# ---- frame_mismatch_counter ----
**frame_mismatch_counter: wires at chosen ports, followed through buffers**

Drawn at 4 px/µm.
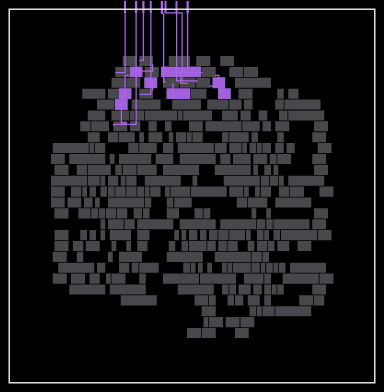

## src/rtl/frame_mismatch_counter.sv

```systemverilog
// Per-frame byte-pair mismatch statistics: counts pairs, unequal pairs and
// differing bits over a valid/ready stream, then holds a result record.
//
// Ports:
//   clk, rst_n                 clock, async active-low reset
//   in_valid/in_ready          input pair handshake
//   in_a, in_b, in_last        operands and early frame close
//   out_valid/out_ready        result record handshake
//   out_pairs, out_mismatch    saturating pair / unequal-pair counts
//   out_bit_errs               saturating sum of popcount(a ^ b)
//   out_all_equal              high when out_mismatch is zero
module frame_mismatch_counter #(
    parameter int WIDTH     = 8,
    parameter int FRAME_LEN = 16,
    parameter int CNT_W     = 8,
    parameter int ERR_W     = 12
) (
    input  logic             clk,
    input  logic             rst_n,
    input  logic             in_valid,
    output logic             in_ready,
    input  logic [WIDTH-1:0] in_a,
    input  logic [WIDTH-1:0] in_b,
    input  logic             in_last,
    output logic             out_valid,
    input  logic             out_ready,
    output logic [CNT_W-1:0] out_pairs,
    output logic [CNT_W-1:0] out_mismatch,
    output logic [ERR_W-1:0] out_bit_errs,
    output logic             out_all_equal
);

    // Frame position is tracked separately from the saturating pair count
    // so a frame still closes at FRAME_LEN when CNT_W is too narrow.
    localparam int IDX_W  = $clog2(FRAME_LEN + 1);
    localparam int PC_W   = $clog2(WIDTH + 1);
    localparam int ERR_W1 = ERR_W + 1;

    typedef enum logic {
        ACCUM,
        REPORT
    } state_t;

    state_t           state_q, state_d;
    logic [CNT_W-1:0] pairs_q, pairs_d;
    logic [CNT_W-1:0] mism_q, mism_d;
    logic [ERR_W-1:0] errs_q, errs_d;
    logic [IDX_W-1:0] idx_q, idx_d;

    logic [WIDTH-1:0]  diff;
    logic [PC_W-1:0]   pc;
    logic [ERR_W1-1:0] errs_sum;
    logic              accept;
    logic              frame_end;

    always_comb begin
        diff = in_a ^ in_b;
        pc   = '0;
        for (int i = 0; i < WIDTH; i++) begin
            pc = pc + PC_W'(diff[i]);
        end
    end

    // Extra carry bit detects overflow of the bit-error accumulator.
    assign errs_sum  = {1'b0, errs_q} + ERR_W1'(pc);
    assign accept    = in_valid && (state_q == ACCUM);
    assign frame_end = accept &&
                       (in_last || (idx_q == IDX_W'(FRAME_LEN - 1)));

    always_comb begin
        state_d = state_q;
        pairs_d = pairs_q;
        mism_d  = mism_q;
        errs_d  = errs_q;
        idx_d   = idx_q;
        unique case (state_q)
            ACCUM: begin
                if (accept) begin
                    idx_d = idx_q + IDX_W'(1);
                    if (!(&pairs_q)) begin
                        pairs_d = pairs_q + CNT_W'(1);
                    end
                    if ((diff != '0) && !(&mism_q)) begin
                        mism_d = mism_q + CNT_W'(1);
                    end
                    errs_d = errs_sum[ERR_W] ? '1 : errs_sum[ERR_W-1:0];
                    if (frame_end) begin
                        state_d = REPORT;
                    end
                end
            end
            REPORT: begin
                if (out_ready) begin
                    state_d = ACCUM;
                    pairs_d = '0;
                    mism_d  = '0;
                    errs_d  = '0;
                    idx_d   = '0;
                end
            end
            default: state_d = ACCUM;
        endcase
    end

    always_ff @(posedge clk or negedge rst_n) begin
        if (!rst_n) begin
            state_q <= ACCUM;
            pairs_q <= '0;
            mism_q  <= '0;
            errs_q  <= '0;
            idx_q   <= '0;
        end else begin
            state_q <= state_d;
            pairs_q <= pairs_d;
            mism_q  <= mism_d;
            errs_q  <= errs_d;
            idx_q   <= idx_d;
        end
    end

    assign in_ready      = (state_q == ACCUM);
    assign out_valid     = (state_q == REPORT);
    assign out_pairs     = pairs_q;
    assign out_mismatch  = mism_q;
    assign out_bit_errs  = errs_q;
    assign out_all_equal = (mism_q == '0);

endmodule

```

## config.mk

```make
export PLATFORM = sky130hd
export DESIGN_NAME = frame_mismatch_counter
export DESIGN_NICKNAME = d
export VERILOG_FILES = /design/src/rtl/frame_mismatch_counter.sv
export SDC_FILE = /design/constraint.sdc
export NUM_CORES = 1
export LEC_CHECK = 0
export CAP_MARGIN = 40
export CORE_AREA = 10 10 81 83
export DETAILED_ROUTE_END_ITERATION = 7
export DIE_AREA = 0 0 91 93
export HOLD_SLACK_MARGIN = 0.08
export PLACE_DENSITY = 0.77
export SLEW_MARGIN = 25
export SYNTH_ARGS = -nofsm -noshare
export SYNTH_HDL_FRONTEND = slang
export SYNTH_SLANG_ARGS = --single-unit
```

## constraint.sdc

```tcl
create_clock -name clk -period 3.6 [get_ports clk]
set_clock_uncertainty 0.2 [all_clocks]
set_input_delay 0.72 -clock clk [delete_from_list [all_inputs] [get_ports clk]]
set_output_delay 0.72 -clock clk [all_outputs]
set_load 0.02 [all_outputs]
```

# ---- cont_chain_seq_flat ----
<file path="src/rtl/cont_chain_seq_pkg.sv">
// Shared types and defaults for the display-chain continuation sequencer.
// No logic and no latency; backpressure is not applicable.
package cont_chain_seq_pkg;

    localparam int CONT_STATE_BITS   = 2;
    localparam int DEFAULT_N_STAGES  = 3;
    localparam int DEFAULT_PASS_BITS = 8;
    localparam int DEFAULT_TO_BITS   = 24;

    typedef enum logic [CONT_STATE_BITS-1:0] {
        CONT_IDLE  = 2'd0,
        CONT_WAIT  = 2'd1,
        CONT_FAULT = 2'd2
    } cont_state_e;

    // Index width that stays legal for the smallest chain.
    function automatic int idx_bits(input int n);
        return (n > 1) ? $clog2(n) : 1;
    endfunction

endpackage

</file>
<file path="src/rtl/cont_chain_seq_if.sv">
// Control/status bundle between game-level control and the stage sequencer.
// Pure wiring, zero latency; stages hold go until done, no other backpressure.
interface cont_chain_seq_if
    import cont_chain_seq_pkg::*;
#(
    parameter int N_STAGES  = DEFAULT_N_STAGES,
    parameter int PASS_BITS = DEFAULT_PASS_BITS
);
    localparam int IDX_W = idx_bits(N_STAGES);

    logic                 working;
    logic                 loop_en;
    logic                 err_clr;
    logic [N_STAGES-1:0]  stage_done;
    logic [N_STAGES-1:0]  stage_go;
    logic [IDX_W-1:0]     active_stage;
    logic                 busy;
    logic                 frame_done;
    logic [PASS_BITS-1:0] pass_cnt;
    logic                 timeout_err;
    logic                 protocol_err;

    modport master (
        output working, loop_en, err_clr, stage_done,
        input  stage_go, active_stage, busy, frame_done, pass_cnt,
               timeout_err, protocol_err
    );

    modport slave (
        input  working, loop_en, err_clr, stage_done,
        output stage_go, active_stage, busy, frame_done, pass_cnt,
               timeout_err, protocol_err
    );

endinterface

</file>
<file path="src/rtl/cont_chain_seq_watchdog.sv">
// Per-stage cycle watchdog; expired is combinational from the count, asserted on the
// TIMEOUT_CYCLES-th cycle of run since the last clr; never expires when TIMEOUT_CYCLES=0.
module cont_watchdog #(
    parameter int TO_BITS        = 24,
    parameter int TIMEOUT_CYCLES = 0
) (
    input  logic Clck,
    input  logic Reset,
    input  logic clr,
    input  logic run,
    output logic expired
);

    localparam bit                 ENABLE = (TIMEOUT_CYCLES != 0);
    localparam logic [TO_BITS-1:0] LIMIT  = ENABLE ? TO_BITS'(TIMEOUT_CYCLES - 1) : '0;

    logic [TO_BITS-1:0] cnt_q;

    // The edge that would bring the count to TIMEOUT_CYCLES is the faulting edge.
    assign expired = ENABLE && run && (cnt_q == LIMIT);

    always_ff @(posedge Clck or posedge Reset) begin
        if (Reset) begin
            cnt_q <= '0;
        end else if (clr) begin
            cnt_q <= '0;
        end else if (ENABLE && run && !expired) begin
            cnt_q <= cnt_q + 1'b1;
        end
    end

endmodule

</file>
<file path="src/rtl/cont_chain_seq.sv">
// Chains N stages with one-hot level go, advancing on the active stage's done; go moves
// on the same edge as done (1-cycle start latency), stages stall the chain by withholding done.
module cont_chain_seq
    import cont_chain_seq_pkg::*;
#(
    parameter int N_STAGES       = DEFAULT_N_STAGES,
    parameter int TIMEOUT_CYCLES = 0,
    parameter int TO_BITS        = DEFAULT_TO_BITS,
    parameter int PASS_BITS      = DEFAULT_PASS_BITS
) (
    input  logic              Clck,
    input  logic              Reset,
    cont_chain_seq_if.slave   bus
);

    localparam int                  IDX_W    = idx_bits(N_STAGES);
    localparam logic [IDX_W-1:0]    LAST_IDX = IDX_W'(N_STAGES - 1);
    localparam logic [N_STAGES-1:0] GO_FIRST = N_STAGES'(1);

    cont_state_e          state_q, state_d;
    logic [N_STAGES-1:0]  go_q, go_d;
    logic [IDX_W-1:0]     idx_q, idx_d;
    logic                 frame_done_q, frame_done_d;
    logic [PASS_BITS-1:0] pass_q, pass_d;
    logic                 terr_q, terr_d;
    logic                 perr_q, perr_d;
    logic                 working_q;
    logic                 armed_q;

    logic start;
    logic done_active;
    logic done_other;
    logic wd_run;
    logic wd_clr;
    logic wd_expired;

    // armed_q keeps a working level held across reset from counting as a fresh edge.
    assign start       = bus.working && !working_q && armed_q;
    assign done_active = |(bus.stage_done & go_q);
    assign done_other  = |(bus.stage_done & ~go_q);
    assign wd_run      = (state_q == CONT_WAIT);
    assign wd_clr      = !wd_run || done_active;

    cont_watchdog #(
        .TO_BITS        (TO_BITS),
        .TIMEOUT_CYCLES (TIMEOUT_CYCLES)
    ) u_watchdog (
        .Clck    (Clck),
        .Reset   (Reset),
        .clr     (wd_clr),
        .run     (wd_run),
        .expired (wd_expired)
    );

    always_comb begin
        state_d      = state_q;
        go_d         = go_q;
        idx_d        = idx_q;
        frame_done_d = 1'b0;
        pass_d       = pass_q;
        terr_d       = terr_q;
        perr_d       = perr_q;

        // Clear first so an error raised on this same edge overrides it.
        if (bus.err_clr) begin
            terr_d = 1'b0;
            perr_d = 1'b0;
        end

        unique case (state_q)
            CONT_IDLE: begin
                if (start) begin
                    state_d = CONT_WAIT;
                    go_d    = GO_FIRST;
                    idx_d   = '0;
                end
            end

            CONT_WAIT: begin
                if (done_other) begin
                    perr_d = 1'b1;
                end
                if (done_active) begin
                    if (idx_q != LAST_IDX) begin
                        go_d  = go_q << 1;
                        idx_d = idx_q + 1'b1;
                    end else begin
                        frame_done_d = 1'b1;
                        pass_d       = pass_q + 1'b1;
                        idx_d        = '0;
                        if (bus.loop_en) begin
                            go_d = GO_FIRST;
                        end else begin
                            go_d    = '0;
                            state_d = CONT_IDLE;
                        end
                    end
                end else if (wd_expired) begin
                    go_d    = '0;
                    terr_d  = 1'b1;
                    state_d = CONT_FAULT;
                end
            end

            CONT_FAULT: begin
                go_d = '0;
                if (bus.err_clr) begin
                    state_d = CONT_IDLE;
                    idx_d   = '0;
                end
            end

            default: begin
                state_d = CONT_IDLE;
                go_d    = '0;
                idx_d   = '0;
            end
        endcase
    end

    always_ff @(posedge Clck or posedge Reset) begin
        if (Reset) begin
            state_q      <= CONT_IDLE;
            go_q         <= '0;
            idx_q        <= '0;
            frame_done_q <= 1'b0;
            pass_q       <= '0;
            terr_q       <= 1'b0;
            perr_q       <= 1'b0;
            working_q    <= 1'b0;
            armed_q      <= 1'b0;
        end else begin
            state_q      <= state_d;
            go_q         <= go_d;
            idx_q        <= idx_d;
            frame_done_q <= frame_done_d;
            pass_q       <= pass_d;
            terr_q       <= terr_d;
            perr_q       <= perr_d;
            working_q    <= bus.working;
            armed_q      <= armed_q | ~bus.working;
        end
    end

    assign bus.stage_go     = go_q;
    assign bus.active_stage = idx_q;
    assign bus.busy         = (state_q == CONT_WAIT);
    assign bus.frame_done   = frame_done_q;
    assign bus.pass_cnt     = pass_q;
    assign bus.timeout_err  = terr_q;
    assign bus.protocol_err = perr_q;

endmodule

</file>
<file path="src/flat_wrapper.sv">
// flat-port wrapper written by rule: the top's interface ports become plain ports
module cont_chain_seq_flat import cont_chain_seq_pkg::*;
#(
    parameter int N_STAGES       = DEFAULT_N_STAGES,
    parameter int TIMEOUT_CYCLES = 0,
    parameter int TO_BITS        = DEFAULT_TO_BITS,
    parameter int PASS_BITS      = DEFAULT_PASS_BITS
)
  (Clck, Reset, bus_working, bus_loop_en, bus_err_clr, bus_stage_done, bus_stage_go, bus_active_stage, bus_busy, bus_frame_done, bus_pass_cnt, bus_timeout_err, bus_protocol_err);
  cont_chain_seq_if #(.N_STAGES(N_STAGES), .PASS_BITS(PASS_BITS)) bus_i ();
  input  logic Clck;
  input  logic Reset;
  input wire logic [$bits(bus_i.working)-1:0] bus_working;
  input wire logic [$bits(bus_i.loop_en)-1:0] bus_loop_en;
  input wire logic [$bits(bus_i.err_clr)-1:0] bus_err_clr;
  input wire logic [$bits(bus_i.stage_done)-1:0] bus_stage_done;
  output wire logic [$bits(bus_i.stage_go)-1:0] bus_stage_go;
  output wire logic [$bits(bus_i.active_stage)-1:0] bus_active_stage;
  output wire logic [$bits(bus_i.busy)-1:0] bus_busy;
  output wire logic [$bits(bus_i.frame_done)-1:0] bus_frame_done;
  output wire logic [$bits(bus_i.pass_cnt)-1:0] bus_pass_cnt;
  output wire logic [$bits(bus_i.timeout_err)-1:0] bus_timeout_err;
  output wire logic [$bits(bus_i.protocol_err)-1:0] bus_protocol_err;
  assign bus_i.working = bus_working;
  assign bus_i.loop_en = bus_loop_en;
  assign bus_i.err_clr = bus_err_clr;
  assign bus_i.stage_done = bus_stage_done;
  assign bus_stage_go = bus_i.stage_go;
  assign bus_active_stage = bus_i.active_stage;
  assign bus_busy = bus_i.busy;
  assign bus_frame_done = bus_i.frame_done;
  assign bus_pass_cnt = bus_i.pass_cnt;
  assign bus_timeout_err = bus_i.timeout_err;
  assign bus_protocol_err = bus_i.protocol_err;
  cont_chain_seq #(.N_STAGES(N_STAGES), .TIMEOUT_CYCLES(TIMEOUT_CYCLES), .TO_BITS(TO_BITS), .PASS_BITS(PASS_BITS)) u_core (.Clck(Clck), .Reset(Reset), .bus(bus_i));
endmodule
</file>
<file path="config.mk">
export PLATFORM = sky130hd
export DESIGN_NAME = cont_chain_seq_flat
export DESIGN_NICKNAME = d
export VERILOG_FILES = /design/src/rtl/cont_chain_seq_pkg.sv /design/src/rtl/cont_chain_seq_if.sv /design/src/rtl/cont_chain_seq_watchdog.sv /design/src/rtl/cont_chain_seq.sv /design/src/flat_wrapper.sv
export SDC_FILE = /design/constraint.sdc
export NUM_CORES = 1
export LEC_CHECK = 0
export ABC_AREA = 1
export CAP_MARGIN = 0
export CORE_MARGIN = 2
export CORE_UTILIZATION = 55
export CTS_BUF_LIST = sky130_fd_sc_hd__clkbuf_8
export DETAILED_ROUTE_END_ITERATION = 10
export HOLD_SLACK_MARGIN = 0.15
export PLACE_DENSITY = 0.89
export SETUP_SLACK_MARGIN = 0.2
export SLEW_MARGIN = 20
export SYNTH_ARGS = -nofsm -noshare
export SYNTH_HDL_FRONTEND = slang
export SYNTH_HIERARCHICAL = 1
export SYNTH_SLANG_ARGS = --single-unit
</file>
<file path="constraint.sdc">
create_clock -name Clck -period 3.95 [get_ports Clck]
set_clock_uncertainty 0.2 [all_clocks]
set_input_delay 0.79 -clock Clck [delete_from_list [all_inputs] [get_ports Clck]]
set_output_delay 0.79 -clock Clck [all_outputs]
set_load 0.05 [all_outputs]
</file>
# ---- mem_arbiter ----
$ cat src/rtl/mem_arbiter_pkg.sv
// Shared types for the cache/RAM arbiter.
//   arb_state_t : arbiter FSM states (suffixed to avoid clashing with cache IDLE)
//   ramstate_t  : RAM status encoding presented on the ramstate port
package mem_arbiter_pkg;

    localparam int unsigned STARVE_W = 4;

    typedef enum logic [1:0] {
        IDLE_ARB = 2'd0,
        IGNT_ARB = 2'd1,
        DGNT_ARB = 2'd2
    } arb_state_t;

    typedef enum logic [1:0] {
        FREE   = 2'd0,
        BUSY   = 2'd1,
        ACCESS = 2'd2,
        ERROR  = 2'd3
    } ramstate_t;

endpackage

$ cat src/rtl/mem_arbiter.sv
// Single-port RAM arbiter between the instruction and data caches.
// Dcache has priority; a saturating counter bounds icache starvation.
// Every completed transfer returns through IDLE, where arbitration happens.
// Ports:
//   CLK, nRST                 clock (rising edge), async active-low reset
//   iREN, iaddr               icache read request / word address
//   iwait, iload              icache stall (low on ACCESS of its grant) / read data
//   dREN, dWEN, daddr, dstore dcache read / write request, address, write data
//   dwait, dload              dcache stall (low on ACCESS of its grant) / read data
//   ramREN, ramWEN, ramaddr, ramstore   RAM strobes, address, write data
//   ramload, ramstate         RAM read data / status (FREE, BUSY, ACCESS, ERROR)
//   mem_err                   sticky: RAM reported ERROR during a grant
module mem_arbiter
    import mem_arbiter_pkg::*;
#(
    parameter int unsigned STARVE_MAX = 4
) (
    input  logic        CLK,
    input  logic        nRST,
    input  logic        iREN,
    input  logic [31:0] iaddr,
    output logic        iwait,
    output logic [31:0] iload,
    input  logic        dREN,
    input  logic        dWEN,
    input  logic [31:0] daddr,
    input  logic [31:0] dstore,
    output logic        dwait,
    output logic [31:0] dload,
    output logic        ramREN,
    output logic        ramWEN,
    output logic [31:0] ramaddr,
    output logic [31:0] ramstore,
    input  logic [31:0] ramload,
    input  logic [1:0]  ramstate,
    output logic        mem_err
);

    localparam logic [STARVE_W-1:0] STARVE_LIM = STARVE_W'(STARVE_MAX);

    arb_state_t          state_q, state_d;
    logic [STARVE_W-1:0] starve_cnt_q, starve_cnt_d;
    logic                mem_err_q, mem_err_d;
    ramstate_t           rs;
    logic                dreq;

    assign rs      = ramstate_t'(ramstate);
    assign dreq    = dREN | dWEN;
    assign iload   = ramload;
    assign dload   = ramload;
    assign mem_err = mem_err_q;

    always_comb begin
        state_d      = state_q;
        starve_cnt_d = starve_cnt_q;
        mem_err_d    = mem_err_q;
        iwait        = 1'b1;
        dwait        = 1'b1;
        ramREN       = 1'b0;
        ramWEN       = 1'b0;
        ramaddr      = '0;
        ramstore     = '0;

        case (state_q)
            IDLE_ARB: begin
                if (!iREN) starve_cnt_d = '0;
                if (dreq && (!iREN || (starve_cnt_q < STARVE_LIM))) state_d = DGNT_ARB;
                else if (iREN)                                       state_d = IGNT_ARB;
            end

            IGNT_ARB: begin
                // Strobe follows the live request so a dropped request never reaches RAM.
                ramREN  = iREN;
                ramaddr = iaddr;
                if (rs == ERROR) mem_err_d = 1'b1;
                if (!iREN) begin
                    state_d = IDLE_ARB;
                end else if (rs == ACCESS) begin
                    iwait        = 1'b0;
                    starve_cnt_d = '0;
                    state_d      = IDLE_ARB;
                end
            end

            DGNT_ARB: begin
                ramaddr  = daddr;
                ramstore = dstore;
                ramWEN   = dWEN;
                ramREN   = dREN & ~dWEN;  // write wins when both are asserted
                if (rs == ERROR) mem_err_d = 1'b1;
                if (!dreq) begin
                    state_d = IDLE_ARB;
                end else if (rs == ACCESS) begin
                    dwait   = 1'b0;
                    state_d = IDLE_ARB;
                    if (iREN && (starve_cnt_q < STARVE_LIM))
                        starve_cnt_d = starve_cnt_q + 1'b1;
                end
            end

            default: state_d = IDLE_ARB;
        endcase
    end

    always_ff @(posedge CLK or negedge nRST) begin
        if (!nRST) begin
            state_q      <= IDLE_ARB;
            starve_cnt_q <= '0;
            mem_err_q    <= 1'b0;
        end else begin
            state_q      <= state_d;
            starve_cnt_q <= starve_cnt_d;
            mem_err_q    <= mem_err_d;
        end
    end

endmodule

$ cat config.mk
export PLATFORM = sky130hd
export DESIGN_NAME = mem_arbiter
export DESIGN_NICKNAME = d
export VERILOG_FILES = /design/src/rtl/mem_arbiter_pkg.sv /design/src/rtl/mem_arbiter.sv
export SDC_FILE = /design/constraint.sdc
export NUM_CORES = 1
export LEC_CHECK = 0
export ABC_AREA = 1
export CORE_AREA = 2 2 105 107
export DETAILED_ROUTE_END_ITERATION = 8
export DIE_AREA = 0 0 107 109
export GPL_TIMING_DRIVEN = 0
export SLEW_MARGIN = 20
export SYNTH_ARGS = -nofsm -noshare
export SYNTH_HDL_FRONTEND = slang
export SYNTH_SLANG_ARGS = --single-unit
$ cat constraint.sdc
create_clock -name CLK -period 1.7 [get_ports CLK]
set_clock_uncertainty 0.05 [all_clocks]
set_input_delay 0.255 -clock CLK [delete_from_list [all_inputs] [get_ports CLK]]
set_output_delay 0.255 -clock CLK [all_outputs]
set_load 0.01 [all_outputs]
**frame_mismatch_counter: placed cells, one color a class**

Drawn at 4 px/µm. Fill, decap, tap and diode cells in gray.
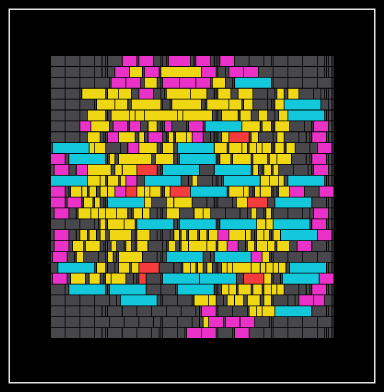
flip-flops -> cyan  # cells 34
clock drivers and dummy loads -> red  # cells 8
all other logic -> yellow  # cells 187
other buffers and delay cells -> magenta  # cells 63

## Picture notes: 'wires at chosen ports, followed through buffers' of frame_mismatch_counter
`in_a` -> purple  # direction input, edge top, end cells 8, wire 206 µm
Port Buffers: 51
Top-Level Pins: 52

==> out/metrics.yaml, frame_mismatch_counter <==
floorplan:
  nWellTaps: 70
  coreArea_mm2: 0.00501
logic_synthesis:
  yosys.area.top_type: "dfrtp_1"
  aoi_share: 0.219
  yosysUniqueCellTypes: 50
  syn_avg_cell_area_um2: 9.45
  logic_family: "AND-OR/OR-AND gates"
cells_and_area:
  fin_util: 0.599
  largest_reg_flops: 12
  final_cells: 362
  stdcell_area_mm2: 0.00300
  layout.non_clock_buffers: 63
  bufAreaShareNonClock: 0.201
detailed_routing:
  wl_met1_um: 2390
  drc_errors: 0
final_timing:
  setup_slack_ns: -0.265
  finalSetupViolCount: 12
  relSlewSlack: 0.570
  finalClockPeriodUsage: 1.07
  post-route-min-period_ns: 3.87
outcome:
  violations: "setup timing"
  outcome: "complete, but fails checks"
grt:
  grt_use_total: 0.126
clock_network:
  clk_path_buf_depth: 2
  htree_levels: 2
worst_setup_path:
  cp_slowest_stage_delay_ns: 0.51
## frame_mismatch_counter: cells by family (layout without fill, tap and decap cells)
family | after synthesis | count (layout)
muxes | 5 | 5
and+or+nand+nor | 78 | 78
AOI/OAI and AO/OA | 69 | 69
DFF | 34 | 34
adders and majority gates | 16 | 16
buffers and inverters | 17 | 81
xor gates and xnor gates | 9 | 9
## frame_mismatch_counter: worst paths after layout
check / slack [ns] / startpoint / cells past startpoint / to
max: -0.27 / in_b[2] / 14 / out_bit_errs[10]
min: 0.28 / idx_q[4] / 2 / idx_q[4]
max reg2reg: 0.01 / out_bit_errs[0] / 12 / out_bit_errs[10]
min reg2reg: 0.28 / idx_q[4] / 2 / idx_q[4]
max in group asynchronous: 2.23 / rst_n / 2 / out_valid
min in group asynchronous: 0.63 / rst_n / 2 / out_pairs[4]
## frame_mismatch_counter: power breakdown
part	internal, µW	switching, µW	leakage, µW	total [µW]
combinational	467	463	0.000784	930
clock	154	144	0.0000472	297
sequential	456	94.7	0.000449	551
total	1080	701	0.00128	1780
## frame_mismatch_counter: worst min-delay path: stages, from the launching register on
cell and delay, ns:
dfrtp_1 0.34, nand2_1 0.04, o21ai_0 0.06
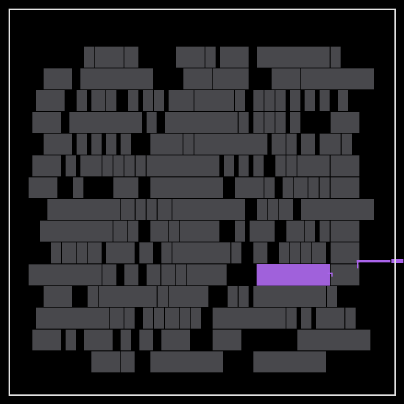
**Above:** cont_chain_seq_flat (wires at chosen ports, followed through buffers).
Drawn at 8 px/µm.
`bus_frame_done` -> purple  # direction output, edge right, end cells 1, wire 5.60 µm

==> out/metrics.yaml, cont_chain_seq_flat <==
logic_synthesis:
  flop_cell: "dfrtp_1"
  yosysUniqueCellTypes: 22
  numSynthFlops: 20
  synth_cells: 134
  postSynthNetCount: 143
worst_setup_path:
  setup.worst_path.end: "bus_busy"
  critical-path-top-delay-family: "buffers and inverters"
  crit_start: "u_core/state_q[1]"
outcome:
  outcome: "finished clean"
power:
  power_leakage_uw: 0.000707
  fin_total_pwr_uw: 932
  pwr-share-clk: 0.164
place:
  dp_cells: 181
  pre_cts_slack_ns: 1.49
grt:
  grt_pass1_wl_um: 3510
hold_path:
  min_from: "u_core/armed_q"
final_timing:
  finalSetupViolCount: 0
  relSlewSlack: 0.501
  finalClockPeriodUsage: 0.693
cells_and_area:
  drive_gt1_frac: 0.0688
clock_network:
  cts_resized: 0
  insertion_delay_ns: 0.25
-- cont_chain_seq_flat: power by group through the flow --
stage	Combinational (µW)	Clock [µW]	Sequential, µW
after floorplan	194	0	439
after global placement	454	0	305
after detailed placement	471	0	310
after CTS	472	157	307
after global routing	505	164	315
final	472	153	307
-- cont_chain_seq_flat: flip-flops by register name (all words and copies together), names as in the netlist --
register                 flops
u_core/bus.pass_cnt          8
u_core/bus.stage_go          3
u_core/bus.active_stage      2
u_core/state_q               2
u_core/armed_q               1
u_core/bus.frame_done        1
u_core/bus.protocol_err      1
u_core/bus.timeout_err       1
u_core/working_q             1
-- cont_chain_seq_flat: cells in the mapped netlist (all sizes together) (2+ instances only) --
cell type	number
nand2	51
o21ai	8
nor2	7
nor3	2
nand3b	2
dfrtp	20
xor2	2
inv	20
buf	2
nand3	14
-- cont_chain_seq_flat: layout make-up --
cell class,count,area share
clock buffers,4,0.0401
inverters,20,0.0547
multi-input cells,92,0.342
flip-flops and latches,20,0.365
well taps,25,0.0228
repair buffers,24,0.175
**mem_arbiter: clock wiring as the flow saved it**

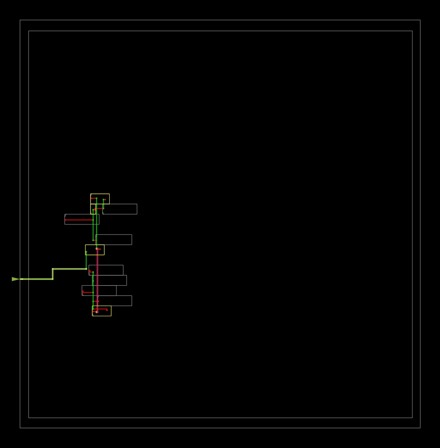
clk latency of the worst-skew pair: 0.22 ns
clock buffer count: 4
clk sinks: 7
Seq Cell Count: 7
TritonCTS buffer count: 3

==> out/metrics.yaml, mem_arbiter <==
logic_synthesis:
  ys_cells: 316
  ys_sh_xor: 0
  yosysUniqueCellTypes: 21
  top_area_frac: 0.305
  synth_seq_share: 0.100
  synth_warnings: 0
  yosys_area_mm2: 0.00175
final_timing:
  drv_slew: 0
  setup_slack_ns: -0.156
  hold_ws_ns: 0.236
  relSlewSlack: 0.769
  finalSetupViolCount: 59
clock_network:
  cts_tree: "built"
  clkTransAtPathRegs_ns: 0.04
cells_and_area:
  final_nets: 721
  fin_util: 0.465
  fillers: 1049
floorplan:
  fp.dieH_um: 109
worst_setup_path:
  crit_cells: 7
  ff2ff_setup_slack_ns: 0.12
  cp_slowest_stage_delay_ns: 0.44
grt:
  grt_use_total: 0.135
outcome:
  violations: "setup timing"
  outcome: "complete, but fails checks"
hold_path:
  hold_class: "primary input to async pin"
detailed_routing:
  wl_met1_um: 3280
  drc_errors: 0
==> mem_arbiter: flip-flops by register name, summed over array words and instances (netlist names) <==
signal	cells
starve_cnt_q	4
state_q	2
mem_err	1
==> mem_arbiter: repair_timing <==
| action | CTS | global route |
|---|---|---|
| buffers inserted | 10 | 7 |
| setup endpoints to repair | 68 | 72 |
| gates cloned | 6 | 3 |
| hold endpoints to repair | 0 | 0 |
| gates resized | 357 | 125 |
| pin swaps | 10 | 12 |
==> mem_arbiter: power groups by stage <==
| stage | registers, µW | logic (µW) | clock network (µW) |
|---|---|---|---|
| 2_1_floorplan | 239 | 1660 | 0 |
| 3_3_place_gp | 244 | 3390 | 0 |
| 3_5_place_dp | 247 | 3430 | 0 |
| 4_1_cts | 259 | 3900 | 233 |
| 5_1_grt | 262 | 5260 | 247 |
| 6_report | 256 | 4890 | 225 |
==> mem_arbiter: worst reg2reg max path, delay by kind of cell, from the launching register on <==
| family | cells | cell delay (ns) |
|---|---|---|
| and+or+nand+nor | 4 | 0.43 |
| adders and majority gates | 1 | 0.17 |
| DFF | 1 | 0.38 |
| buffers and inverters | 4 | 0.44 |

# ---- encoder_frontend ----
**encoder_frontend: metal 2**

Drawn at 6 px/µm. Cells faint in the background.
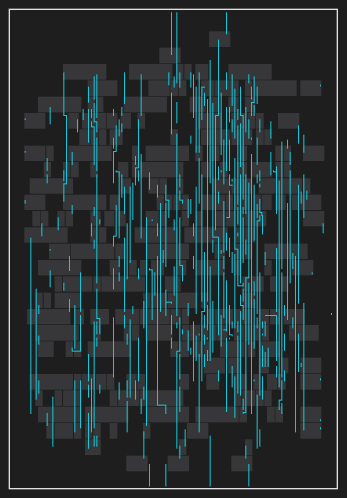

## src/rtl/encoder_frontend.sv

```systemverilog
// rtl/encoder_frontend.sv - quadrature encoder synchroniser, debouncer and wrapping channel counter
//
// Purpose: turns one rotary encoder's raw A/B pins into a WIDTH-bit channel
// value that feeds a PWM level input. The pins are synchronised, then
// debounced on a prescaled sample tick. Direction is decoded on both edges
// of debounced A, and the result steps a wrapping counter.
//
// Ports:
//   wb_clk_i   - single clock
//   wb_rst_i   - synchronous active-high reset
//   active     - block enable; decoder events are dropped while low
//   enc_a      - raw encoder A pin (asynchronous)
//   enc_b      - raw encoder B pin (asynchronous)
//   load       - synchronous preload strobe, has priority over steps
//   load_value - value written by load
//   value      - channel value (registered)
//   step       - one-cycle pulse when value takes a count step
//   dir        - direction of the last step, 1 = up, 0 = down
module encoder_frontend #(
  parameter int WIDTH  = 8,
  parameter int DB_DIV = 256,
  parameter int DB_LEN = 3
) (
  input  logic             wb_clk_i,
  input  logic             wb_rst_i,
  input  logic             active,
  input  logic             enc_a,
  input  logic             enc_b,
  input  logic             load,
  input  logic [WIDTH-1:0] load_value,
  output logic [WIDTH-1:0] value,
  output logic             step,
  output logic             dir
);

  localparam int PW = (DB_DIV > 1) ? $clog2(DB_DIV) : 1;
  localparam logic [PW-1:0] PRE_LAST = PW'(DB_DIV - 1);

  // Two-flop synchronisers, always running regardless of active.
  logic a_s1, a_s2, b_s1, b_s2;

  always_ff @(posedge wb_clk_i) begin
    if (wb_rst_i) begin
      a_s1 <= 1'b0;
      a_s2 <= 1'b0;
      b_s1 <= 1'b0;
      b_s2 <= 1'b0;
    end else begin
      a_s1 <= enc_a;
      a_s2 <= a_s1;
      b_s1 <= enc_b;
      b_s2 <= b_s1;
    end
  end

  // Sample prescaler. With DB_DIV=1 the counter is stuck at 0, which equals
  // PRE_LAST, so tick is high every cycle.
  logic [PW-1:0] pre_cnt;
  logic          tick;

  assign tick = (pre_cnt == PRE_LAST);

  always_ff @(posedge wb_clk_i) begin
    if (wb_rst_i || tick) begin
      pre_cnt <= '0;
    end else begin
      pre_cnt <= pre_cnt + PW'(1);
    end
  end

  // Debounce: the window is the stored history plus the current synced
  // sample, so a level is accepted on the DB_LEN-th consecutive equal tick.
  logic [DB_LEN-2:0] hist_a, hist_b;
  logic [DB_LEN-1:0] win_a, win_b;
  logic              da, db;

  assign win_a = {hist_a, a_s2};
  assign win_b = {hist_b, b_s2};

  always_ff @(posedge wb_clk_i) begin
    if (wb_rst_i) begin
      hist_a <= '0;
      hist_b <= '0;
      da     <= 1'b0;
      db     <= 1'b0;
    end else if (tick) begin
      if (&win_a) begin
        da <= 1'b1;
      end else if (~|win_a) begin
        da <= 1'b0;
      end
      if (&win_b) begin
        db <= 1'b1;
      end else if (~|win_b) begin
        db <= 1'b0;
      end
      hist_a <= win_a[DB_LEN-2:0];
      hist_b <= win_b[DB_LEN-2:0];
    end
  end

  // Decoder: either edge of debounced A is an event. da_prev tracks da
  // unconditionally so an event dropped while inactive is never replayed.
  logic da_prev;
  logic enc_event;
  logic enc_up;

  assign enc_event = da ^ da_prev;
  assign enc_up    = da ^ db;

  always_ff @(posedge wb_clk_i) begin
    if (wb_rst_i) begin
      da_prev <= 1'b0;
    end else begin
      da_prev <= da;
    end
  end

  // Counter: reset, then load, then event. An event coinciding with load
  // is discarded rather than deferred.
  always_ff @(posedge wb_clk_i) begin
    if (wb_rst_i) begin
      value <= '0;
      step  <= 1'b0;
      dir   <= 1'b0;
    end else if (load) begin
      value <= load_value;
      step  <= 1'b0;
    end else if (enc_event && active) begin
      value <= enc_up ? value + WIDTH'(1) : value - WIDTH'(1);
      step  <= 1'b1;
      dir   <= enc_up;
    end else begin
      step  <= 1'b0;
    end
  end

endmodule
```

## config.mk

```make
export PLATFORM = sky130hd
export DESIGN_NAME = encoder_frontend
export DESIGN_NICKNAME = d
export VERILOG_FILES = /design/src/rtl/encoder_frontend.sv
export SDC_FILE = /design/constraint.sdc
export NUM_CORES = 1
export LEC_CHECK = 0
export ABC_AREA = 1
export CORE_ASPECT_RATIO = 1.5
export CORE_MARGIN = 2
export CORE_UTILIZATION = 40
export DETAILED_ROUTE_END_ITERATION = 12
export PLACE_DENSITY = 0.59
export REMOVE_ABC_BUFFERS = 1
export SYNTH_ARGS = -nofsm -noshare
export SYNTH_HDL_FRONTEND = slang
export SYNTH_SLANG_ARGS = --single-unit
```

## constraint.sdc

```tcl
create_clock -name wb_clk_i -period 3.3 [get_ports wb_clk_i]
set_input_delay 0.33 -clock wb_clk_i [delete_from_list [all_inputs] [get_ports wb_clk_i]]
set_output_delay 0.33 -clock wb_clk_i [all_outputs]
set_load 0.02 [all_outputs]
```

# ---- vga_frame_copier ----
## src/rtl/vga_frame_copier.sv

```systemverilog
// vga_frame_copier: copies a packed image out of one bank of the data
// memory into the VGA pixel memory. Each memory word is read, held in a
// shift register and written out as PPW pixels, least-significant slice
// first, each one tagged with its x/y screen coordinate. A frame can be
// copied once per request or back-to-back while the request is held.
module vga_frame_copier #(
    parameter int XLEN       = 32,
    parameter int DMEM_WIDTH = 14,
    parameter int PIX_W      = 8,
    parameter int H_RES      = 160,
    parameter int V_RES      = 120,
    parameter int X_W        = 8,
    parameter int Y_W        = 7,
    parameter int NUM_BLOCKS = 4,
    parameter int BASE_ADDR  = 0,
    localparam int SEL_W     = (NUM_BLOCKS > 1) ? $clog2(NUM_BLOCKS) : 1
) (
    input  logic                       clk,
    input  logic                       rst,
    input  logic                       start,
    input  logic                       continuous,
    input  logic [SEL_W-1:0]           block_sel,
    input  logic [NUM_BLOCKS*XLEN-1:0] data_in,
    output logic [DMEM_WIDTH-1:0]      mem_addr,
    output logic                       mem_rd_en,
    output logic [XLEN/8-1:0]          byte_en,
    output logic [PIX_W-1:0]           mem_out,
    output logic [X_W-1:0]             mem_wr_x_addr,
    output logic [Y_W-1:0]             mem_wr_y_addr,
    output logic                       mem_wr_en,
    output logic                       busy,
    output logic                       frame_done
);

    // Pixels packed into one memory word, and the width of the counter
    // that walks through them.
    localparam int PPW   = XLEN / PIX_W;
    localparam int CNT_W = (PPW > 1) ? $clog2(PPW) : 1;

    localparam logic [X_W-1:0]        X_LAST   = X_W'(H_RES - 1);
    localparam logic [Y_W-1:0]        Y_LAST   = Y_W'(V_RES - 1);
    localparam logic [CNT_W-1:0]      PIX_LAST = CNT_W'(PPW - 1);
    localparam logic [DMEM_WIDTH-1:0] BASE     = DMEM_WIDTH'(BASE_ADDR);

    typedef enum logic [2:0] {
        IDLE   = 3'd0,
        READ   = 3'd1,
        WAIT   = 3'd2,
        UNPACK = 3'd3,
        DONE   = 3'd4
    } state_t;

    state_t                 state_reg;
    state_t                 state_next;

    logic [SEL_W-1:0]       sel_reg;
    logic [DMEM_WIDTH-1:0]  word_idx_reg;
    logic [X_W-1:0]         x_reg;
    logic [Y_W-1:0]         y_reg;
    logic [CNT_W-1:0]       pix_cnt_reg;
    logic [XLEN-1:0]        shift_reg;
    logic [X_W-1:0]         last_x_reg;
    logic [Y_W-1:0]         last_y_reg;
    logic                   busy_reg;

    // Decoded controls from the next-state logic.
    logic                   restart;
    logic                   rd_phase;
    logic                   wr_phase;

    // Coordinate / word-position flags for the pixel being written now.
    logic                   at_x_last;
    logic                   at_y_last;
    logic                   at_pix_last;
    logic                   frame_end;

    // Read data split into one word per bank.
    logic [XLEN-1:0]        banks [NUM_BLOCKS];

    genvar gi;
    generate
        for (gi = 0; gi < NUM_BLOCKS; gi++) begin : g_bank
            assign banks[gi] = data_in[gi*XLEN +: XLEN];
        end
    endgenerate

    assign at_x_last   = (x_reg == X_LAST);
    assign at_y_last   = (y_reg == Y_LAST);
    assign at_pix_last = (pix_cnt_reg == PIX_LAST);
    assign frame_end   = at_x_last && at_y_last;

    // State register.
    always_ff @(posedge clk) begin
        if (!rst) begin
            state_reg <= IDLE;
        end else begin
            state_reg <= state_next;
        end
    end

    // Next-state and strobe decode; everything idles to zero by default.
    always_comb begin
        state_next = state_reg;
        restart    = 1'b0;
        rd_phase   = 1'b0;
        wr_phase   = 1'b0;
        frame_done = 1'b0;
        case (state_reg)
            IDLE: begin
                if (start) begin
                    restart    = 1'b1;
                    state_next = READ;
                end
            end
            READ: begin
                rd_phase   = 1'b1;
                state_next = WAIT;
            end
            WAIT: begin
                state_next = UNPACK;
            end
            UNPACK: begin
                wr_phase = 1'b1;
                if (frame_end) begin
                    state_next = DONE;
                end else if (at_pix_last) begin
                    state_next = READ;
                end
            end
            DONE: begin
                frame_done = 1'b1;
                if (continuous && start) begin
                    restart    = 1'b1;
                    state_next = READ;
                end else begin
                    state_next = IDLE;
                end
            end
            default: begin
                state_next = IDLE;
            end
        endcase
    end

    // Bank latch, word/pixel counters, shift word and held coordinates.
    always_ff @(posedge clk) begin
        if (!rst) begin
            sel_reg      <= '0;
            word_idx_reg <= '0;
            x_reg        <= '0;
            y_reg        <= '0;
            pix_cnt_reg  <= '0;
            shift_reg    <= '0;
            last_x_reg   <= '0;
            last_y_reg   <= '0;
        end else begin
            if (restart) begin
                sel_reg      <= block_sel;
                word_idx_reg <= '0;
                x_reg        <= '0;
                y_reg        <= '0;
                pix_cnt_reg  <= '0;
            end
            // The read issued in READ returns during WAIT.
            if (state_reg == WAIT) begin
                shift_reg <= banks[sel_reg];
            end
            if (wr_phase) begin
                shift_reg  <= shift_reg >> PIX_W;
                last_x_reg <= x_reg;
                last_y_reg <= y_reg;
                if (at_x_last) begin
                    x_reg <= '0;
                    y_reg <= y_reg + Y_W'(1);
                end else begin
                    x_reg <= x_reg + X_W'(1);
                end
                if (at_pix_last) begin
                    pix_cnt_reg  <= '0;
                    word_idx_reg <= word_idx_reg + DMEM_WIDTH'(1);
                end else begin
                    pix_cnt_reg <= pix_cnt_reg + CNT_W'(1);
                end
            end
        end
    end

    // Busy covers the whole frame including the DONE cycle; it only falls
    // when the engine returns to IDLE.
    always_ff @(posedge clk) begin
        if (!rst) begin
            busy_reg <= 1'b0;
        end else if (restart) begin
            busy_reg <= 1'b1;
        end else if (state_reg == DONE) begin
            busy_reg <= 1'b0;
        end
    end

    // Address wraps naturally at the memory width; it reads zero when idle.
    assign mem_addr      = rd_phase ? (BASE + word_idx_reg) : '0;
    assign mem_rd_en     = rd_phase;
    assign byte_en       = rd_phase ? '1 : '0;
    assign mem_wr_en     = wr_phase;
    assign mem_out       = wr_phase ? shift_reg[PIX_W-1:0] : '0;
    // Coordinates are live while writing and hold the last pixel otherwise.
    assign mem_wr_x_addr = wr_phase ? x_reg : last_x_reg;
    assign mem_wr_y_addr = wr_phase ? y_reg : last_y_reg;
    assign busy          = busy_reg;

endmodule
```

## config.mk

```make
export PLATFORM = sky130hd
export DESIGN_NAME = vga_frame_copier
export DESIGN_NICKNAME = d
export VERILOG_FILES = /design/src/rtl/vga_frame_copier.sv
export SDC_FILE = /design/constraint.sdc
export NUM_CORES = 1
export LEC_CHECK = 0
export CAP_MARGIN = 20
export CORE_MARGIN = 3
export CORE_UTILIZATION = 48
export CTS_CLUSTER_SIZE = 8
export DETAILED_ROUTE_END_ITERATION = 8
export GPL_ROUTABILITY_DRIVEN = 0
export PLACE_DENSITY = 0.92
export SLEW_MARGIN = 15
export SYNTH_ARGS = -nofsm -noshare
export SYNTH_HDL_FRONTEND = slang
export SYNTH_SLANG_ARGS = --single-unit
```

## constraint.sdc

```tcl
create_clock -name clk -period 2.7 [get_ports clk]
set_input_delay 0.54 -clock clk [delete_from_list [all_inputs] [get_ports clk]]
set_output_delay 0.54 -clock clk [all_outputs]
set_load 0.01 [all_outputs]
```


==> notes/layouts.md <==
Pictures saved along the way, in no particular order.

Clock distribution.
(a)
Drawn at 4 px/µm.
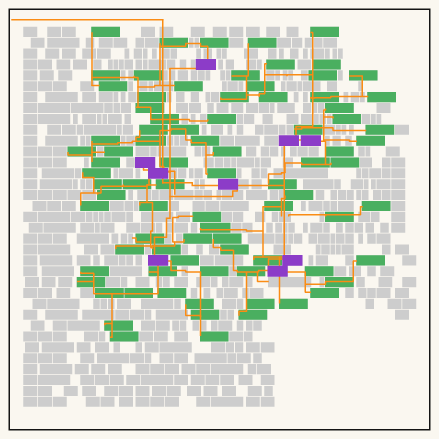
(b)
Drawn at 6 px/µm.
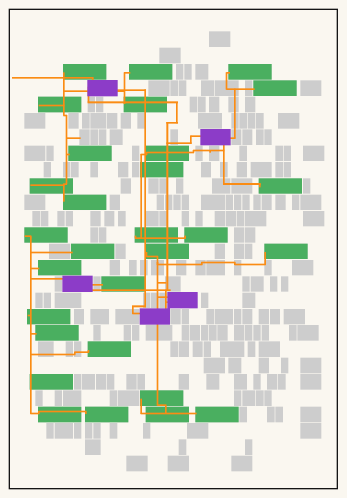
(a): vga_frame_copier
(b): encoder_frontend
Of these, most sequential cells: (a)
Of these, largest die: (a)

**encoder_frontend: wires at chosen ports, followed through buffers**

Drawn at 4 px/µm.
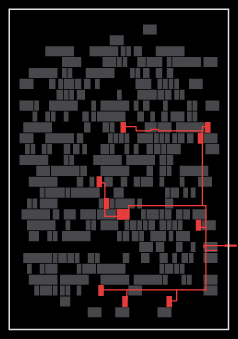
`load` -> red  # direction input, edge right, end cells 11, wire 144 µm
Port Buffers: 23
Top-Level Pins: 24

Notes on 'metal 2' of encoder_frontend above:
nets with wire on the layer = 213
wire length on this layer = 1830 µm
longest straight run = 43.2 µm
Routed Wire Length: 3480 µm
met2 Use GR: 0.336

==> out/metrics.yaml, encoder_frontend <==
outcome:
  outcome: "finished clean"
detailed_routing:
  ant_nets: 0
power:
  combPwrFrac: 0.148
  power_leakage_uw: 0.000829
  internal-power_uw: 557
final_timing:
  post-route-min-period_ns: 1.79
worst_setup_path:
  cp.required_ns: 3.48
  r2r_end: "value[6]"
  worstPathMaxFanout: 5
place:
  globalplace.congestion: 0.787
  dp_cells: 286
logic_synthesis:
  synth.cellmix.simpleShare: 0.368
  yosysUniqueCellTypes: 23
  yosys_area_mm2: 0.00153
job:
  tool_warnings: 25
==> encoder_frontend: power groups by stage <==
stage | Clock, µW | Combinational [µW] | Sequential [µW]
floorplan | 0 | 62.8 | 384
global placement | 0 | 114 | 379
detailed placement | 0 | 114 | 379
CTS | 295 | 114 | 371
global route | 310 | 126 | 373
finish | 282 | 114 | 372
==> encoder_frontend: cell type report <==
cell class / count / area, µm²
fill: 387 / 1800
multi-input combinational: 158 / 811
sequential: 29 / 581
timing repair buffer: 23 / 230
inverter: 33 / 124
clock buffer: 5 / 68.8
tap: 43 / 53.8
clock inverter: 3 / 17.5
==> encoder_frontend: flip-flops by register name, indices dropped and copies added (netlist names) <==
signal / cells
pre_cnt: 8
db: 1
da_prev: 1
da: 1
a_s2: 1
value: 8
step: 1
b_s1: 1
hist_b: 2
b_s2: 1
dir: 1
hist_a: 2
a_s1: 1
==> encoder_frontend: routing by layer <==
layer  up-vias  wire length, µm
met1       634             1340
met5         -                0
met4         0              127
li1        764                -
met2        49             1830
met3        13              175
==> encoder_frontend: critical path: cells and delay by family, from the launching register on <==
kind	cells	cell delay [ns]
DFF	1	0.42
adders and majority gates	1	0.16
and+or+nand+nor	10	0.89
buffers and inverters	3	0.21
**vga_frame_copier: placed cells, one color a class**

Drawn at 4 px/µm. Fill, decap, tap and diode cells in gray.
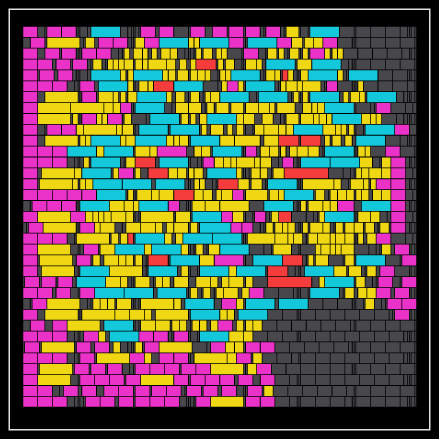
flip-flops -> cyan  # cells 84
all other logic -> yellow  # cells 379
clock drivers and dummy loads -> red  # cells 16
other buffers and delay cells -> magenta  # cells 193

==> out/metrics.yaml, vga_frame_copier <==
outcome:
  outcome: "finished clean"
floorplan:
  io_pins: 179
  chipArea_mm2: 0.0110
final_timing:
  relSlewSlack: 0.614
  finalSetupViolCount: 0
  finalSetupTns_ns: 0
  drv_slew: 0
power:
  fin_total_pwr_uw: 3010
job:
  tool_warnings: 26
detailed_routing:
  avgRoutedWirePerCell_um: 17.8
  ant_nets: 0
  via_per_inst: 5.68
grt:
  grt_max_degree: 37
cells_and_area:
  final_nets: 805
clock_network:
  root_buffer: "clkbuf_8"
  cts_setup_buffers: 0
place:
  pre_cts_slack_ns: 0.254
worst_setup_path:
  critical_path.endpoint_type: "primary output"
hold_path:
  hold_class: "flip-flop to flip-flop"
-- vga_frame_copier: metal layers --
metal,routed length [µm],global-route usage
met3,857,0.0482
met5,0,0
met1,5000,0.274
met2,7630,0.489
met4,782,0.153
-- vga_frame_copier: layout make-up --
class | instances | area [µm²]
sequential | 84 | 1680
tap | 129 | 161
inverter | 6 | 26.3
clock buffer | 13 | 159
timing repair buffer | 193 | 1920
clock inverter | 3 | 68.8
fill | 665 | 2560
multi-input combinational | 373 | 2790
-- vga_frame_copier: report_power, final --
group          switching, µW  total, µW  internal, µW
clock network            434       1010           575
logic                    278        668           389
registers               36.4       1330          1300
-- vga_frame_copier: kinds of logic (layout without fill, tap and decap cells) --
family	after synthesis	count (layout)
buf+inv	47	215
xor+xnor	13	13
compound gates	94	94
flops	84	84
simple gates	202	202
fa+ha+maj	4	4
mux	60	60
-- vga_frame_copier: worst max-delay path, cell delays in order, from the launching register on --
cell             delay [ns]
dfxtp_2                0.39
buf_12                 0.19
nor3b_4                0.23
buf_6                  0.18
and2_1                 0.16
clkdlybuf4s50_1        0.55

# ---- mem_access_flat ----
**mem_access_flat: clock distribution**

Drawn at 4 px/µm.
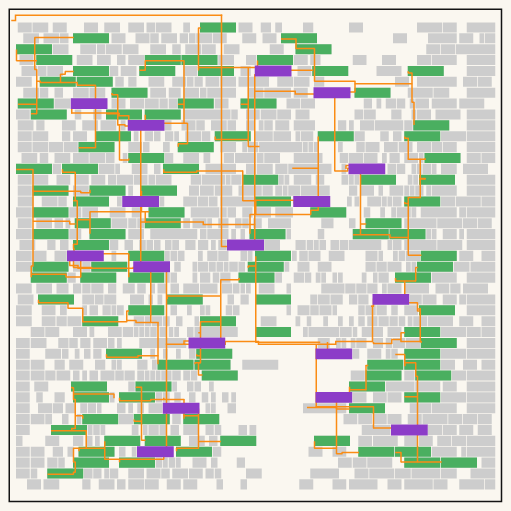

$ cat src/rtl/mem_access_if.sv
// Data-bus interface between the memory-access stage (master) and the data memory (slave).
// Handshake: req/we/addr/be/wdata are held stable until gnt is seen high on a rising edge;
// for reads, rvalid qualifies rdata in a later cycle than gnt, never in the gnt cycle itself.
interface mem_access_if;
   logic        req;
   logic        we;
   logic [31:0] addr;
   logic [3:0]  be;
   logic [31:0] wdata;
   logic        gnt;
   logic        rvalid;
   logic [31:0] rdata;

   modport master (
      output req, we, addr, be, wdata,
      input  gnt, rvalid, rdata
   );

   modport slave (
      input  req, we, addr, be, wdata,
      output gnt, rvalid, rdata
   );
endinterface

$ cat src/rtl/mem_access.sv
// Memory-access pipeline stage: runs EX/MEM load/store commands on the data bus,
// aligns/extends load data for MEM/WB and stalls the pipeline while the bus is busy.
module mem_access (
   input  logic               clk_i,
   input  logic               rst_ni,
   input  logic               mem_we_i,
   input  logic [31:0]        mem_addr_i,
   input  logic [31:0]        mem_data_i,
   input  logic [3:0]         mem_op_i,
   input  logic [4:0]         reg_waddr_i,
   input  logic               reg_we_i,
   input  logic [31:0]        reg_wdata_i,
   input  logic [5:0]         stall_i,
   mem_access_if.master       dbus,
   output logic [4:0]         reg_waddr_o,
   output logic               reg_we_o,
   output logic [31:0]        reg_wdata_o,
   output logic               stallreq_o,
   output logic               misalign_o,
   output logic [1:0]         dbg_state
);

   localparam logic [3:0] OP_LB  = 4'd1;
   localparam logic [3:0] OP_LH  = 4'd2;
   localparam logic [3:0] OP_LW  = 4'd3;
   localparam logic [3:0] OP_LBU = 4'd4;
   localparam logic [3:0] OP_LHU = 4'd5;
   localparam logic [3:0] OP_SB  = 4'd6;
   localparam logic [3:0] OP_SH  = 4'd7;
   localparam logic [3:0] OP_SW  = 4'd8;

   typedef enum logic [1:0] {S_IDLE = 2'd0, S_REQ = 2'd1, S_WAIT = 2'd2, S_DONE = 2'd3} state_t;

   state_t      state_q, state_d;
   logic        is_load, is_store, misalign, start;
   logic [3:0]  be_d;
   logic [31:0] wdata_d;
   logic [31:0] addr_q, wdata_q, result_q, load_ext;
   logic [3:0]  be_q, op_q;
   logic [1:0]  off_q;
   logic        store_q, we_q;
   logic [4:0]  waddr_q;
   logic [7:0]  byte_sel;
   logic [15:0] half_sel;
   logic        unused_inputs;

   // The store flag duplicates what the op code already says; only the MEM/WB hold bit matters here.
   assign unused_inputs = ^{mem_we_i, stall_i[5], stall_i[3:0]};

   assign is_load  = (mem_op_i >= OP_LB) && (mem_op_i <= OP_LHU);
   assign is_store = (mem_op_i >= OP_SB) && (mem_op_i <= OP_SW);
   assign start    = (is_load || is_store) && !misalign;

   always_comb begin
      be_d     = 4'b0000;
      wdata_d  = 32'h0;
      misalign = 1'b0;
      case (mem_op_i)
         OP_LB, OP_LBU: be_d = 4'b0001 << mem_addr_i[1:0];
         OP_SB: begin
            be_d    = 4'b0001 << mem_addr_i[1:0];
            wdata_d = {4{mem_data_i[7:0]}};
         end
         OP_LH, OP_LHU: begin
            be_d     = mem_addr_i[1] ? 4'b1100 : 4'b0011;
            misalign = mem_addr_i[0];
         end
         OP_SH: begin
            be_d     = mem_addr_i[1] ? 4'b1100 : 4'b0011;
            wdata_d  = {2{mem_data_i[15:0]}};
            misalign = mem_addr_i[0];
         end
         OP_LW: begin
            be_d     = 4'b1111;
            misalign = |mem_addr_i[1:0];
         end
         OP_SW: begin
            be_d     = 4'b1111;
            wdata_d  = mem_data_i;
            misalign = |mem_addr_i[1:0];
         end
         default: ;
      endcase
   end

   assign byte_sel = dbus.rdata[{off_q, 3'b000} +: 8];
   assign half_sel = off_q[1] ? dbus.rdata[31:16] : dbus.rdata[15:0];

   always_comb begin
      case (op_q)
         OP_LB:   load_ext = {{24{byte_sel[7]}}, byte_sel};
         OP_LBU:  load_ext = {24'h0, byte_sel};
         OP_LH:   load_ext = {{16{half_sel[15]}}, half_sel};
         OP_LHU:  load_ext = {16'h0, half_sel};
         default: load_ext = dbus.rdata;
      endcase
   end

   always_ff @(posedge clk_i or negedge rst_ni) begin
      if (!rst_ni) begin
         state_q <= S_IDLE;
      end else begin
         state_q <= state_d;
      end
   end

   always_comb begin
      state_d = state_q;
      case (state_q)
         S_IDLE: if (start) state_d = S_REQ;
         S_REQ:  if (dbus.gnt) state_d = store_q ? S_DONE : S_WAIT;
         S_WAIT: if (dbus.rvalid) state_d = S_DONE;
         S_DONE: if (!stall_i[4]) state_d = S_IDLE;
         default: state_d = S_IDLE;
      endcase
   end

   // Request fields are captured once in IDLE so the bus sees them stable however long gnt takes.
   always_ff @(posedge clk_i or negedge rst_ni) begin
      if (!rst_ni) begin
         addr_q   <= 32'h0;
         be_q     <= 4'h0;
         wdata_q  <= 32'h0;
         op_q     <= 4'h0;
         off_q    <= 2'b00;
         store_q  <= 1'b0;
         we_q     <= 1'b0;
         waddr_q  <= 5'h0;
         result_q <= 32'h0;
      end else begin
         if (state_q == S_IDLE && start) begin
            addr_q  <= {mem_addr_i[31:2], 2'b00};
            be_q    <= be_d;
            wdata_q <= wdata_d;
            op_q    <= mem_op_i;
            off_q   <= mem_addr_i[1:0];
            store_q <= is_store;
            we_q    <= reg_we_i;
            waddr_q <= reg_waddr_i;
         end
         if (state_q == S_WAIT && dbus.rvalid) begin
            result_q <= load_ext;
         end
      end
   end

   // Every output is gated by reset so even the combinational pass-through reads zero in reset.
   always_comb begin
      dbus.req    = 1'b0;
      dbus.we     = 1'b0;
      dbus.addr   = 32'h0;
      dbus.be     = 4'h0;
      dbus.wdata  = 32'h0;
      reg_waddr_o = 5'h0;
      reg_we_o    = 1'b0;
      reg_wdata_o = 32'h0;
      stallreq_o  = 1'b0;
      misalign_o  = 1'b0;
      dbg_state   = 2'b00;
      if (rst_ni) begin
         dbg_state = state_q;
         case (state_q)
            S_IDLE: begin
               if (start) begin
                  stallreq_o = 1'b1;
               end else begin
                  reg_waddr_o = reg_waddr_i;
                  reg_wdata_o = reg_wdata_i;
                  misalign_o  = misalign;
                  reg_we_o    = reg_we_i && !misalign;
               end
            end
            S_REQ: begin
               dbus.req   = 1'b1;
               dbus.we    = store_q;
               dbus.addr  = addr_q;
               dbus.be    = be_q;
               dbus.wdata = wdata_q;
               stallreq_o = 1'b1;
            end
            S_WAIT: stallreq_o = 1'b1;
            S_DONE: begin
               reg_waddr_o = waddr_q;
               reg_we_o    = we_q;
               reg_wdata_o = store_q ? reg_wdata_i : result_q;
            end
            default: ;
         endcase
      end
   end

endmodule

$ cat src/flat_wrapper.sv
// flat-port wrapper written by rule: the top's interface ports become plain ports
module mem_access_flat 
  (clk_i, rst_ni, mem_we_i, mem_addr_i, mem_data_i, mem_op_i, reg_waddr_i, reg_we_i, reg_wdata_i, stall_i, reg_waddr_o, reg_we_o, reg_wdata_o, stallreq_o, misalign_o, dbg_state, dbus_req, dbus_we, dbus_addr, dbus_be, dbus_wdata, dbus_gnt, dbus_rvalid, dbus_rdata);
  mem_access_if dbus_i ();
  input  logic clk_i;
  input  logic rst_ni;
  input  logic mem_we_i;
  input  logic [31:0] mem_addr_i;
  input  logic [31:0] mem_data_i;
  input  logic [3:0] mem_op_i;
  input  logic [4:0] reg_waddr_i;
  input  logic reg_we_i;
  input  logic [31:0] reg_wdata_i;
  input  logic [5:0] stall_i;
  output logic [4:0] reg_waddr_o;
  output logic reg_we_o;
  output logic [31:0] reg_wdata_o;
  output logic stallreq_o;
  output logic misalign_o;
  output logic [1:0] dbg_state;
  output wire logic [$bits(dbus_i.req)-1:0] dbus_req;
  output wire logic [$bits(dbus_i.we)-1:0] dbus_we;
  output wire logic [$bits(dbus_i.addr)-1:0] dbus_addr;
  output wire logic [$bits(dbus_i.be)-1:0] dbus_be;
  output wire logic [$bits(dbus_i.wdata)-1:0] dbus_wdata;
  input wire logic [$bits(dbus_i.gnt)-1:0] dbus_gnt;
  input wire logic [$bits(dbus_i.rvalid)-1:0] dbus_rvalid;
  input wire logic [$bits(dbus_i.rdata)-1:0] dbus_rdata;
  assign dbus_req = dbus_i.req;
  assign dbus_we = dbus_i.we;
  assign dbus_addr = dbus_i.addr;
  assign dbus_be = dbus_i.be;
  assign dbus_wdata = dbus_i.wdata;
  assign dbus_i.gnt = dbus_gnt;
  assign dbus_i.rvalid = dbus_rvalid;
  assign dbus_i.rdata = dbus_rdata;
  mem_access u_core (.clk_i(clk_i), .rst_ni(rst_ni), .mem_we_i(mem_we_i), .mem_addr_i(mem_addr_i), .mem_data_i(mem_data_i), .mem_op_i(mem_op_i), .reg_waddr_i(reg_waddr_i), .reg_we_i(reg_we_i), .reg_wdata_i(reg_wdata_i), .stall_i(stall_i), .dbus(dbus_i), .reg_waddr_o(reg_waddr_o), .reg_we_o(reg_we_o), .reg_wdata_o(reg_wdata_o), .stallreq_o(stallreq_o), .misalign_o(misalign_o), .dbg_state(dbg_state));
endmodule
$ cat config.mk
export PLATFORM = sky130hd
export DESIGN_NAME = mem_access_flat
export DESIGN_NICKNAME = d
export VERILOG_FILES = /design/src/rtl/mem_access_if.sv /design/src/rtl/mem_access.sv /design/src/flat_wrapper.sv
export SDC_FILE = /design/constraint.sdc
export NUM_CORES = 1
export LEC_CHECK = 0
export CAP_MARGIN = 15
export CORE_UTILIZATION = 44
export DETAILED_ROUTE_END_ITERATION = 8
export GPL_TIMING_DRIVEN = 0
export PLACE_DENSITY = 0.82
export SYNTH_ARGS = -nofsm -noshare
export SYNTH_HDL_FRONTEND = slang
export SYNTH_SLANG_ARGS = --single-unit
$ cat constraint.sdc
create_clock -name clk_i -period 4.35 [get_ports clk_i]
set_clock_uncertainty 0.05 [all_clocks]
set_input_delay 1.305 -clock clk_i [delete_from_list [all_inputs] [get_ports clk_i]]
set_output_delay 1.305 -clock clk_i [all_outputs]
set_load 0.1 [all_outputs]
# ---- eth_resp_tx ----
### config.mk
export PLATFORM = sky130hd
export DESIGN_NAME = eth_resp_tx
export DESIGN_NICKNAME = d
export VERILOG_FILES = /design/src/rtl/state_mgr_pkg.sv /design/src/rtl/eth_resp_tx.sv
export SDC_FILE = /design/constraint.sdc
export NUM_CORES = 1
export LEC_CHECK = 0
export ABC_CLOCK_PERIOD_IN_PS = 1890
export CORE_MARGIN = 5
export CORE_UTILIZATION = 50
export CTS_CLUSTER_DIAMETER = 80
export DETAILED_ROUTE_END_ITERATION = 6
export GPL_ROUTABILITY_DRIVEN = 0
export GPL_TIMING_DRIVEN = 0
export PLACE_DENSITY = 0.77
export SYNTH_ARGS = -nofsm -noshare
export SYNTH_HDL_FRONTEND = slang
export SYNTH_SLANG_ARGS = --single-unit
### constraint.sdc
create_clock -name clk -period 1.89 [get_ports clk]
set_clock_uncertainty 0.05 [all_clocks]
set_input_delay 0.378 -clock clk [delete_from_list [all_inputs] [get_ports clk]]
set_output_delay 0.378 -clock clk [all_outputs]
set_load 0.1 [all_outputs]
### src/rtl/state_mgr_pkg.sv
// Shared definitions for the state manager's Ethernet response path:
// frame constants, field widths and the transmitter state encoding.
package state_mgr_pkg;

  localparam logic [7:0]  SYNC_BYTE   = 8'hD7;
  localparam int unsigned FRAME_LEN   = 6;
  localparam int unsigned CMD_W       = 4;
  localparam int unsigned STATE_W     = 4;
  localparam int unsigned FIFO_USED_W = 11;
  localparam int unsigned IDX_W       = 3;

  typedef enum logic {
    StIdle = 1'b0,
    StSend = 1'b1
  } tx_state_e;

endpackage

### src/rtl/eth_resp_tx.sv
// Ethernet response transmitter: captures one status-report request and streams it
// out as a fixed 6-byte frame on a valid/ready/last byte interface.
module eth_resp_tx
  import state_mgr_pkg::*;
#(
  parameter logic [7:0] SyncByte = SYNC_BYTE
) (
  input  logic                   clk,
  input  logic                   rst,
  input  logic                   req_valid,
  output logic                   req_ready,
  input  logic [CMD_W-1:0]       req_cmd,
  input  logic [STATE_W-1:0]     req_state,
  input  logic [FIFO_USED_W-1:0] req_fifo_used,
  output logic [7:0]             tx_data,
  output logic                   tx_valid,
  input  logic                   tx_ready,
  output logic                   tx_last
);

  localparam logic [IDX_W-1:0] LastIdx = IDX_W'(FRAME_LEN - 1);

  tx_state_e              r_state;
  logic [IDX_W-1:0]       r_idx;
  logic [CMD_W-1:0]       r_cmd;
  logic [STATE_W-1:0]     r_sys_state;
  logic [FIFO_USED_W-1:0] r_fifo_used;
  logic [7:0]             r_seq;
  logic [7:0]             r_chk;
  logic [7:0]             r_tx_data;
  logic                   r_tx_valid;
  logic                   r_tx_last;
  logic                   r_req_ready;

  logic       w_accept;
  logic       w_xfer;
  logic [7:0] w_chk_in;
  logic [7:0] w_next_byte;

  assign w_accept = req_valid && r_req_ready;
  assign w_xfer   = r_tx_valid && tx_ready;

  // Checksum built from the live request at accept time, so it matches the captured fields.
  assign w_chk_in = SyncByte ^ {req_cmd, req_state} ^ {5'b0, req_fifo_used[10:8]} ^
                    req_fifo_used[7:0] ^ r_seq;

  // Byte that follows the one currently on tx_data (i.e. byte[r_idx + 1]).
  always_comb begin
    w_next_byte = 8'h00;
    case (r_idx)
      3'd0:    w_next_byte = {r_cmd, r_sys_state};
      3'd1:    w_next_byte = {5'b0, r_fifo_used[10:8]};
      3'd2:    w_next_byte = r_fifo_used[7:0];
      3'd3:    w_next_byte = r_seq;
      3'd4:    w_next_byte = r_chk;
      default: w_next_byte = 8'h00;
    endcase
  end

  always_ff @(posedge clk) begin
    if (rst) begin
      r_state     <= StIdle;
      r_idx       <= '0;
      r_cmd       <= '0;
      r_sys_state <= '0;
      r_fifo_used <= '0;
      r_seq       <= 8'h00;
      r_chk       <= 8'h00;
      r_tx_data   <= 8'h00;
      r_tx_valid  <= 1'b0;
      r_tx_last   <= 1'b0;
      r_req_ready <= 1'b1;
    end else begin
      case (r_state)
        StIdle: begin
          if (w_accept) begin
            r_cmd       <= req_cmd;
            r_sys_state <= req_state;
            r_fifo_used <= req_fifo_used;
            r_chk       <= w_chk_in;
            r_idx       <= '0;
            r_tx_data   <= SyncByte;
            r_tx_valid  <= 1'b1;
            r_tx_last   <= 1'b0;
            r_req_ready <= 1'b0;
            r_state     <= StSend;
          end
        end
        StSend: begin
          if (w_xfer) begin
            if (r_idx == LastIdx) begin
              r_seq       <= r_seq + 8'd1;
              r_tx_data   <= 8'h00;
              r_tx_valid  <= 1'b0;
              r_tx_last   <= 1'b0;
              r_req_ready <= 1'b1;
              r_state     <= StIdle;
            end else begin
              r_idx     <= r_idx + 3'd1;
              r_tx_data <= w_next_byte;
              r_tx_last <= (r_idx == LastIdx - 3'd1);
            end
          end
        end
        default: r_state <= StIdle;
      endcase
    end
  end

  assign req_ready = r_req_ready;
  assign tx_data   = r_tx_data;
  assign tx_valid  = r_tx_valid;
  assign tx_last   = r_tx_last;

endmodule

**mem_access_flat: placed cells, one color a class**

Drawn at 3 px/µm. Fill, decap, tap and diode cells in gray.
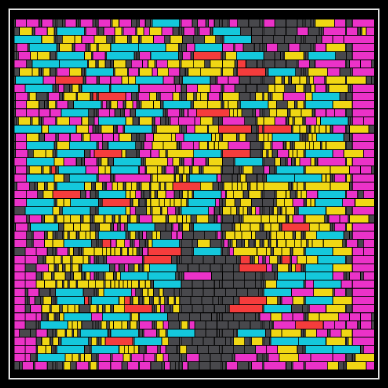
flip-flops -> cyan  # cells 113
all other logic -> yellow  # cells 473
clock drivers and dummy loads -> red  # cells 31
other buffers and delay cells -> magenta  # cells 330
final instance area: 0.0107 mm²
core area: 0.0140 mm²
Final Util: 0.761

Notes on 'clock distribution' of mem_access_flat above:
flip-flops -> green  # count 113
cells driving clock nets -> purple  # count 17
clock wires -> orange  # length 1620 µm
flops lie = widely spread
routed clock nets = 18
clk latency of the worst-skew pair: 0.42 ns
clock network fraction of total power: 0.203
clk pwr: 1450 µW

==> out/metrics.yaml, mem_access_flat <==
hold_path:
  min_from: "u_core.wdata_q[20]"
  whs_path_depth: 2
grt:
  grt_pass1_wl_um: 36700
floorplan:
  row_count: 43
  fp.dieH_um: 123
final_timing:
  max_freq_ghz: 0.225
  finalSetupViolCount: 30
  setup_slack_ns: -0.0948
logic_synthesis:
  synth_cells: 643
  syn_avg_cell_area_um2: 9.96
  yosysUniqueCellTypes: 62
cells_and_area:
  final_nets: 1088
  largest_class: "combinational gates"
  clockBufferCount: 21
  n_antenna_cell: 1
outcome:
  outcome: "complete, but fails checks"
  violations: "setup timing"
power:
  internal-power_uw: 3870
place:
  dp_cells: 1076
worst_setup_path:
  critical-path-top-delay-family: "buffers and inverters"
clock_network:
  cts_resized: 627
[mem_access_flat: cells by family after synthesis]
family	after synthesis	share of synthesized area
other	1	0.000585
and+or+nand+nor	220	0.185
muxes	57	0.103
adders and majority gates	4	0.00781
DFF	113	0.441
AOI/OAI and AO/OA	179	0.210
xor gates and xnor gates	2	0.00273
buffers and inverters	67	0.0500
[mem_access_flat: worst max path at each step]
stage / startpoint / end / slack [ns] / cells after the start
floorplan: mem_op_i[1] / stallreq_o / -0.24 / 7
global placement: rst_ni / reg_wdata_o[22] / -6.02 / 7
detailed placement: rst_ni / reg_wdata_o[22] / -2.39 / 8
CTS: mem_op_i[2] / reg_wdata_o[11] / -0.07 / 10
global route: mem_op_i[2] / reg_wdata_o[17] / -0.14 / 10
finish: mem_op_i[2] / reg_wdata_o[17] / -0.09 / 10
[mem_access_flat: layer usage]
metal  wire length (µm)  GRT usage  vias to the layer above
li1                   -          -                     2985
met1               9200      0.380                     3255
met2              12000      0.538                      460
met3               2540      0.110                       88
met4               1040      0.168                        0
met5                  0          0                        -
[mem_access_flat: worst register-to-register path, delay by kind of cell (launching register included)]
kind,cells,cell delay (ns)
flops,1,0.41
buf+inv,1,0.57
compound gates,2,0.56
mux,1,0.60
**eth_resp_tx: placed cells, one color a class**

Drawn at 4 px/µm. Fill, decap, tap and diode cells in gray.
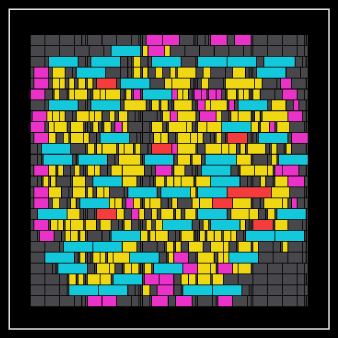
flip-flops -> cyan  # cells 50
other buffers and delay cells -> magenta  # cells 52
clock drivers and dummy loads -> red  # cells 7
all other logic -> yellow  # cells 211

**eth_resp_tx: wires at chosen ports, followed through buffers**

Drawn at 4 px/µm.
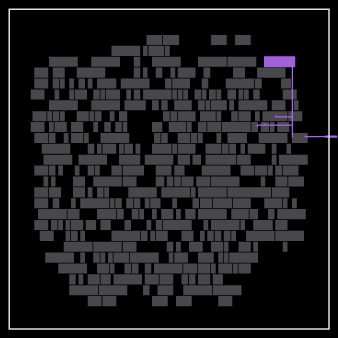
`tx_valid` -> purple  # direction output, edge right, end cells 1, wire 37.4 µm
Top-Level Pins: 34
Port Buffers: 32

==> out/metrics.yaml, eth_resp_tx <==
outcome:
  outcome: "finished clean"
worst_setup_path:
  arrival_ns: 1.98
  worst-path-buf-inv: 3
  worst_setup_path_start_kind: "flip-flop"
detailed_routing:
  route.met3.wl_um: 466
  wl_met1_um: 2700
  dr.pass1.iters: 4
logic_synthesis:
  yosys_area_mm2: 0.00242
  synth_seq_share: 0.413
  yosysUniqueCellTypes: 40
grt:
  grt_util_met3: 0.0339
  grt_use_total: 0.204
clock_network:
  clkTransAtPathRegs_ns: 0.09
  cts_resized: 34
final_timing:
  finalSetupTns_ns: 0
  post-route-min-period_ns: 1.83
cells_and_area:
  final_nets: 349
  fin_util: 0.627
power:
  fin_total_pwr_uw: 2380
[eth_resp_tx: layout by cell type, fill, tap and decap left out, types with 4 or more instances in the layout]
| cell | synthesis | routed |
|---|---|---|
| clkbuf_1 | 8 | 8 |
| nor2_1 | 19 | 19 |
| o21ai_0 | 8 | 8 |
| nand3_1 | 6 | 6 |
| clkbuf_8 | 0 | 6 |
| buf_2 | 9 | 9 |
| a22oi_1 | 4 | 4 |
| dfxtp_1 | 50 | 48 |
| nor3_1 | 4 | 4 |
| a222oi_1 | 4 | 4 |
| clkdlybuf4s50_1 | 0 | 21 |
| nand2_1 | 55 | 55 |
| o21ai_1 | 4 | 4 |
| inv_1 | 4 | 4 |
| xnor2_1 | 26 | 26 |
| clkdlybuf4s15_2 | 0 | 11 |
| a21oi_1 | 32 | 32 |
| nor4_2 | 4 | 4 |
| ha_1 | 6 | 6 |
[eth_resp_tx: power by group]
group          leakage, µW  switching (µW)  total (µW)  internal (µW)
clock network    0.0000573             346         770            424
registers         0.000410            35.6        1150           1120
logic             0.000562             302         458            156

# ---- mem_bus_arbiter ----
**mem_bus_arbiter: wires at chosen ports, followed through buffers**

Drawn at 3 px/µm.
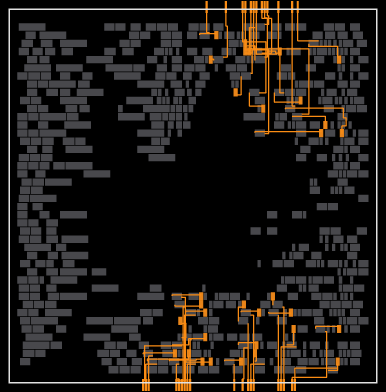

$ cat src/rtl/mem_bus_arbiter_pkg.sv
// Shared core types for the memory-map port and the debug arbiter.
//   addr_t / data_t : default 32-bit address and data words
//   arb_state_t     : arbiter state encoding, visible to debug logic and benches
package mem_bus_arbiter_pkg;

  localparam int ADDR_W = 32;
  localparam int DATA_W = 32;

  typedef logic [ADDR_W-1:0] addr_t;
  typedef logic [DATA_W-1:0] data_t;

  typedef enum logic [1:0] {
    RUN    = 2'd0,
    DBG    = 2'd1,
    RESP   = 2'd2,
    HALTED = 2'd3
  } arb_state_t;

endpackage

$ cat src/rtl/mem_bus_arbiter.sv
// Shares the single memory-map port between the core and the UART debug
// master, and owns the core's run/halt state.
//   core_*      : core request, read data passthrough, stall
//   dbg_*       : debug request/ack handshake with captured read data
//   halt_req    : level, park the core; resume_req: pulse, release it
//   halted      : high while parked
//   mem_*       : shared memory-map port (combinational read data)
module mem_bus_arbiter
  import mem_bus_arbiter_pkg::*;
#(
  parameter int ADDR_WIDTH    = 32,
  parameter int DATA_WIDTH    = 32,
  parameter int MAX_DBG_BURST = 4,
  parameter int RESET_HALTED  = 0
) (
  input  logic                    clk,
  input  logic                    rst_n,
  input  logic [ADDR_WIDTH-1:0]   core_addr,
  input  logic [DATA_WIDTH-1:0]   core_wdata,
  input  logic [DATA_WIDTH/8-1:0] core_we,
  output logic [DATA_WIDTH-1:0]   core_rdata,
  output logic                    core_stall,
  input  logic                    dbg_req,
  input  logic [ADDR_WIDTH-1:0]   dbg_addr,
  input  logic [DATA_WIDTH-1:0]   dbg_wdata,
  input  logic [DATA_WIDTH/8-1:0] dbg_we,
  output logic                    dbg_ack,
  output logic [DATA_WIDTH-1:0]   dbg_rdata,
  input  logic                    halt_req,
  input  logic                    resume_req,
  output logic                    halted,
  output logic [ADDR_WIDTH-1:0]   mem_addr,
  output logic [DATA_WIDTH-1:0]   mem_wdata,
  output logic [DATA_WIDTH/8-1:0] mem_we,
  input  logic [DATA_WIDTH-1:0]   mem_rdata
);

  localparam int CW = $clog2(MAX_DBG_BURST + 1);
  localparam logic [CW-1:0] BURST_MAX = CW'(MAX_DBG_BURST);
  localparam arb_state_t RST_STATE = (RESET_HALTED != 0) ? HALTED : RUN;

  arb_state_t    state, state_nxt;
  logic          halt_pend, halt_pend_nxt;
  logic [CW-1:0] burst_cnt, burst_cnt_nxt;

  // Outputs other than the bus mux decode from state only, so there is no
  // combinational path from any input to core_stall.
  assign core_stall = (state != RUN);
  assign halted     = (state == HALTED);
  assign dbg_ack    = (state == RESP);
  assign core_rdata = mem_rdata;

  always_comb begin
    state_nxt     = state;
    halt_pend_nxt = halt_pend;
    burst_cnt_nxt = burst_cnt;
    mem_addr      = dbg_addr;
    mem_wdata     = dbg_wdata;
    mem_we        = '0;

    case (state)
      RUN: begin
        mem_addr  = core_addr;
        mem_wdata = core_wdata;
        mem_we    = core_we;
        if (dbg_req && (burst_cnt < BURST_MAX)) begin
          state_nxt     = DBG;
          burst_cnt_nxt = burst_cnt + CW'(1);
          halt_pend_nxt = halt_req;
        end else begin
          // Any RUN cycle without a debug access (including the forced one
          // at saturation) restarts the burst window.
          burst_cnt_nxt = '0;
          if (halt_req) begin
            state_nxt     = HALTED;
            halt_pend_nxt = 1'b0;
          end
        end
      end
      DBG: begin
        mem_we    = dbg_we;
        state_nxt = RESP;
      end
      RESP: begin
        // dbg_req is still high from the acked request; do not sample it.
        if (halt_pend) begin
          state_nxt     = HALTED;
          halt_pend_nxt = 1'b0;
          burst_cnt_nxt = '0;
        end else begin
          state_nxt = RUN;
        end
      end
      HALTED: begin
        if (dbg_req) begin
          // halt_pend doubles as "return to HALTED after RESP"; accesses
          // made while parked are not counted against the burst limit.
          state_nxt     = DBG;
          halt_pend_nxt = 1'b1;
        end else if (resume_req && !halt_req) begin
          state_nxt = RUN;
        end
      end
      default: state_nxt = RUN;
    endcase
  end

  always_ff @(posedge clk or negedge rst_n) begin
    if (!rst_n) begin
      state     <= RST_STATE;
      halt_pend <= 1'b0;
      burst_cnt <= '0;
      dbg_rdata <= '0;
    end else begin
      state     <= state_nxt;
      halt_pend <= halt_pend_nxt;
      burst_cnt <= burst_cnt_nxt;
      if (state == DBG) dbg_rdata <= mem_rdata;
    end
  end

endmodule

$ cat config.mk
export PLATFORM = sky130hd
export DESIGN_NAME = mem_bus_arbiter
export DESIGN_NICKNAME = d
export VERILOG_FILES = /design/src/rtl/mem_bus_arbiter_pkg.sv /design/src/rtl/mem_bus_arbiter.sv
export SDC_FILE = /design/constraint.sdc
export NUM_CORES = 1
export LEC_CHECK = 0
export CORE_AREA = 2 2 120 122
export CTS_BUF_LIST = sky130_fd_sc_hd__clkbuf_8 sky130_fd_sc_hd__clkbuf_16
export DETAILED_ROUTE_END_ITERATION = 6
export DIE_AREA = 0 0 122 124
export SLEW_MARGIN = 20
export SYNTH_ARGS = -nofsm -noshare
export SYNTH_HDL_FRONTEND = slang
export SYNTH_SLANG_ARGS = --single-unit
$ cat constraint.sdc
create_clock -name clk -period 3.9 [get_ports clk]
set_clock_uncertainty 0.1 [all_clocks]
set_input_delay 0.78 -clock clk [delete_from_list [all_inputs] [get_ports clk]]
set_output_delay 0.78 -clock clk [all_outputs]
set_load 0.02 [all_outputs]
# ---- logic_req_sequencer ----
File: src/rtl/logic_seq_pkg.sv
// rtl/logic_seq_pkg.sv - opcodes, FSM states and opcode decode for logic_req_sequencer
package logic_seq_pkg;

    localparam logic [2:0] OP_AND = 3'b000;
    localparam logic [2:0] OP_OR  = 3'b001;
    localparam logic [2:0] OP_XOR = 3'b010;
    localparam logic [2:0] OP_NOR = 3'b011;

    typedef enum logic [1:0] {
        S_IDLE  = 2'd0,
        S_ISSUE = 2'd1,
        S_RESP  = 2'd2
    } seq_state_t;

    function automatic logic op_supported(input logic [2:0] op);
`ifdef LOGIC_SEQ_EXT_OPS_EN
        return (op[2] == 1'b0);
`else
        return (op[2:1] == 2'b00);
`endif
    endfunction

endpackage

File: src/rtl/logic_req_fifo.sv
// rtl/logic_req_fifo.sv - request FIFO holding {opcode, A, B}; push is dropped when full
module logic_req_fifo #(
    parameter int W     = 67,
    parameter int DEPTH = 4
) (
    input  logic                     clk,
    input  logic                     reset_n,
    input  logic                     push_i,
    input  logic [W-1:0]             wdata_i,
    input  logic                     pop_i,
    output logic [W-1:0]             rdata_o,
    output logic                     full_o,
    output logic                     empty_o,
    output logic [$clog2(DEPTH):0]   count_o
);

    localparam int AW = $clog2(DEPTH);
    localparam logic [AW:0] FULL_CNT = (AW+1)'(DEPTH);

    logic [W-1:0]  mem_q [DEPTH];
    logic [AW-1:0] wr_ptr_q, rd_ptr_q;
    logic [AW:0]   count_q;
    logic          do_push, do_pop;

    assign full_o  = (count_q == FULL_CNT);
    assign empty_o = (count_q == '0);
    assign count_o = count_q;
    assign rdata_o = mem_q[rd_ptr_q];

    assign do_push = push_i && !full_o;
    assign do_pop  = pop_i && !empty_o;

    always_ff @(posedge clk) begin
        if (do_push) begin
            mem_q[wr_ptr_q] <= wdata_i;
        end
    end

    always_ff @(posedge clk) begin
        if (!reset_n) begin
            wr_ptr_q <= '0;
            rd_ptr_q <= '0;
            count_q  <= '0;
        end else begin
            if (do_push) wr_ptr_q <= wr_ptr_q + AW'(1);
            if (do_pop)  rd_ptr_q <= rd_ptr_q + AW'(1);
            case ({do_push, do_pop})
                2'b10:   count_q <= count_q + (AW+1)'(1);
                2'b01:   count_q <= count_q - (AW+1)'(1);
                default: count_q <= count_q;
            endcase
        end
    end

endmodule

File: src/rtl/logic_req_sequencer.sv
// rtl/logic_req_sequencer.sv - queues logic-op requests, drives logic_unit, returns results.
// LOGIC_SEQ_EXT_OPS_EN adds locally computed XOR/NOR.
module logic_req_sequencer
    import logic_seq_pkg::*;
#(
    parameter int WIDTH = 32,
    parameter int DEPTH = 4
) (
    input  logic                     clk,
    input  logic                     reset_n,
    input  logic                     req_valid,
    output logic                     req_ready,
    input  logic [2:0]               req_opcode,
    input  logic [WIDTH-1:0]         req_a,
    input  logic [WIDTH-1:0]         req_b,
    output logic [2:0]               lu_opcode,
    output logic [WIDTH-1:0]         lu_a,
    output logic [WIDTH-1:0]         lu_b,
    input  logic [WIDTH-1:0]         lu_out,
    output logic                     resp_valid,
    input  logic                     resp_ready,
    output logic [WIDTH-1:0]         resp_data,
    output logic                     resp_err,
    output logic [$clog2(DEPTH):0]   pending
);

    localparam int DW = 2*WIDTH + 3;

    seq_state_t       state_q, state_d;
    logic [2:0]       lu_op_q, lu_op_d;
    logic [WIDTH-1:0] lu_a_q, lu_a_d, lu_b_q, lu_b_d;
    logic [WIDTH-1:0] resp_data_q, resp_data_d;
    logic             resp_err_q, resp_err_d;

    logic [DW-1:0]    fifo_rdata;
    logic             fifo_full, fifo_empty, fifo_pop;
    logic [WIDTH-1:0] issue_result;

    logic_req_fifo #(.W(DW), .DEPTH(DEPTH)) u_fifo (
        .clk     (clk),
        .reset_n (reset_n),
        .push_i  (req_valid),
        .wdata_i ({req_opcode, req_a, req_b}),
        .pop_i   (fifo_pop),
        .rdata_o (fifo_rdata),
        .full_o  (fifo_full),
        .empty_o (fifo_empty),
        .count_o (pending)
    );

    assign req_ready  = !fifo_full;
    assign lu_opcode  = lu_op_q;
    assign lu_a       = lu_a_q;
    assign lu_b       = lu_b_q;
    assign resp_valid = (state_q == S_RESP);
    assign resp_data  = resp_data_q;
    assign resp_err   = resp_err_q;

    // Unsupported opcodes never let lu_out through, so resp_data reads 0 with resp_err.
    always_comb begin
        issue_result = '0;
        case (lu_op_q)
            OP_AND, OP_OR: issue_result = lu_out;
`ifdef LOGIC_SEQ_EXT_OPS_EN
            OP_XOR:        issue_result = lu_a_q ^ lu_b_q;
            OP_NOR:        issue_result = ~(lu_a_q | lu_b_q);
`endif
            default:       issue_result = '0;
        endcase
    end

    always_comb begin
        state_d     = state_q;
        lu_op_d     = lu_op_q;
        lu_a_d      = lu_a_q;
        lu_b_d      = lu_b_q;
        resp_data_d = resp_data_q;
        resp_err_d  = resp_err_q;
        fifo_pop    = 1'b0;
        case (state_q)
            S_IDLE: begin
                if (!fifo_empty) begin
                    {lu_op_d, lu_a_d, lu_b_d} = fifo_rdata;
                    fifo_pop = 1'b1;
                    state_d  = S_ISSUE;
                end
            end
            S_ISSUE: begin
                resp_data_d = issue_result;
                resp_err_d  = !op_supported(lu_op_q);
                state_d     = S_RESP;
            end
            S_RESP: begin
                if (resp_ready) begin
                    if (!fifo_empty) begin
                        {lu_op_d, lu_a_d, lu_b_d} = fifo_rdata;
                        fifo_pop = 1'b1;
                        state_d  = S_ISSUE;
                    end else begin
                        state_d = S_IDLE;
                    end
                end
            end
            default: state_d = S_IDLE;
        endcase
    end

    always_ff @(posedge clk) begin
        if (!reset_n) begin
            state_q     <= S_IDLE;
            lu_op_q     <= '0;
            lu_a_q      <= '0;
            lu_b_q      <= '0;
            resp_data_q <= '0;
            resp_err_q  <= 1'b0;
        end else begin
            state_q     <= state_d;
            lu_op_q     <= lu_op_d;
            lu_a_q      <= lu_a_d;
            lu_b_q      <= lu_b_d;
            resp_data_q <= resp_data_d;
            resp_err_q  <= resp_err_d;
        end
    end

endmodule

File: config.mk
export PLATFORM = sky130hd
export DESIGN_NAME = logic_req_sequencer
export DESIGN_NICKNAME = d
export VERILOG_FILES = /design/src/rtl/logic_seq_pkg.sv /design/src/rtl/logic_req_fifo.sv /design/src/rtl/logic_req_sequencer.sv
export SDC_FILE = /design/constraint.sdc
export NUM_CORES = 1
export LEC_CHECK = 0
export CAP_MARGIN = 0
export CORE_ASPECT_RATIO = 1.2
export CORE_UTILIZATION = 40
export CTS_CLUSTER_DIAMETER = 30
export DETAILED_ROUTE_END_ITERATION = 8
export PLACE_DENSITY_LB_ADDON = 0.15
export SYNTH_ARGS = -nofsm -noshare
export SYNTH_HDL_FRONTEND = slang
export SYNTH_SLANG_ARGS = --single-unit
File: constraint.sdc
create_clock -name clk -period 3.7 [get_ports clk]
set_clock_uncertainty 0.15 [all_clocks]
set_input_delay 0.555 -clock clk [delete_from_list [all_inputs] [get_ports clk]]
set_output_delay 0.555 -clock clk [all_outputs]
set_load 0.05 [all_outputs]
# ---- sal_bank_ctrl ----
`config.mk`:
```
export PLATFORM = sky130hd
export DESIGN_NAME = sal_bank_ctrl
export DESIGN_NICKNAME = d
export VERILOG_FILES = /design/src/rtl/sal_bank_ctrl.sv
export SDC_FILE = /design/constraint.sdc
export NUM_CORES = 1
export LEC_CHECK = 0
export CORE_MARGIN = 5
export CORE_UTILIZATION = 50
export CTS_CLUSTER_SIZE = 10
export DETAILED_ROUTE_END_ITERATION = 10
export PLACE_DENSITY = 0.85
export REMOVE_ABC_BUFFERS = 1
export SLEW_MARGIN = 20
export SYNTH_ARGS = -nofsm -noshare
export SYNTH_HDL_FRONTEND = slang
export SYNTH_SLANG_ARGS = --single-unit
```
`constraint.sdc`:
```
create_clock -name clk -period 6.63 [get_ports clk]
set_input_delay 0.9945 -clock clk [delete_from_list [all_inputs] [get_ports clk]]
set_output_delay 0.9945 -clock clk [all_outputs]
set_load 0.01 [all_outputs]
```
`src/rtl/sal_bank_ctrl.sv`:
```
// Per-bank DDR2 controller: one-entry request buffer, open-page row tracking,
// and per-bank ACT/RD/WR/PRE timing enforcement toward the command scheduler.
module sal_bank_ctrl #(
    parameter int RA_WIDTH  = 14,
    parameter int CA_WIDTH  = 10,
    parameter int ID_WIDTH  = 4,
    parameter int LEN_WIDTH = 4,
    parameter int T_RCD     = 4,
    parameter int T_RAS     = 12,
    parameter int T_RP      = 4,
    parameter int T_CCD     = 2,
    parameter int T_RTP     = 2,
    parameter int T_WR      = 5
) (
    input  logic                 clk,
    input  logic                 rst,
    input  logic                 req_valid,
    output logic                 req_ready,
    input  logic [ID_WIDTH-1:0]  req_id,
    input  logic [RA_WIDTH-1:0]  req_ra,
    input  logic [CA_WIDTH-1:0]  req_ca,
    input  logic [LEN_WIDTH-1:0] req_len,
    input  logic                 req_wr,
    output logic                 cmd_valid,
    output logic [1:0]           cmd_type,
    output logic [RA_WIDTH-1:0]  cmd_ra,
    output logic [CA_WIDTH-1:0]  cmd_ca,
    output logic [ID_WIDTH-1:0]  cmd_id,
    output logic [LEN_WIDTH-1:0] cmd_len,
    input  logic                 cmd_gnt,
    input  logic                 ref_req,
    output logic                 ref_ready
);

    localparam int T_M0  = (T_RCD > T_RAS) ? T_RCD : T_RAS;
    localparam int T_M1  = (T_RP  > T_CCD) ? T_RP  : T_CCD;
    localparam int T_M2  = (T_RTP > T_WR)  ? T_RTP : T_WR;
    localparam int T_M3  = (T_M0  > T_M1)  ? T_M0  : T_M1;
    localparam int T_MAX = (T_M3  > T_M2)  ? T_M3  : T_M2;
    // Counters only ever hold T-1, so $clog2(T_MAX) bits suffice.
    localparam int CNT_W = (T_MAX > 1) ? $clog2(T_MAX) : 1;

    localparam logic [CNT_W-1:0] RCD_L = CNT_W'(T_RCD - 1);
    localparam logic [CNT_W-1:0] RAS_L = CNT_W'(T_RAS - 1);
    localparam logic [CNT_W-1:0] RP_L  = CNT_W'(T_RP  - 1);
    localparam logic [CNT_W-1:0] CCD_L = CNT_W'(T_CCD - 1);
    localparam logic [CNT_W-1:0] RTP_L = CNT_W'(T_RTP - 1);
    localparam logic [CNT_W-1:0] WR_L  = CNT_W'(T_WR  - 1);

    typedef enum logic [1:0] {CMD_ACT = 2'd0, CMD_RD = 2'd1, CMD_WR = 2'd2, CMD_PRE = 2'd3} cmd_t;
    typedef enum logic {ST_CLOSED = 1'b0, ST_OPEN = 1'b1} state_t;

    function automatic logic [CNT_W-1:0] dec_sat(input logic [CNT_W-1:0] c);
        return (c == '0) ? '0 : c - 1'b1;
    endfunction

    function automatic logic [CNT_W-1:0] max_cnt(input logic [CNT_W-1:0] a, input logic [CNT_W-1:0] b);
        return (a > b) ? a : b;
    endfunction

    state_t                 state, state_nxt;
    cmd_t                   cmd_type_c;
    logic                   cmd_vld_c, ref_rdy_c, issue, hit;
    logic                   buf_valid, buf_wr;
    logic [ID_WIDTH-1:0]    buf_id;
    logic [RA_WIDTH-1:0]    buf_ra, open_row;
    logic [CA_WIDTH-1:0]    buf_ca;
    logic [LEN_WIDTH-1:0]   buf_len;
    logic [CNT_W-1:0]       act_cnt, col_cnt, pre_cnt;
    logic                   accept;

    assign hit    = buf_valid && (buf_ra == open_row);
    assign accept = req_valid && req_ready;

    always_ff @(posedge clk) begin
        if (rst) state <= ST_CLOSED;
        else     state <= state_nxt;
    end

    // Command selection; a row hit outranks a pending refresh.
    always_comb begin
        state_nxt  = state;
        cmd_vld_c  = 1'b0;
        cmd_type_c = CMD_ACT;
        ref_rdy_c  = 1'b0;
        issue      = 1'b0;
        case (state)
            ST_CLOSED: begin
                cmd_type_c = CMD_ACT;
                cmd_vld_c  = buf_valid && !ref_req && (act_cnt == '0);
                ref_rdy_c  = (act_cnt == '0);
            end
            ST_OPEN: begin
                if (hit) begin
                    cmd_type_c = buf_wr ? CMD_WR : CMD_RD;
                    cmd_vld_c  = (col_cnt == '0);
                end else if (buf_valid || ref_req) begin
                    cmd_type_c = CMD_PRE;
                    cmd_vld_c  = (pre_cnt == '0);
                end
            end
            default: state_nxt = ST_CLOSED;
        endcase
        if (rst) begin
            cmd_vld_c = 1'b0;
            ref_rdy_c = 1'b0;
        end
        issue = cmd_vld_c && cmd_gnt;
        if (issue && cmd_type_c == CMD_ACT) state_nxt = ST_OPEN;
        if (issue && cmd_type_c == CMD_PRE) state_nxt = ST_CLOSED;
    end

    always_ff @(posedge clk) begin
        if (rst) begin
            buf_valid <= 1'b0;
            act_cnt   <= '0;
            col_cnt   <= '0;
            pre_cnt   <= '0;
        end else begin
            act_cnt <= dec_sat(act_cnt);
            col_cnt <= dec_sat(col_cnt);
            pre_cnt <= dec_sat(pre_cnt);
            if (accept) buf_valid <= 1'b1;
            if (issue) begin
                case (cmd_type_c)
                    CMD_ACT: begin
                        col_cnt <= RCD_L;
                        pre_cnt <= RAS_L;
                    end
                    CMD_RD: begin
                        col_cnt   <= CCD_L;
                        pre_cnt   <= max_cnt(dec_sat(pre_cnt), RTP_L);
                        buf_valid <= 1'b0;
                    end
                    CMD_WR: begin
                        col_cnt   <= CCD_L;
                        pre_cnt   <= max_cnt(dec_sat(pre_cnt), WR_L);
                        buf_valid <= 1'b0;
                    end
                    default: act_cnt <= RP_L;
                endcase
            end
        end
    end

    // Request payload and open row carry no reset; their validity is tracked by control state.
    always_ff @(posedge clk) begin
        if (accept) begin
            buf_id  <= req_id;
            buf_ra  <= req_ra;
            buf_ca  <= req_ca;
            buf_len <= req_len;
            buf_wr  <= req_wr;
        end
        if (issue && cmd_type_c == CMD_ACT) open_row <= buf_ra;
    end

    assign req_ready = !buf_valid && !rst;
    assign cmd_valid = cmd_vld_c;
    assign cmd_type  = cmd_type_c;
    assign cmd_ra    = buf_ra;
    assign cmd_ca    = buf_ca;
    assign cmd_id    = buf_id;
    assign cmd_len   = buf_len;
    assign ref_ready = ref_rdy_c;

endmodule

```
# ---- i2s_tx_serializer ----
==> src/rtl/i2s_tx_serializer.sv <==
// i2s_tx_serializer: buffers one mono sample and shifts it out in Philips I2S format on both channel slots
module i2s_tx_serializer #(
  parameter int SAMPLE_BITS = 16,
  parameter int SLOT_BITS = 32,
  parameter int MCLK_PER_BCLK = 4
) (
  input  logic                   mclk,
  input  logic                   rst,
  input  logic                   enable,
  input  logic [SAMPLE_BITS-1:0] sample_in,
  input  logic                   sample_valid,
  output logic                   sample_ready,
  output logic                   bclk,
  output logic                   lrclk,
  output logic                   sdata,
  output logic                   frame_start,
  output logic                   underrun
);
  localparam int DW = MCLK_PER_BCLK > 2 ? $clog2(MCLK_PER_BCLK) : 1;
  localparam int BW = $clog2(2 * SLOT_BITS);
  logic [DW-1:0] div_cnt, div_nxt;
  logic [BW-1:0] bit_cnt, bit_nxt, pos, idx;
  logic [SAMPLE_BITS-1:0] pending, frame_reg, frame_nxt, shifted;
  logic tick, load, first, ready_en, pending_full, accept, sdata_nxt;
  // divider, bit position and the data bit that the next tick will present
  always_comb begin
    tick = enable && div_cnt == DW'(MCLK_PER_BCLK - 1);
    load = tick && (first || bit_cnt == BW'(2 * SLOT_BITS - 1));
    div_nxt = !enable || tick ? '0 : div_cnt + DW'(1);
    bit_nxt = !enable || load ? '0 : tick ? bit_cnt + BW'(1) : bit_cnt;
    pos = bit_nxt >= BW'(SLOT_BITS) ? bit_nxt - BW'(SLOT_BITS) : bit_nxt;
    frame_nxt = load && pending_full ? pending : frame_reg;
    idx = BW'(SAMPLE_BITS) - pos;
    shifted = frame_nxt >> idx;
    sdata_nxt = pos != '0 && pos <= BW'(SAMPLE_BITS) && shifted[0];
    sample_ready = ready_en && !pending_full;
    accept = sample_valid && sample_ready;
  end
  // serial clock counters; first marks that the next tick starts a fresh frame
  always_ff @(posedge mclk) begin
    if (rst) begin
      div_cnt <= '0;
      bit_cnt <= '0;
      first <= 1'b1;
    end else begin
      div_cnt <= div_nxt;
      bit_cnt <= bit_nxt;
      first <= !enable || (first && !tick);
    end
  end
  // one-entry pending buffer and the frame being shifted out
  always_ff @(posedge mclk) begin
    if (rst) begin
      pending <= '0;
      pending_full <= 1'b0;
      frame_reg <= '0;
      ready_en <= 1'b0;
    end else begin
      ready_en <= 1'b1;
      frame_reg <= frame_nxt;
      pending <= accept ? sample_in : pending;
      pending_full <= accept || (pending_full && !load);
    end
  end
  // registered pin drivers and frame pulses
  always_ff @(posedge mclk) begin
    if (rst) begin
      bclk <= 1'b0;
      lrclk <= 1'b0;
      sdata <= 1'b0;
      frame_start <= 1'b0;
      underrun <= 1'b0;
    end else begin
      bclk <= div_nxt >= DW'(MCLK_PER_BCLK / 2);
      lrclk <= bit_nxt >= BW'(SLOT_BITS);
      sdata <= !enable ? 1'b0 : tick ? sdata_nxt : sdata;
      frame_start <= load;
      underrun <= load && !pending_full;
    end
  end
endmodule

==> config.mk <==
export PLATFORM = sky130hd
export DESIGN_NAME = i2s_tx_serializer
export DESIGN_NICKNAME = d
export VERILOG_FILES = /design/src/rtl/i2s_tx_serializer.sv
export SDC_FILE = /design/constraint.sdc
export NUM_CORES = 1
export LEC_CHECK = 0
export CAP_MARGIN = 20
export CORE_UTILIZATION = 41
export DETAILED_ROUTE_END_ITERATION = 8
export PLACE_DENSITY = 0.69
export SLEW_MARGIN = 20
export SYNTH_ARGS = -nofsm -noshare
export SYNTH_HDL_FRONTEND = slang
export SYNTH_SLANG_ARGS = --single-unit
==> constraint.sdc <==
create_clock -name mclk -period 3.6 [get_ports mclk]
set_clock_uncertainty 0.1 [all_clocks]
set_input_delay 0.9 -clock mclk [delete_from_list [all_inputs] [get_ports mclk]]
set_output_delay 0.9 -clock mclk [all_outputs]
set_load 0.03 [all_outputs]
**sal_bank_ctrl: clock distribution**

Drawn at 6 px/µm.
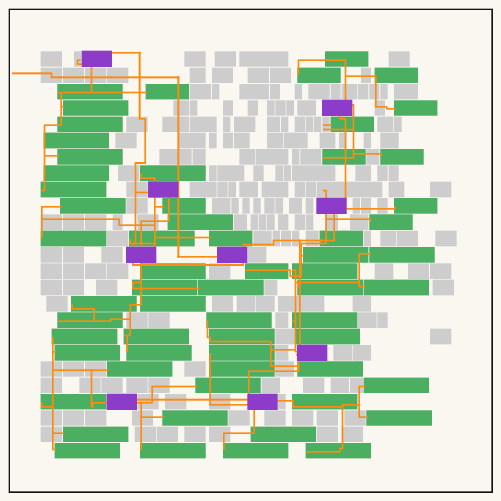
clock wires -> orange  # length 732 µm
cells driving clock nets -> purple  # count 9
flip-flops -> green  # count 61
flops lie = widely spread
routed clock nets = 10
Clock Skews: 0.00429 ns
clk pwr: 295 µW

**sal_bank_ctrl: metal 2**

Drawn at 6 px/µm. Cells faint in the background.
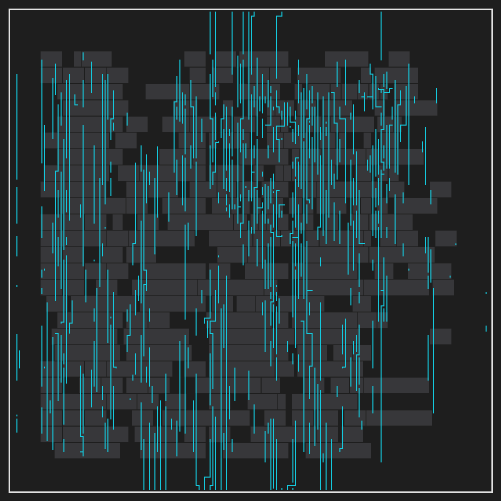
main direction = vertical
longest straight run = 35.5 µm
wire length on this layer = 2750 µm
share of all routed wire = 50%

==> out/metrics.yaml, sal_bank_ctrl <==
outcome:
  outcome: "finished clean"
worst_setup_path:
  setup.worst_path.end: "cmd_valid"
  worstSetupPathType: "primary input to primary output"
  ff2ff_setup_slack_ns: 3.69
  r2r_start: "cmd_ra[9]"
clock_network:
  numCtsBuffers: 9
  insertion_delay_ns: 0.33
detailed_routing:
  ant_nets: 0
grt:
  grt_use_total: 0.189
  grt_pass1_wl_um: 8740
floorplan:
  row_count: 25
cells_and_area:
  area_growth_syn_to_layout_pct: 40.3
  stdcell_area_mm2: 0.00346
  comb_area_um2: 741
logic_synthesis:
  ys_sh_xor: 0.0497
  syn_area_mm2: 0.00247
  yosys_area_mm2: 0.00247
  common_cells: "edfxtp_1 (47), dfxtp_1 (14), xnor2_1 (14)"
  logic_family: "simple AND/OR/NAND/NOR gates"
  ys_cells: 174
  edf_count: 47
  yosysMostFrequentCell: "edfxtp_1"
power:
  ir_drop_v: 0.000180
  pg_seq_uw: 435
place:
  place_hpwl_um: 4020
## sal_bank_ctrl: routing by layer
metal,vias to the layer above,track usage,part of all wire
li1,817,-,-
met4,0,0.0946,0.018
met5,-,0,0
met2,75,0.308,0.50
met1,820,0.193,0.37
met3,8,0.108,0.11
## sal_bank_ctrl: state kept, by name (all words and copies together), names as in the netlist
| register | flops |
|---|---|
| pre_cnt | 4 |
| state | 1 |
| act_cnt | 4 |
| open_row | 14 |
| buf_valid | 1 |
| cmd_ca | 10 |
| col_cnt | 4 |
| cmd_len | 4 |
| cmd_ra | 14 |
| cmd_id | 4 |
| buf_wr | 1 |
## sal_bank_ctrl: cell type report
cell class / instances / share of cell area
Clock buffer: 11 / 0.0380
Clock inverter: 3 / 0.0112
Inverter: 7 / 0.00759
Multi-Input combinational cell: 104 / 0.214
Sequential cell: 61 / 0.489
Tap cell: 67 / 0.0242
Timing Repair Buffer: 75 / 0.216
## sal_bank_ctrl: critical path: stages
cell and delay (ns):
clkdlybuf4s50_1 0.50, nor2_1 0.05, nor4_1 0.24, mux2_2 0.21, nand2_1 0.05, a21oi_1 0.16
clkdlybuf4s50_1 0.57
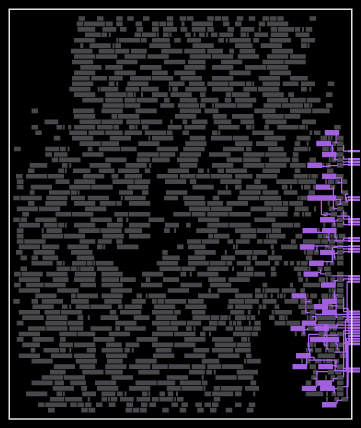
**Above:** logic_req_sequencer (wires at chosen ports, followed through buffers).
Drawn at 2 px/µm.
`resp_data` -> purple  # direction output, edge right, end cells 32, wire 634 µm

**logic_req_sequencer: clock distribution**

Drawn at 2 px/µm.
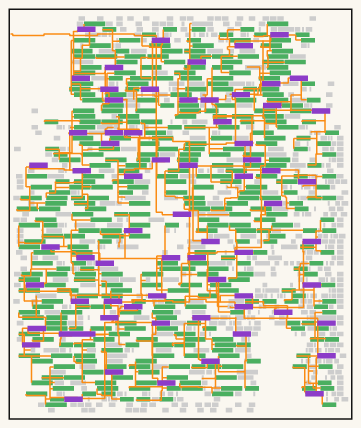
clock wires -> orange  # length 4870 µm
flip-flops -> green  # count 379
cells driving clock nets -> purple  # count 68
routed clock nets = 69

==> out/metrics.yaml, logic_req_sequencer <==
outcome:
  outcome: "finished clean"
detailed_routing:
  drc_errors: 0
  dr.pass1.iters: 4
  via_per_inst: 5.01
  avgRoutedWirePerCell_um: 19.8
  route.met2.wl_um: 15100
logic_synthesis:
  syn_avg_cell_area_um2: 18.3
  synth_warnings: 0
  synthArstFlopShare: 0
  ys_sh_xor: 0.00129
  top_area_frac: 0.591
clock_network:
  cts_setup_buffers: 0
  root_buffer: "clkbuf_16"
worst_setup_path:
  crit_chain: "or3b_1, clkdlybuf4s50_1"
  r2r_start: "u_fifo.count_o[2]"
  critical-path-top-delay-family: "buffers and inverters"
power:
  fin_total_pwr_uw: 17000
floorplan:
  io_pins: 208
  chipArea_mm2: 0.0348
job:
  tool_warnings: 29
grt:
  grt_max_degree: 69
  grt_pass1_vias: 7770
  grt_use_total: 0.174
hold_path:
  hold_class: "flip-flop to flip-flop"
  whs_path_depth: 2
place:
  port_buffers: 207
  pre_cts_slack_ns: 0.813
final_timing:
  hold_ws_ns: 0.308
  setup_slack_ns: 0.707
==> logic_req_sequencer: cell type report <==
class	count	area [µm²]	area share
clock buffer	78	1810	0.0969
clock inverter	46	667	0.0357
inverter	7	26.3	0.00140
multi-input combinational	310	3100	0.166
sequential	379	10300	0.550
tap	450	563	0.0301
timing repair buffer	222	2250	0.121
==> logic_req_sequencer: flip-flops by register name, summed over array words and instances (netlist names), named ones only <==
name and cells:
u_fifo.count_o 3, u_fifo.wr_ptr_q 2, lu_opcode 3, u_fifo.rd_ptr_q 2, u_fifo.mem_q 268, state_q 2
lu_a 32, resp_data 32, resp_err 1, lu_b 32
==> logic_req_sequencer: report_power, final <==
part | internal [µW] | switching, µW | leakage, µW
Sequential | 5290 | 488 | 0.00337
Clock | 4520 | 2090 | 0.00117
Combinational | 1700 | 2870 | 0.00164
Total | 11500 | 5450 | 0.00618
==> logic_req_sequencer: how the worst max path moves through the flow <==
stage,start,endpoint
floorplan,u_fifo.count_o[0],u_fifo.mem_q[0][0]
CTS,u_fifo.count_o[2],req_ready
global route,u_fifo.count_o[2],req_ready
detailed placement,resp_ready,u_fifo.count_o[2]
global placement,resp_ready,u_fifo.count_o[2]
finish,u_fifo.count_o[2],req_ready
**mem_bus_arbiter: placed cells, one color a class**

Drawn at 3 px/µm. Fill, decap, tap and diode cells in gray.
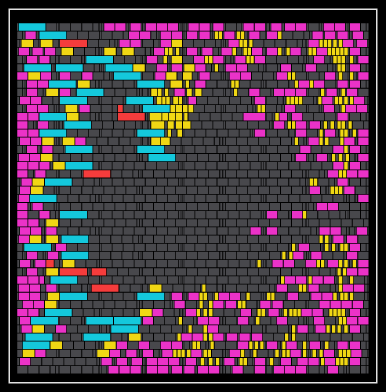
flip-flops -> cyan  # cells 38
clock drivers and dummy loads -> red  # cells 8
all other logic -> yellow  # cells 262
other buffers and delay cells -> magenta  # cells 310

About 'wires at chosen ports, followed through buffers' of mem_bus_arbiter:
`mem_wdata` -> orange  # direction output, edge 19 bottom, 13 top, end cells 32, wire 966 µm

==> out/metrics.yaml, mem_bus_arbiter <==
outcome:
  outcome: "finished clean"
worst_setup_path:
  critical_path.endpoint_type: "primary output"
  worstPathMaxFanout: 65
  arrival_ns: 2.47
grt:
  grt_pass1_wl_um: 17200
logic_synthesis:
  logic_family: "simple AND/OR/NAND/NOR gates"
  synthMuxAreaShare: 0.154
  common_cells: "nand2_1 (193), dfrtp_1 (38), buf_4 (34)"
final_timing:
  setup_slack_ns: 0.550
  rsz0062_at_grt: "no"
cells_and_area:
  largest_class: "buffers"
  comb_area_frac: 0.227
  clockBufferCount: 6
detailed_routing:
  ant_nets: 0
  drt-initial-drc-count: 87
floorplan:
  nWellTaps: 180
power:
  power_leakage_uw: 0.00254
place:
  place_hpwl_um: 9460
mem_bus_arbiter: power by group:
group	internal (µW)	switching, µW	total (µW)	leakage, µW
clock	253	158	411	0.0000729
sequential	593	132	725	0.000449
combinational	1420	1540	2960	0.00202
total	2270	1830	4100	0.00254
mem_bus_arbiter: per-layer routing:
layer  wire length, µm  vias to the layer above  share of wire
li1                  -                     1602              -
met1              4840                     1465           0.41
met2              5690                      183           0.48
met3              1200                       12           0.10
met4               191                        0          0.016
met5                 0                        -              0
mem_bus_arbiter: final timing paths:
check	slack, ns	end	cells after the start
setup / recovery	0.55	mem_addr[24]	5
hold / removal	0.39	dbg_rdata[3]	1
setup reg to reg	1.98	dbg_rdata[17]	2
hold reg to reg	0.39	dbg_rdata[3]	1
max in group asynchronous	2.66	burst_cnt[2]	1
min in group asynchronous	0.50	dbg_rdata[16]	1
mem_bus_arbiter: worst reg2reg max path, delay by kind of cell, from the launching register on:
kind | cells | cell delay, ns
flops | 1 | 0.64
simple gates | 1 | 0.55
mux | 1 | 0.52
mem_bus_arbiter: registers in the layout (all words and copies together), names as in the netlist:
register,flops
dbg_rdata,32
halt_pend,1
state,2
burst_cnt,3
**i2s_tx_serializer: clock distribution**

Drawn at 6 px/µm.
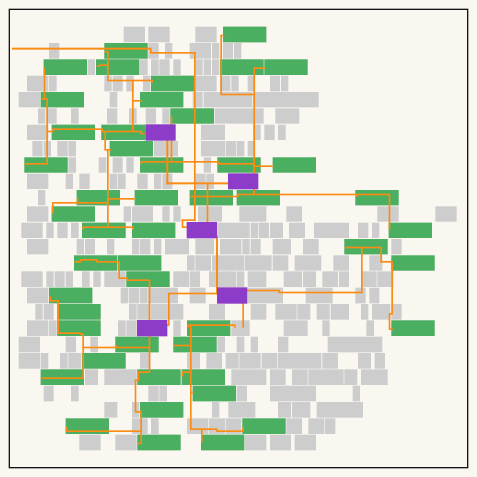
flip-flops -> green  # count 48
clock wires -> orange  # length 543 µm
cells driving clock nets -> purple  # count 5
routed clock nets = 6
clk pwr: 405 µW
clock network fraction of total power: 0.397
clk latency of the worst-skew pair: 0.29 ns

**i2s_tx_serializer: placed cells, one color a class**

Drawn at 4 px/µm. Fill, decap, tap and diode cells in gray.
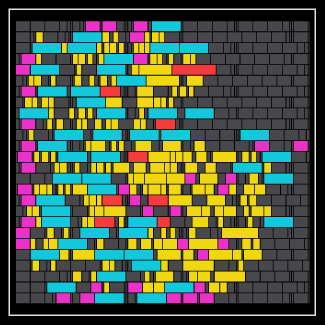
flip-flops -> cyan  # cells 48
clock drivers and dummy loads -> red  # cells 8
all other logic -> yellow  # cells 188
other buffers and delay cells -> magenta  # cells 37

==> out/metrics.yaml, i2s_tx_serializer <==
power:
  power_leakage_uw: 0.000948
  switching_power_uw: 218
logic_synthesis:
  yosysUniqueCellTypes: 53
  synthMuxAreaShare: 0.0771
  synth_warnings: 0
place:
  globalplace.congestion: 0.833
  dp_cells: 343
outcome:
  outcome: "finished clean"
final_timing:
  max_freq_ghz: 0.301
  relSlewSlack: 0.625
  setup_slack_ns: 0.277
cells_and_area:
  most-common-layout-cells: "nand2_1 (66), dfxtp_1 (48), a21oi_1 (31), clkdlybuf4s50_1 (25), buf_4 (12)"
  fillers: 499
  area_growth_syn_to_layout_pct: 21.0
  comb_area_frac: 0.441
  n_antenna_cell: 0
worst_setup_path:
  worst_setup_path_start_kind: "primary input"
  cp.required_ns: 3.68
floorplan:
  nWellTaps: 70
[i2s_tx_serializer: power by group through the flow]
stage / Combinational [µW] / Clock [µW] / Sequential [µW]
after floorplan: 34.9 / 0 / 560
after global placement: 65.4 / 0 / 562
after detailed placement: 66.4 / 0 / 562
after CTS: 66.5 / 416 / 549
after global routing: 73.3 / 441 / 551
final: 65.7 / 405 / 549
[i2s_tx_serializer: layer usage]
layer | GRT usage | share of wire | vias to the layer above
met2 | 0.252 | 0.46 | 25
li1 | - | - | 927
met5 | 0 | 0 | -
met3 | 0.0228 | 0.025 | 6
met4 | 0.0692 | 0.011 | 0
met1 | 0.213 | 0.50 | 804
[i2s_tx_serializer: synth_stat cells (all sizes together), types with 5 or more instances]
master   n  area (µm²)
dfxtp   48         961
and2     5        35.0
nor2     9        33.8
clkbuf  10        37.5
a21oi   31         155
nand2   66         248
mux2     9         109
nor3     9        50.1
[i2s_tx_serializer: path summary, 6_finish.rpt]
kind | endpoint | slack, ns | depth (start not counted)
setup / recovery | sdata | 0.28 | 11
hold / removal | div_cnt[0] | 0.33 | 1
setup reg to reg | sdata | 0.68 | 11
hold reg to reg | div_cnt[0] | 0.33 | 1

# ---- ceff_tx ----
**ceff_tx: clock wiring as the flow saved it**

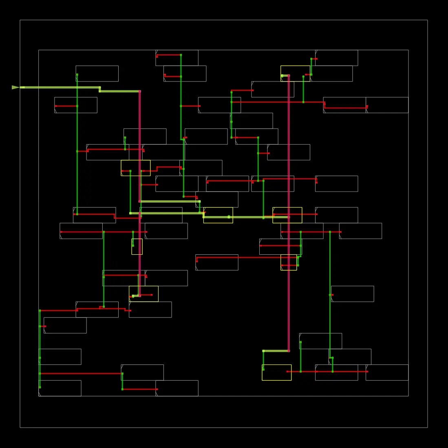

## config.mk

```make
export PLATFORM = sky130hd
export DESIGN_NAME = ceff_tx
export DESIGN_NICKNAME = d
export VERILOG_FILES = /design/src/rtl/ceff_tx.sv
export SDC_FILE = /design/constraint.sdc
export NUM_CORES = 1
export LEC_CHECK = 0
export CORE_MARGIN = 3
export CORE_UTILIZATION = 50
export DETAILED_ROUTE_END_ITERATION = 10
export HOLD_SLACK_MARGIN = 0.02
export PLACE_DENSITY_LB_ADDON = 0.1
export SLEW_MARGIN = 15
export SYNTH_ARGS = -nofsm -noshare
export SYNTH_HDL_FRONTEND = slang
export SYNTH_SLANG_ARGS = --single-unit
```

## constraint.sdc

```tcl
create_clock -name clk -period 2.47 [get_ports clk]
set_input_delay 0.6175 -clock clk [delete_from_list [all_inputs] [get_ports clk]]
set_output_delay 0.6175 -clock clk [all_outputs]
set_load 0.1 [all_outputs]
```

## src/rtl/ceff_tx.sv

```systemverilog
// ceff_tx: serialises a SIZE*BEATS word into paced SIZE-bit valid/data strobes, LSB beat first.
// Ports: clk, reset (sync active-high); valid_i/ready_o/data_i word handshake;
// valid_o/data_o/last_o beat strobe (no backpressure); busy_o word in flight.
// Option CEFF_TX_PARITY_EN adds parity_o = even parity (XOR) of data_o.
module ceff_tx #(
  parameter int SIZE  = 8,
  parameter int BEATS = 4,
  parameter int GAP   = 0
) (
  input  logic                  clk,
  input  logic                  reset,
  input  logic                  valid_i,
  output logic                  ready_o,
  input  logic [SIZE*BEATS-1:0] data_i,
  output logic                  valid_o,
  output logic [SIZE-1:0]       data_o,
  output logic                  last_o,
  output logic                  busy_o
`ifdef CEFF_TX_PARITY_EN
  ,output logic                 parity_o
`endif
);
  localparam int W  = SIZE * BEATS;
  localparam int BW = BEATS > 1 ? $clog2(BEATS) : 1;
  localparam int GW = GAP > 0 ? $clog2(GAP + 1) : 1;
  typedef enum logic [1:0] {IDLE, SEND, WAIT} state_t;
  state_t state_q, state_d;
  logic [W-1:0] shift_q, shift_d;
  logic [BW-1:0] beat_q, beat_d;
  logic [GW-1:0] gap_q, gap_d;
  logic [SIZE-1:0] data_q, data_d;
  logic rdy_q;
  logic beat_last;
  assign beat_last = beat_q == BW'(BEATS - 1);
  always_comb begin
    state_d = state_q;
    shift_d = shift_q;
    beat_d  = beat_q;
    gap_d   = gap_q;
    unique case (state_q)
      IDLE: if (valid_i && rdy_q) begin
        shift_d = data_i;
        beat_d  = '0;
        state_d = SEND;
      end
      SEND: begin
        shift_d = shift_q >> SIZE;
        beat_d  = beat_q + 1'b1;
        state_d = beat_last ? IDLE : (GAP == 0 ? SEND : WAIT);
        gap_d   = GW'(GAP > 0 ? GAP - 1 : 0);
      end
      WAIT: begin
        state_d = gap_q == '0 ? SEND : WAIT;
        gap_d   = gap_q - 1'b1;
      end
      default: state_d = IDLE;
    endcase
    // data_o only moves when a beat is about to be presented, so it holds through gaps
    data_d = state_d == SEND ? shift_d[SIZE-1:0] : data_q;
  end
  always_ff @(posedge clk) begin
    if (reset) begin
      state_q <= IDLE;
      shift_q <= '0;
      beat_q  <= '0;
      gap_q   <= '0;
      data_q  <= '0;
      rdy_q   <= 1'b0;
    end else begin
      state_q <= state_d;
      shift_q <= shift_d;
      beat_q  <= beat_d;
      gap_q   <= gap_d;
      data_q  <= data_d;
      rdy_q   <= state_d == IDLE;
    end
  end
  assign ready_o = rdy_q;
  assign valid_o = state_q == SEND;
  assign last_o  = valid_o && beat_last;
  assign busy_o  = state_q != IDLE;
  assign data_o  = data_q;
`ifdef CEFF_TX_PARITY_EN
  assign parity_o = ^data_q;
`endif
endmodule
```

# ---- chip8_timers ----
### src/rtl/chip8_timers.sv
// CHIP-8 delay and sound timers, decremented by the 60 Hz tick, plus the
// gated square-wave tone that drives the speaker while the sound timer runs.
module chip8_timers #(
    parameter int CLOCK_HZ = 12_000_000,
    parameter int TONE_HZ  = 440,
    localparam int TONE_TOP = CLOCK_HZ / (2 * TONE_HZ) - 1
) (
    input  logic       clk,
    input  logic       rst_n,
    input  logic       tick_60hz,
    input  logic       dt_we,
    input  logic       st_we,
    input  logic [7:0] wdata,
    output logic [7:0] dt_value,
    output logic [7:0] st_value,
    output logic       sound_active,
    output logic       dt_expired,
    output logic       beep
);

    localparam logic [31:0] TONE_RELOAD = 32'(TONE_TOP);

    logic [31:0] tone_cnt;
    logic        tone_phase;

    // A write always wins over a coincident tick; the tick is simply consumed.
    always_ff @(posedge clk or negedge rst_n) begin
        if (!rst_n) begin
            dt_value   <= 8'd0;
            dt_expired <= 1'b0;
        end else begin
            dt_expired <= tick_60hz & ~dt_we & (dt_value == 8'd1);
            if (dt_we) begin
                dt_value <= wdata;
            end else if (tick_60hz && dt_value != 8'd0) begin
                dt_value <= dt_value - 8'd1;
            end
        end
    end

    always_ff @(posedge clk or negedge rst_n) begin
        if (!rst_n) begin
            st_value <= 8'd0;
        end else if (st_we) begin
            st_value <= wdata;
        end else if (tick_60hz && st_value != 8'd0) begin
            st_value <= st_value - 8'd1;
        end
    end

    // Held in its reload state while silent so every burst opens with a
    // full low half-period.
    always_ff @(posedge clk or negedge rst_n) begin
        if (!rst_n) begin
            tone_cnt   <= TONE_RELOAD;
            tone_phase <= 1'b0;
        end else if (st_value == 8'd0) begin
            tone_cnt   <= TONE_RELOAD;
            tone_phase <= 1'b0;
        end else if (tone_cnt == 32'd0) begin
            tone_cnt   <= TONE_RELOAD;
            tone_phase <= ~tone_phase;
        end else begin
            tone_cnt <= tone_cnt - 32'd1;
        end
    end

    assign sound_active = (st_value != 8'd0);
    assign beep         = tone_phase & sound_active;

endmodule

### config.mk
export PLATFORM = sky130hd
export DESIGN_NAME = chip8_timers
export DESIGN_NICKNAME = d
export VERILOG_FILES = /design/src/rtl/chip8_timers.sv
export SDC_FILE = /design/constraint.sdc
export NUM_CORES = 1
export LEC_CHECK = 0
export CAP_MARGIN = 25
export CORE_MARGIN = 2
export CORE_UTILIZATION = 23
export DETAILED_ROUTE_END_ITERATION = 8
export PLACE_DENSITY = 0.36
export SLEW_MARGIN = 20
export SYNTH_ARGS = -nofsm -noshare
export SYNTH_HDL_FRONTEND = slang
export SYNTH_SLANG_ARGS = --single-unit
### constraint.sdc
create_clock -name clk -period 3.39 [get_ports clk]
set_input_delay 0.678 -clock clk [delete_from_list [all_inputs] [get_ports clk]]
set_output_delay 0.678 -clock clk [all_outputs]
set_load 0.005 [all_outputs]
**chip8_timers: wires at chosen ports, followed through buffers**

Drawn at 3 px/µm.
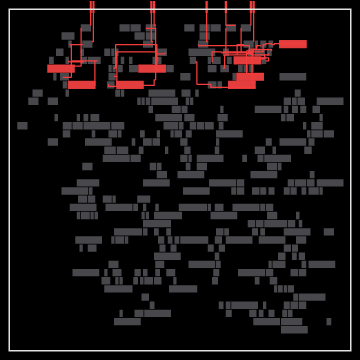
`dt_value` -> red  # direction output, edge top, end cells 8, wire 405 µm
Port Buffers: 31
Top-Level Pins: 32

==> out/metrics.yaml, chip8_timers <==
outcome:
  outcome: "finished clean"
logic_synthesis:
  yosys.area.top_type: "dfrtp_1"
  syn_area_mm2: 0.00275
  postSynthNetCount: 306
  synthMuxAreaShare: 0.0341
worst_setup_path:
  slowest_stage: "or3b_2"
  cpMostUsedCell: "inv_1"
  r2r_start: "st_value[0]"
  worstPathMaxFanout: 9
  setup.worst_path.end: "sound_active"
  worstSetupPathType: "flip-flop to primary output"
  arrival_ns: 2.53
floorplan:
  nWellTaps: 143
  chipArea_mm2: 0.0129
cells_and_area:
  comb_area_frac: 0.411
  final_nets: 342
  bufAreaShareNonClock: 0.108
detailed_routing:
  routed.top_layer: "met4"
final_timing:
  setup_slack_ns: 0.180
  hold_viol: 0
place:
  place_hpwl_um: 5130
power:
  power_leakage_uw: 0.00132
grt:
  grt_util_met3: 0.0239
  use_met2: 0.180
  antenna_found_initial: 0
==> chip8_timers: kinds of logic after synthesis <==
family,count (synthesis)
AND-OR/OR-AND,66
XOR/XNOR,17
adder cells (fa/ha/maj),4
buffers and inverters,22
flip-flops,50
multiplexers,9
AND/OR/NAND/NOR,121
==> chip8_timers: per-stage QoR <==
step / cell area (µm²) / power (µW)
after floorplan: 2750 / 1000
after global placement: 3250 / 1170
after detailed placement: 3250 / 1170
after CTS: 3400 / 1710
after global routing: 3400 / 1780
final: 3400 / 1670
==> chip8_timers: worst min-delay path by stage <==
stage	slack [ns]	to	from	cells past startpoint
after floorplan	0.38	dt_expired	rst_n	0
after detailed placement	0.46	tone_cnt[0]	tone_cnt[0]	1
final	0.40	tone_cnt[19]	rst_n	1
after CTS	0.42	tone_cnt[19]	rst_n	1
after global placement	0.47	tone_cnt[0]	tone_cnt[0]	1
after global routing	0.44	tone_cnt[19]	rst_n	1
==> chip8_timers: flip-flops by register name, indices dropped and copies added (netlist names) <==
signal	cells
dt_expired	1
dt_value	8
st_value	8
tone_cnt	32
tone_phase	1
==> chip8_timers: report_power, final <==
part	internal, µW	switching, µW	leakage (µW)
logic	181	156	0.000616
registers	699	114	0.000630
clock network	294	227	0.0000739
**ceff_tx: placed cells, one color a class**

Drawn at 6 px/µm. Fill, decap, tap and diode cells in gray.
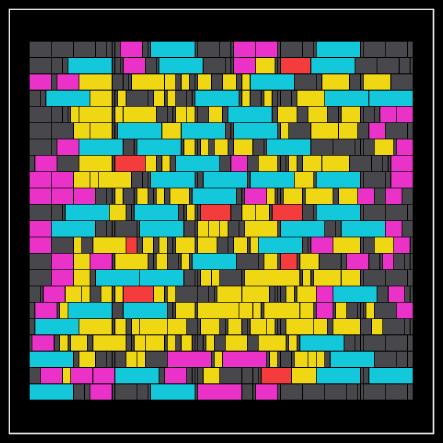
other buffers and delay cells -> magenta  # cells 50
flip-flops -> cyan  # cells 46
clock drivers and dummy loads -> red  # cells 8
all other logic -> yellow  # cells 142
final instance area: 0.00264 mm²
flop share of the area: 0.349
Core Rows: 22

Notes on 'clock wiring as the flow saved it' of ceff_tx above:
TritonCTS buffer count: 5
clk latency of the worst-skew pair: 0.31 ns
clock buffer count: 6
Seq Cell Count: 46
clk sinks: 46

==> out/metrics.yaml, ceff_tx <==
outcome:
  outcome: "finished clean"
detailed_routing:
  ant_nets: 0
  drc_errors: 0
  wl_met1_um: 2180
  dr.pass1.iters: 4
worst_setup_path:
  crit_chain: "inv_1, ha_4, and2_4, buf_12"
  setup.worst_path.end: "last_o"
  worstSetupPathType: "flip-flop to primary output"
  worst_setup_path_start_kind: "flip-flop"
power:
  power.density_mw_per_mm2: 1010
  fin_total_pwr_uw: 2650
clock_network:
  root_buffer: "clkbuf_8"
grt:
  globalRouteMet1Util: 0.263
  grt-busiest-layer: "met2"
job:
  max_cap_viol_count: 0
  tool_warnings: 30
final_timing:
  hold_ws_ns: 0.463
  post-route-min-period_ns: 2.25
cells_and_area:
  n_antenna_cell: 0
ceff_tx: cell type report:
cell class / instances / area (µm²)
clock buffer: 6 / 82.6
clock inverter: 2 / 12.5
fill: 302 / 1190
inverter: 4 / 15.0
multi-input combinational: 138 / 1050
sequential: 46 / 921
tap: 48 / 60.1
timing repair buffer: 50 / 493
ceff_tx: synthesized netlist by cell type, drive strengths merged:
cell type  instances  area [µm²]
dfxtp             46         921
and3               1        6.26
a21oi             10        80.1
a32oi              1        8.76
a22oi              8        60.1
a211oi             9         108
a21boi             1        18.8
nand2b             2        12.5
a21o               1        7.51
inv                4        15.0
nor2b              1        6.26
ha                 6        75.1
mux2               1        11.3
clkbuf             6        23.8
and2              10        62.6
a41oi              1        16.3
o21ai              1        8.76
nand2              4        15.0
nand3              2        15.0
buf               11        81.3
nor2              37         146
nor3              18         100
a221oi            24         279
ceff_tx: cell families after synthesis:
kind of cell	Yosys count	synth area share
and+or+nand+nor	75	0.175
AOI/OAI and AO/OA	56	0.282
DFF	46	0.443
buffers and inverters	21	0.0578
adders and majority gates	6	0.0361
muxes	1	0.00542
ceff_tx: where the power goes:
group          switching, µW  total, µW  internal [µW]
Combinational            817       1210            390
Clock                    261        486            225
Sequential              83.8        960            876

==> gallery <==
Clock distribution.
Plate I
Drawn at 4 px/µm.
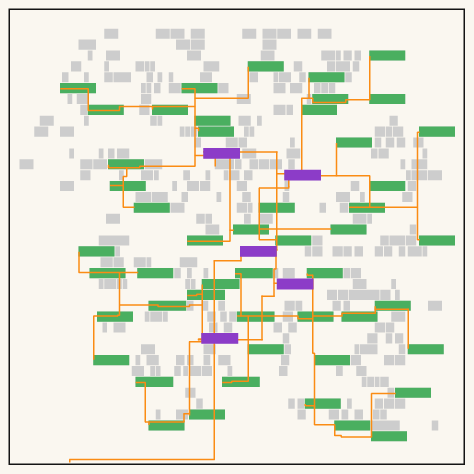
Plate II
Drawn at 6 px/µm.
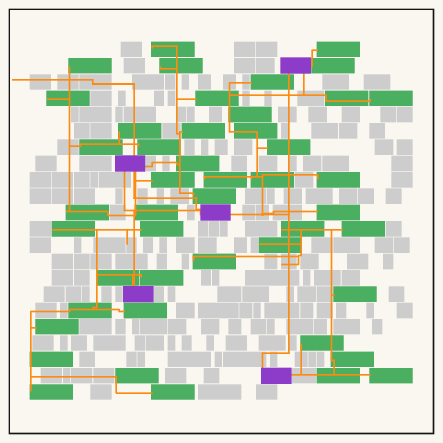
- largest die: Plate I
Plate II: ceff_tx
Plate I: chip8_timers



## Gallery

Metal 2.
image #1
Drawn at 4 px/µm. Cells faint in the background.
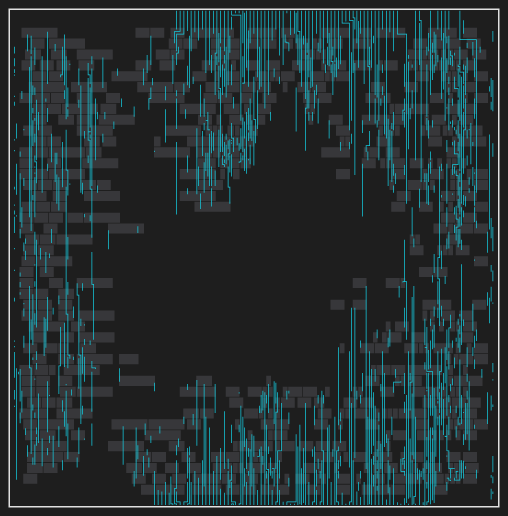
image #2
Drawn at 4 px/µm. Cells faint in the background.
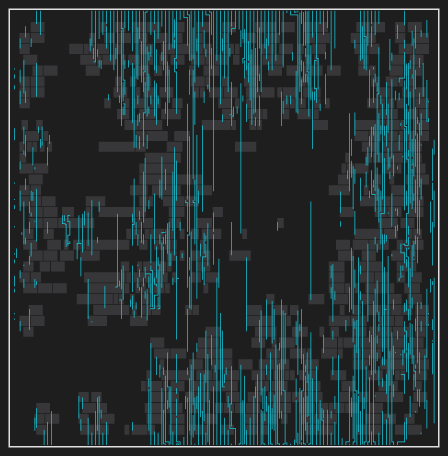
image #3
Drawn at 6 px/µm. Cells faint in the background.
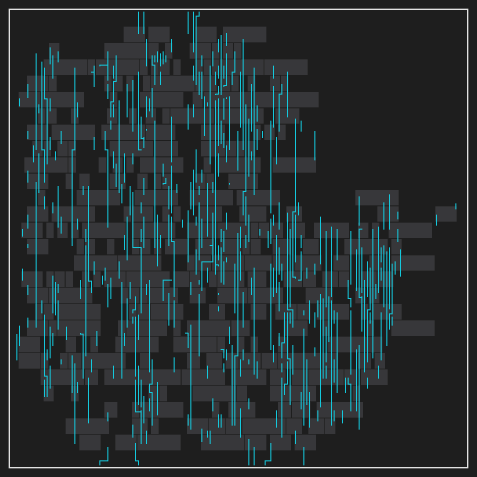
image #4
Drawn at 6 px/µm. Cells faint in the background.
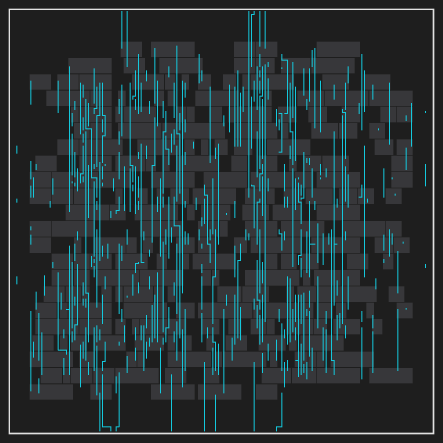
image #5
Drawn at 4 px/µm. Cells faint in the background.
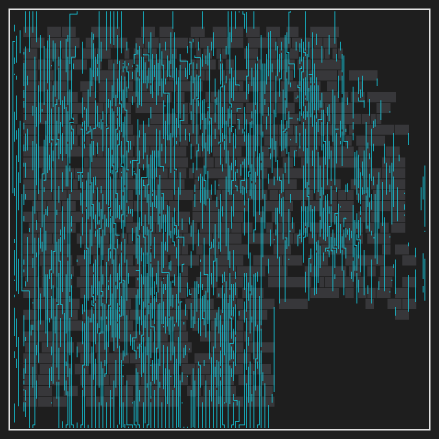
image #6
Drawn at 6 px/µm. Cells faint in the background.
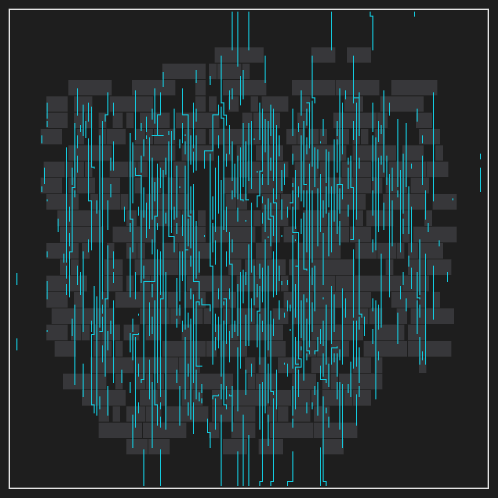
Image #3 is i2s_tx_serializer.
Image #4 is ceff_tx.
Image #6 is eth_resp_tx.
Image #2 is mem_arbiter.
Image #5 is vga_frame_copier.
Image #1 is mem_bus_arbiter.
Of these, smallest die: image #4
Of these, largest die: image #1

Key to image #2:
nets with wire on the layer = 603
longest straight run = 45.0 µm
share of all routed wire = 57%
wire length on this layer = 5220 µm


==> screenshots <==
Clock wiring as the flow saved it.
picture 1
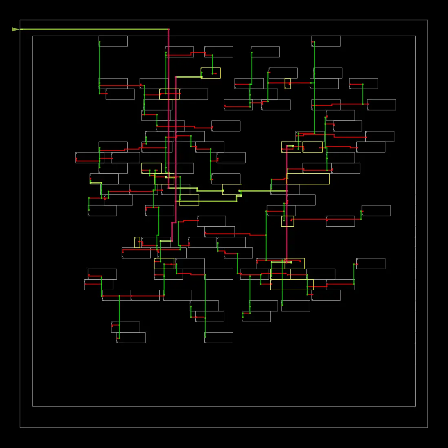
picture 2
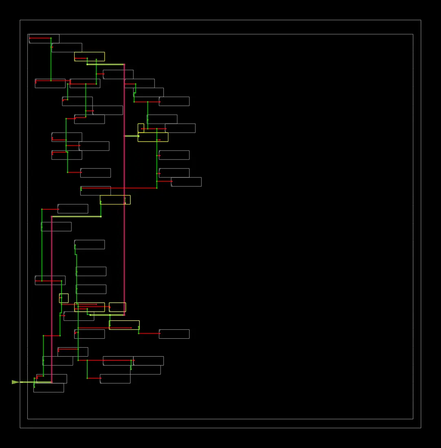
picture 3
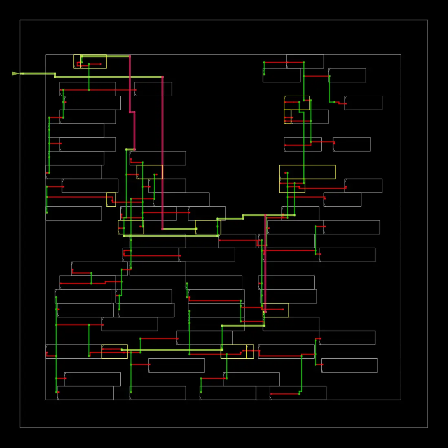
picture 4
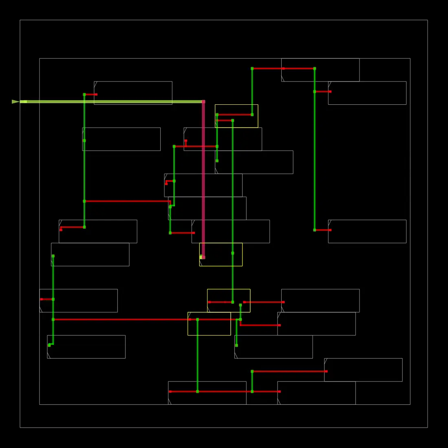
picture 5
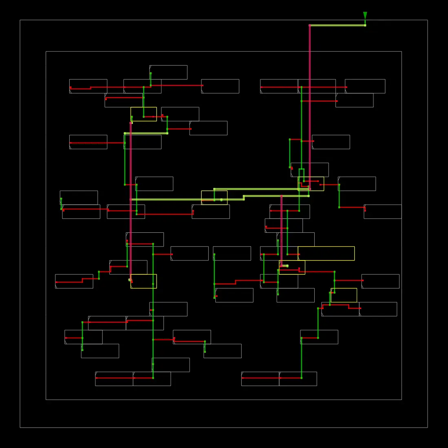
picture 6
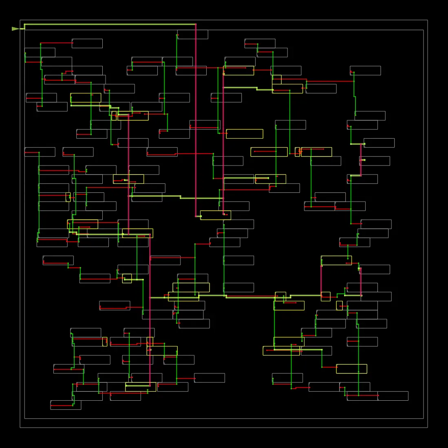
eth_resp_tx is picture 5.
mem_access_flat is picture 6.
mem_bus_arbiter is picture 2.
cont_chain_seq_flat is picture 4.
sal_bank_ctrl is picture 3.
vga_frame_copier is picture 1.
The one with the fewest sequential cells is picture 4.
The one with the most sequential cells is picture 6.

No activity file was given, so power comes from the tool's default toggle rates.
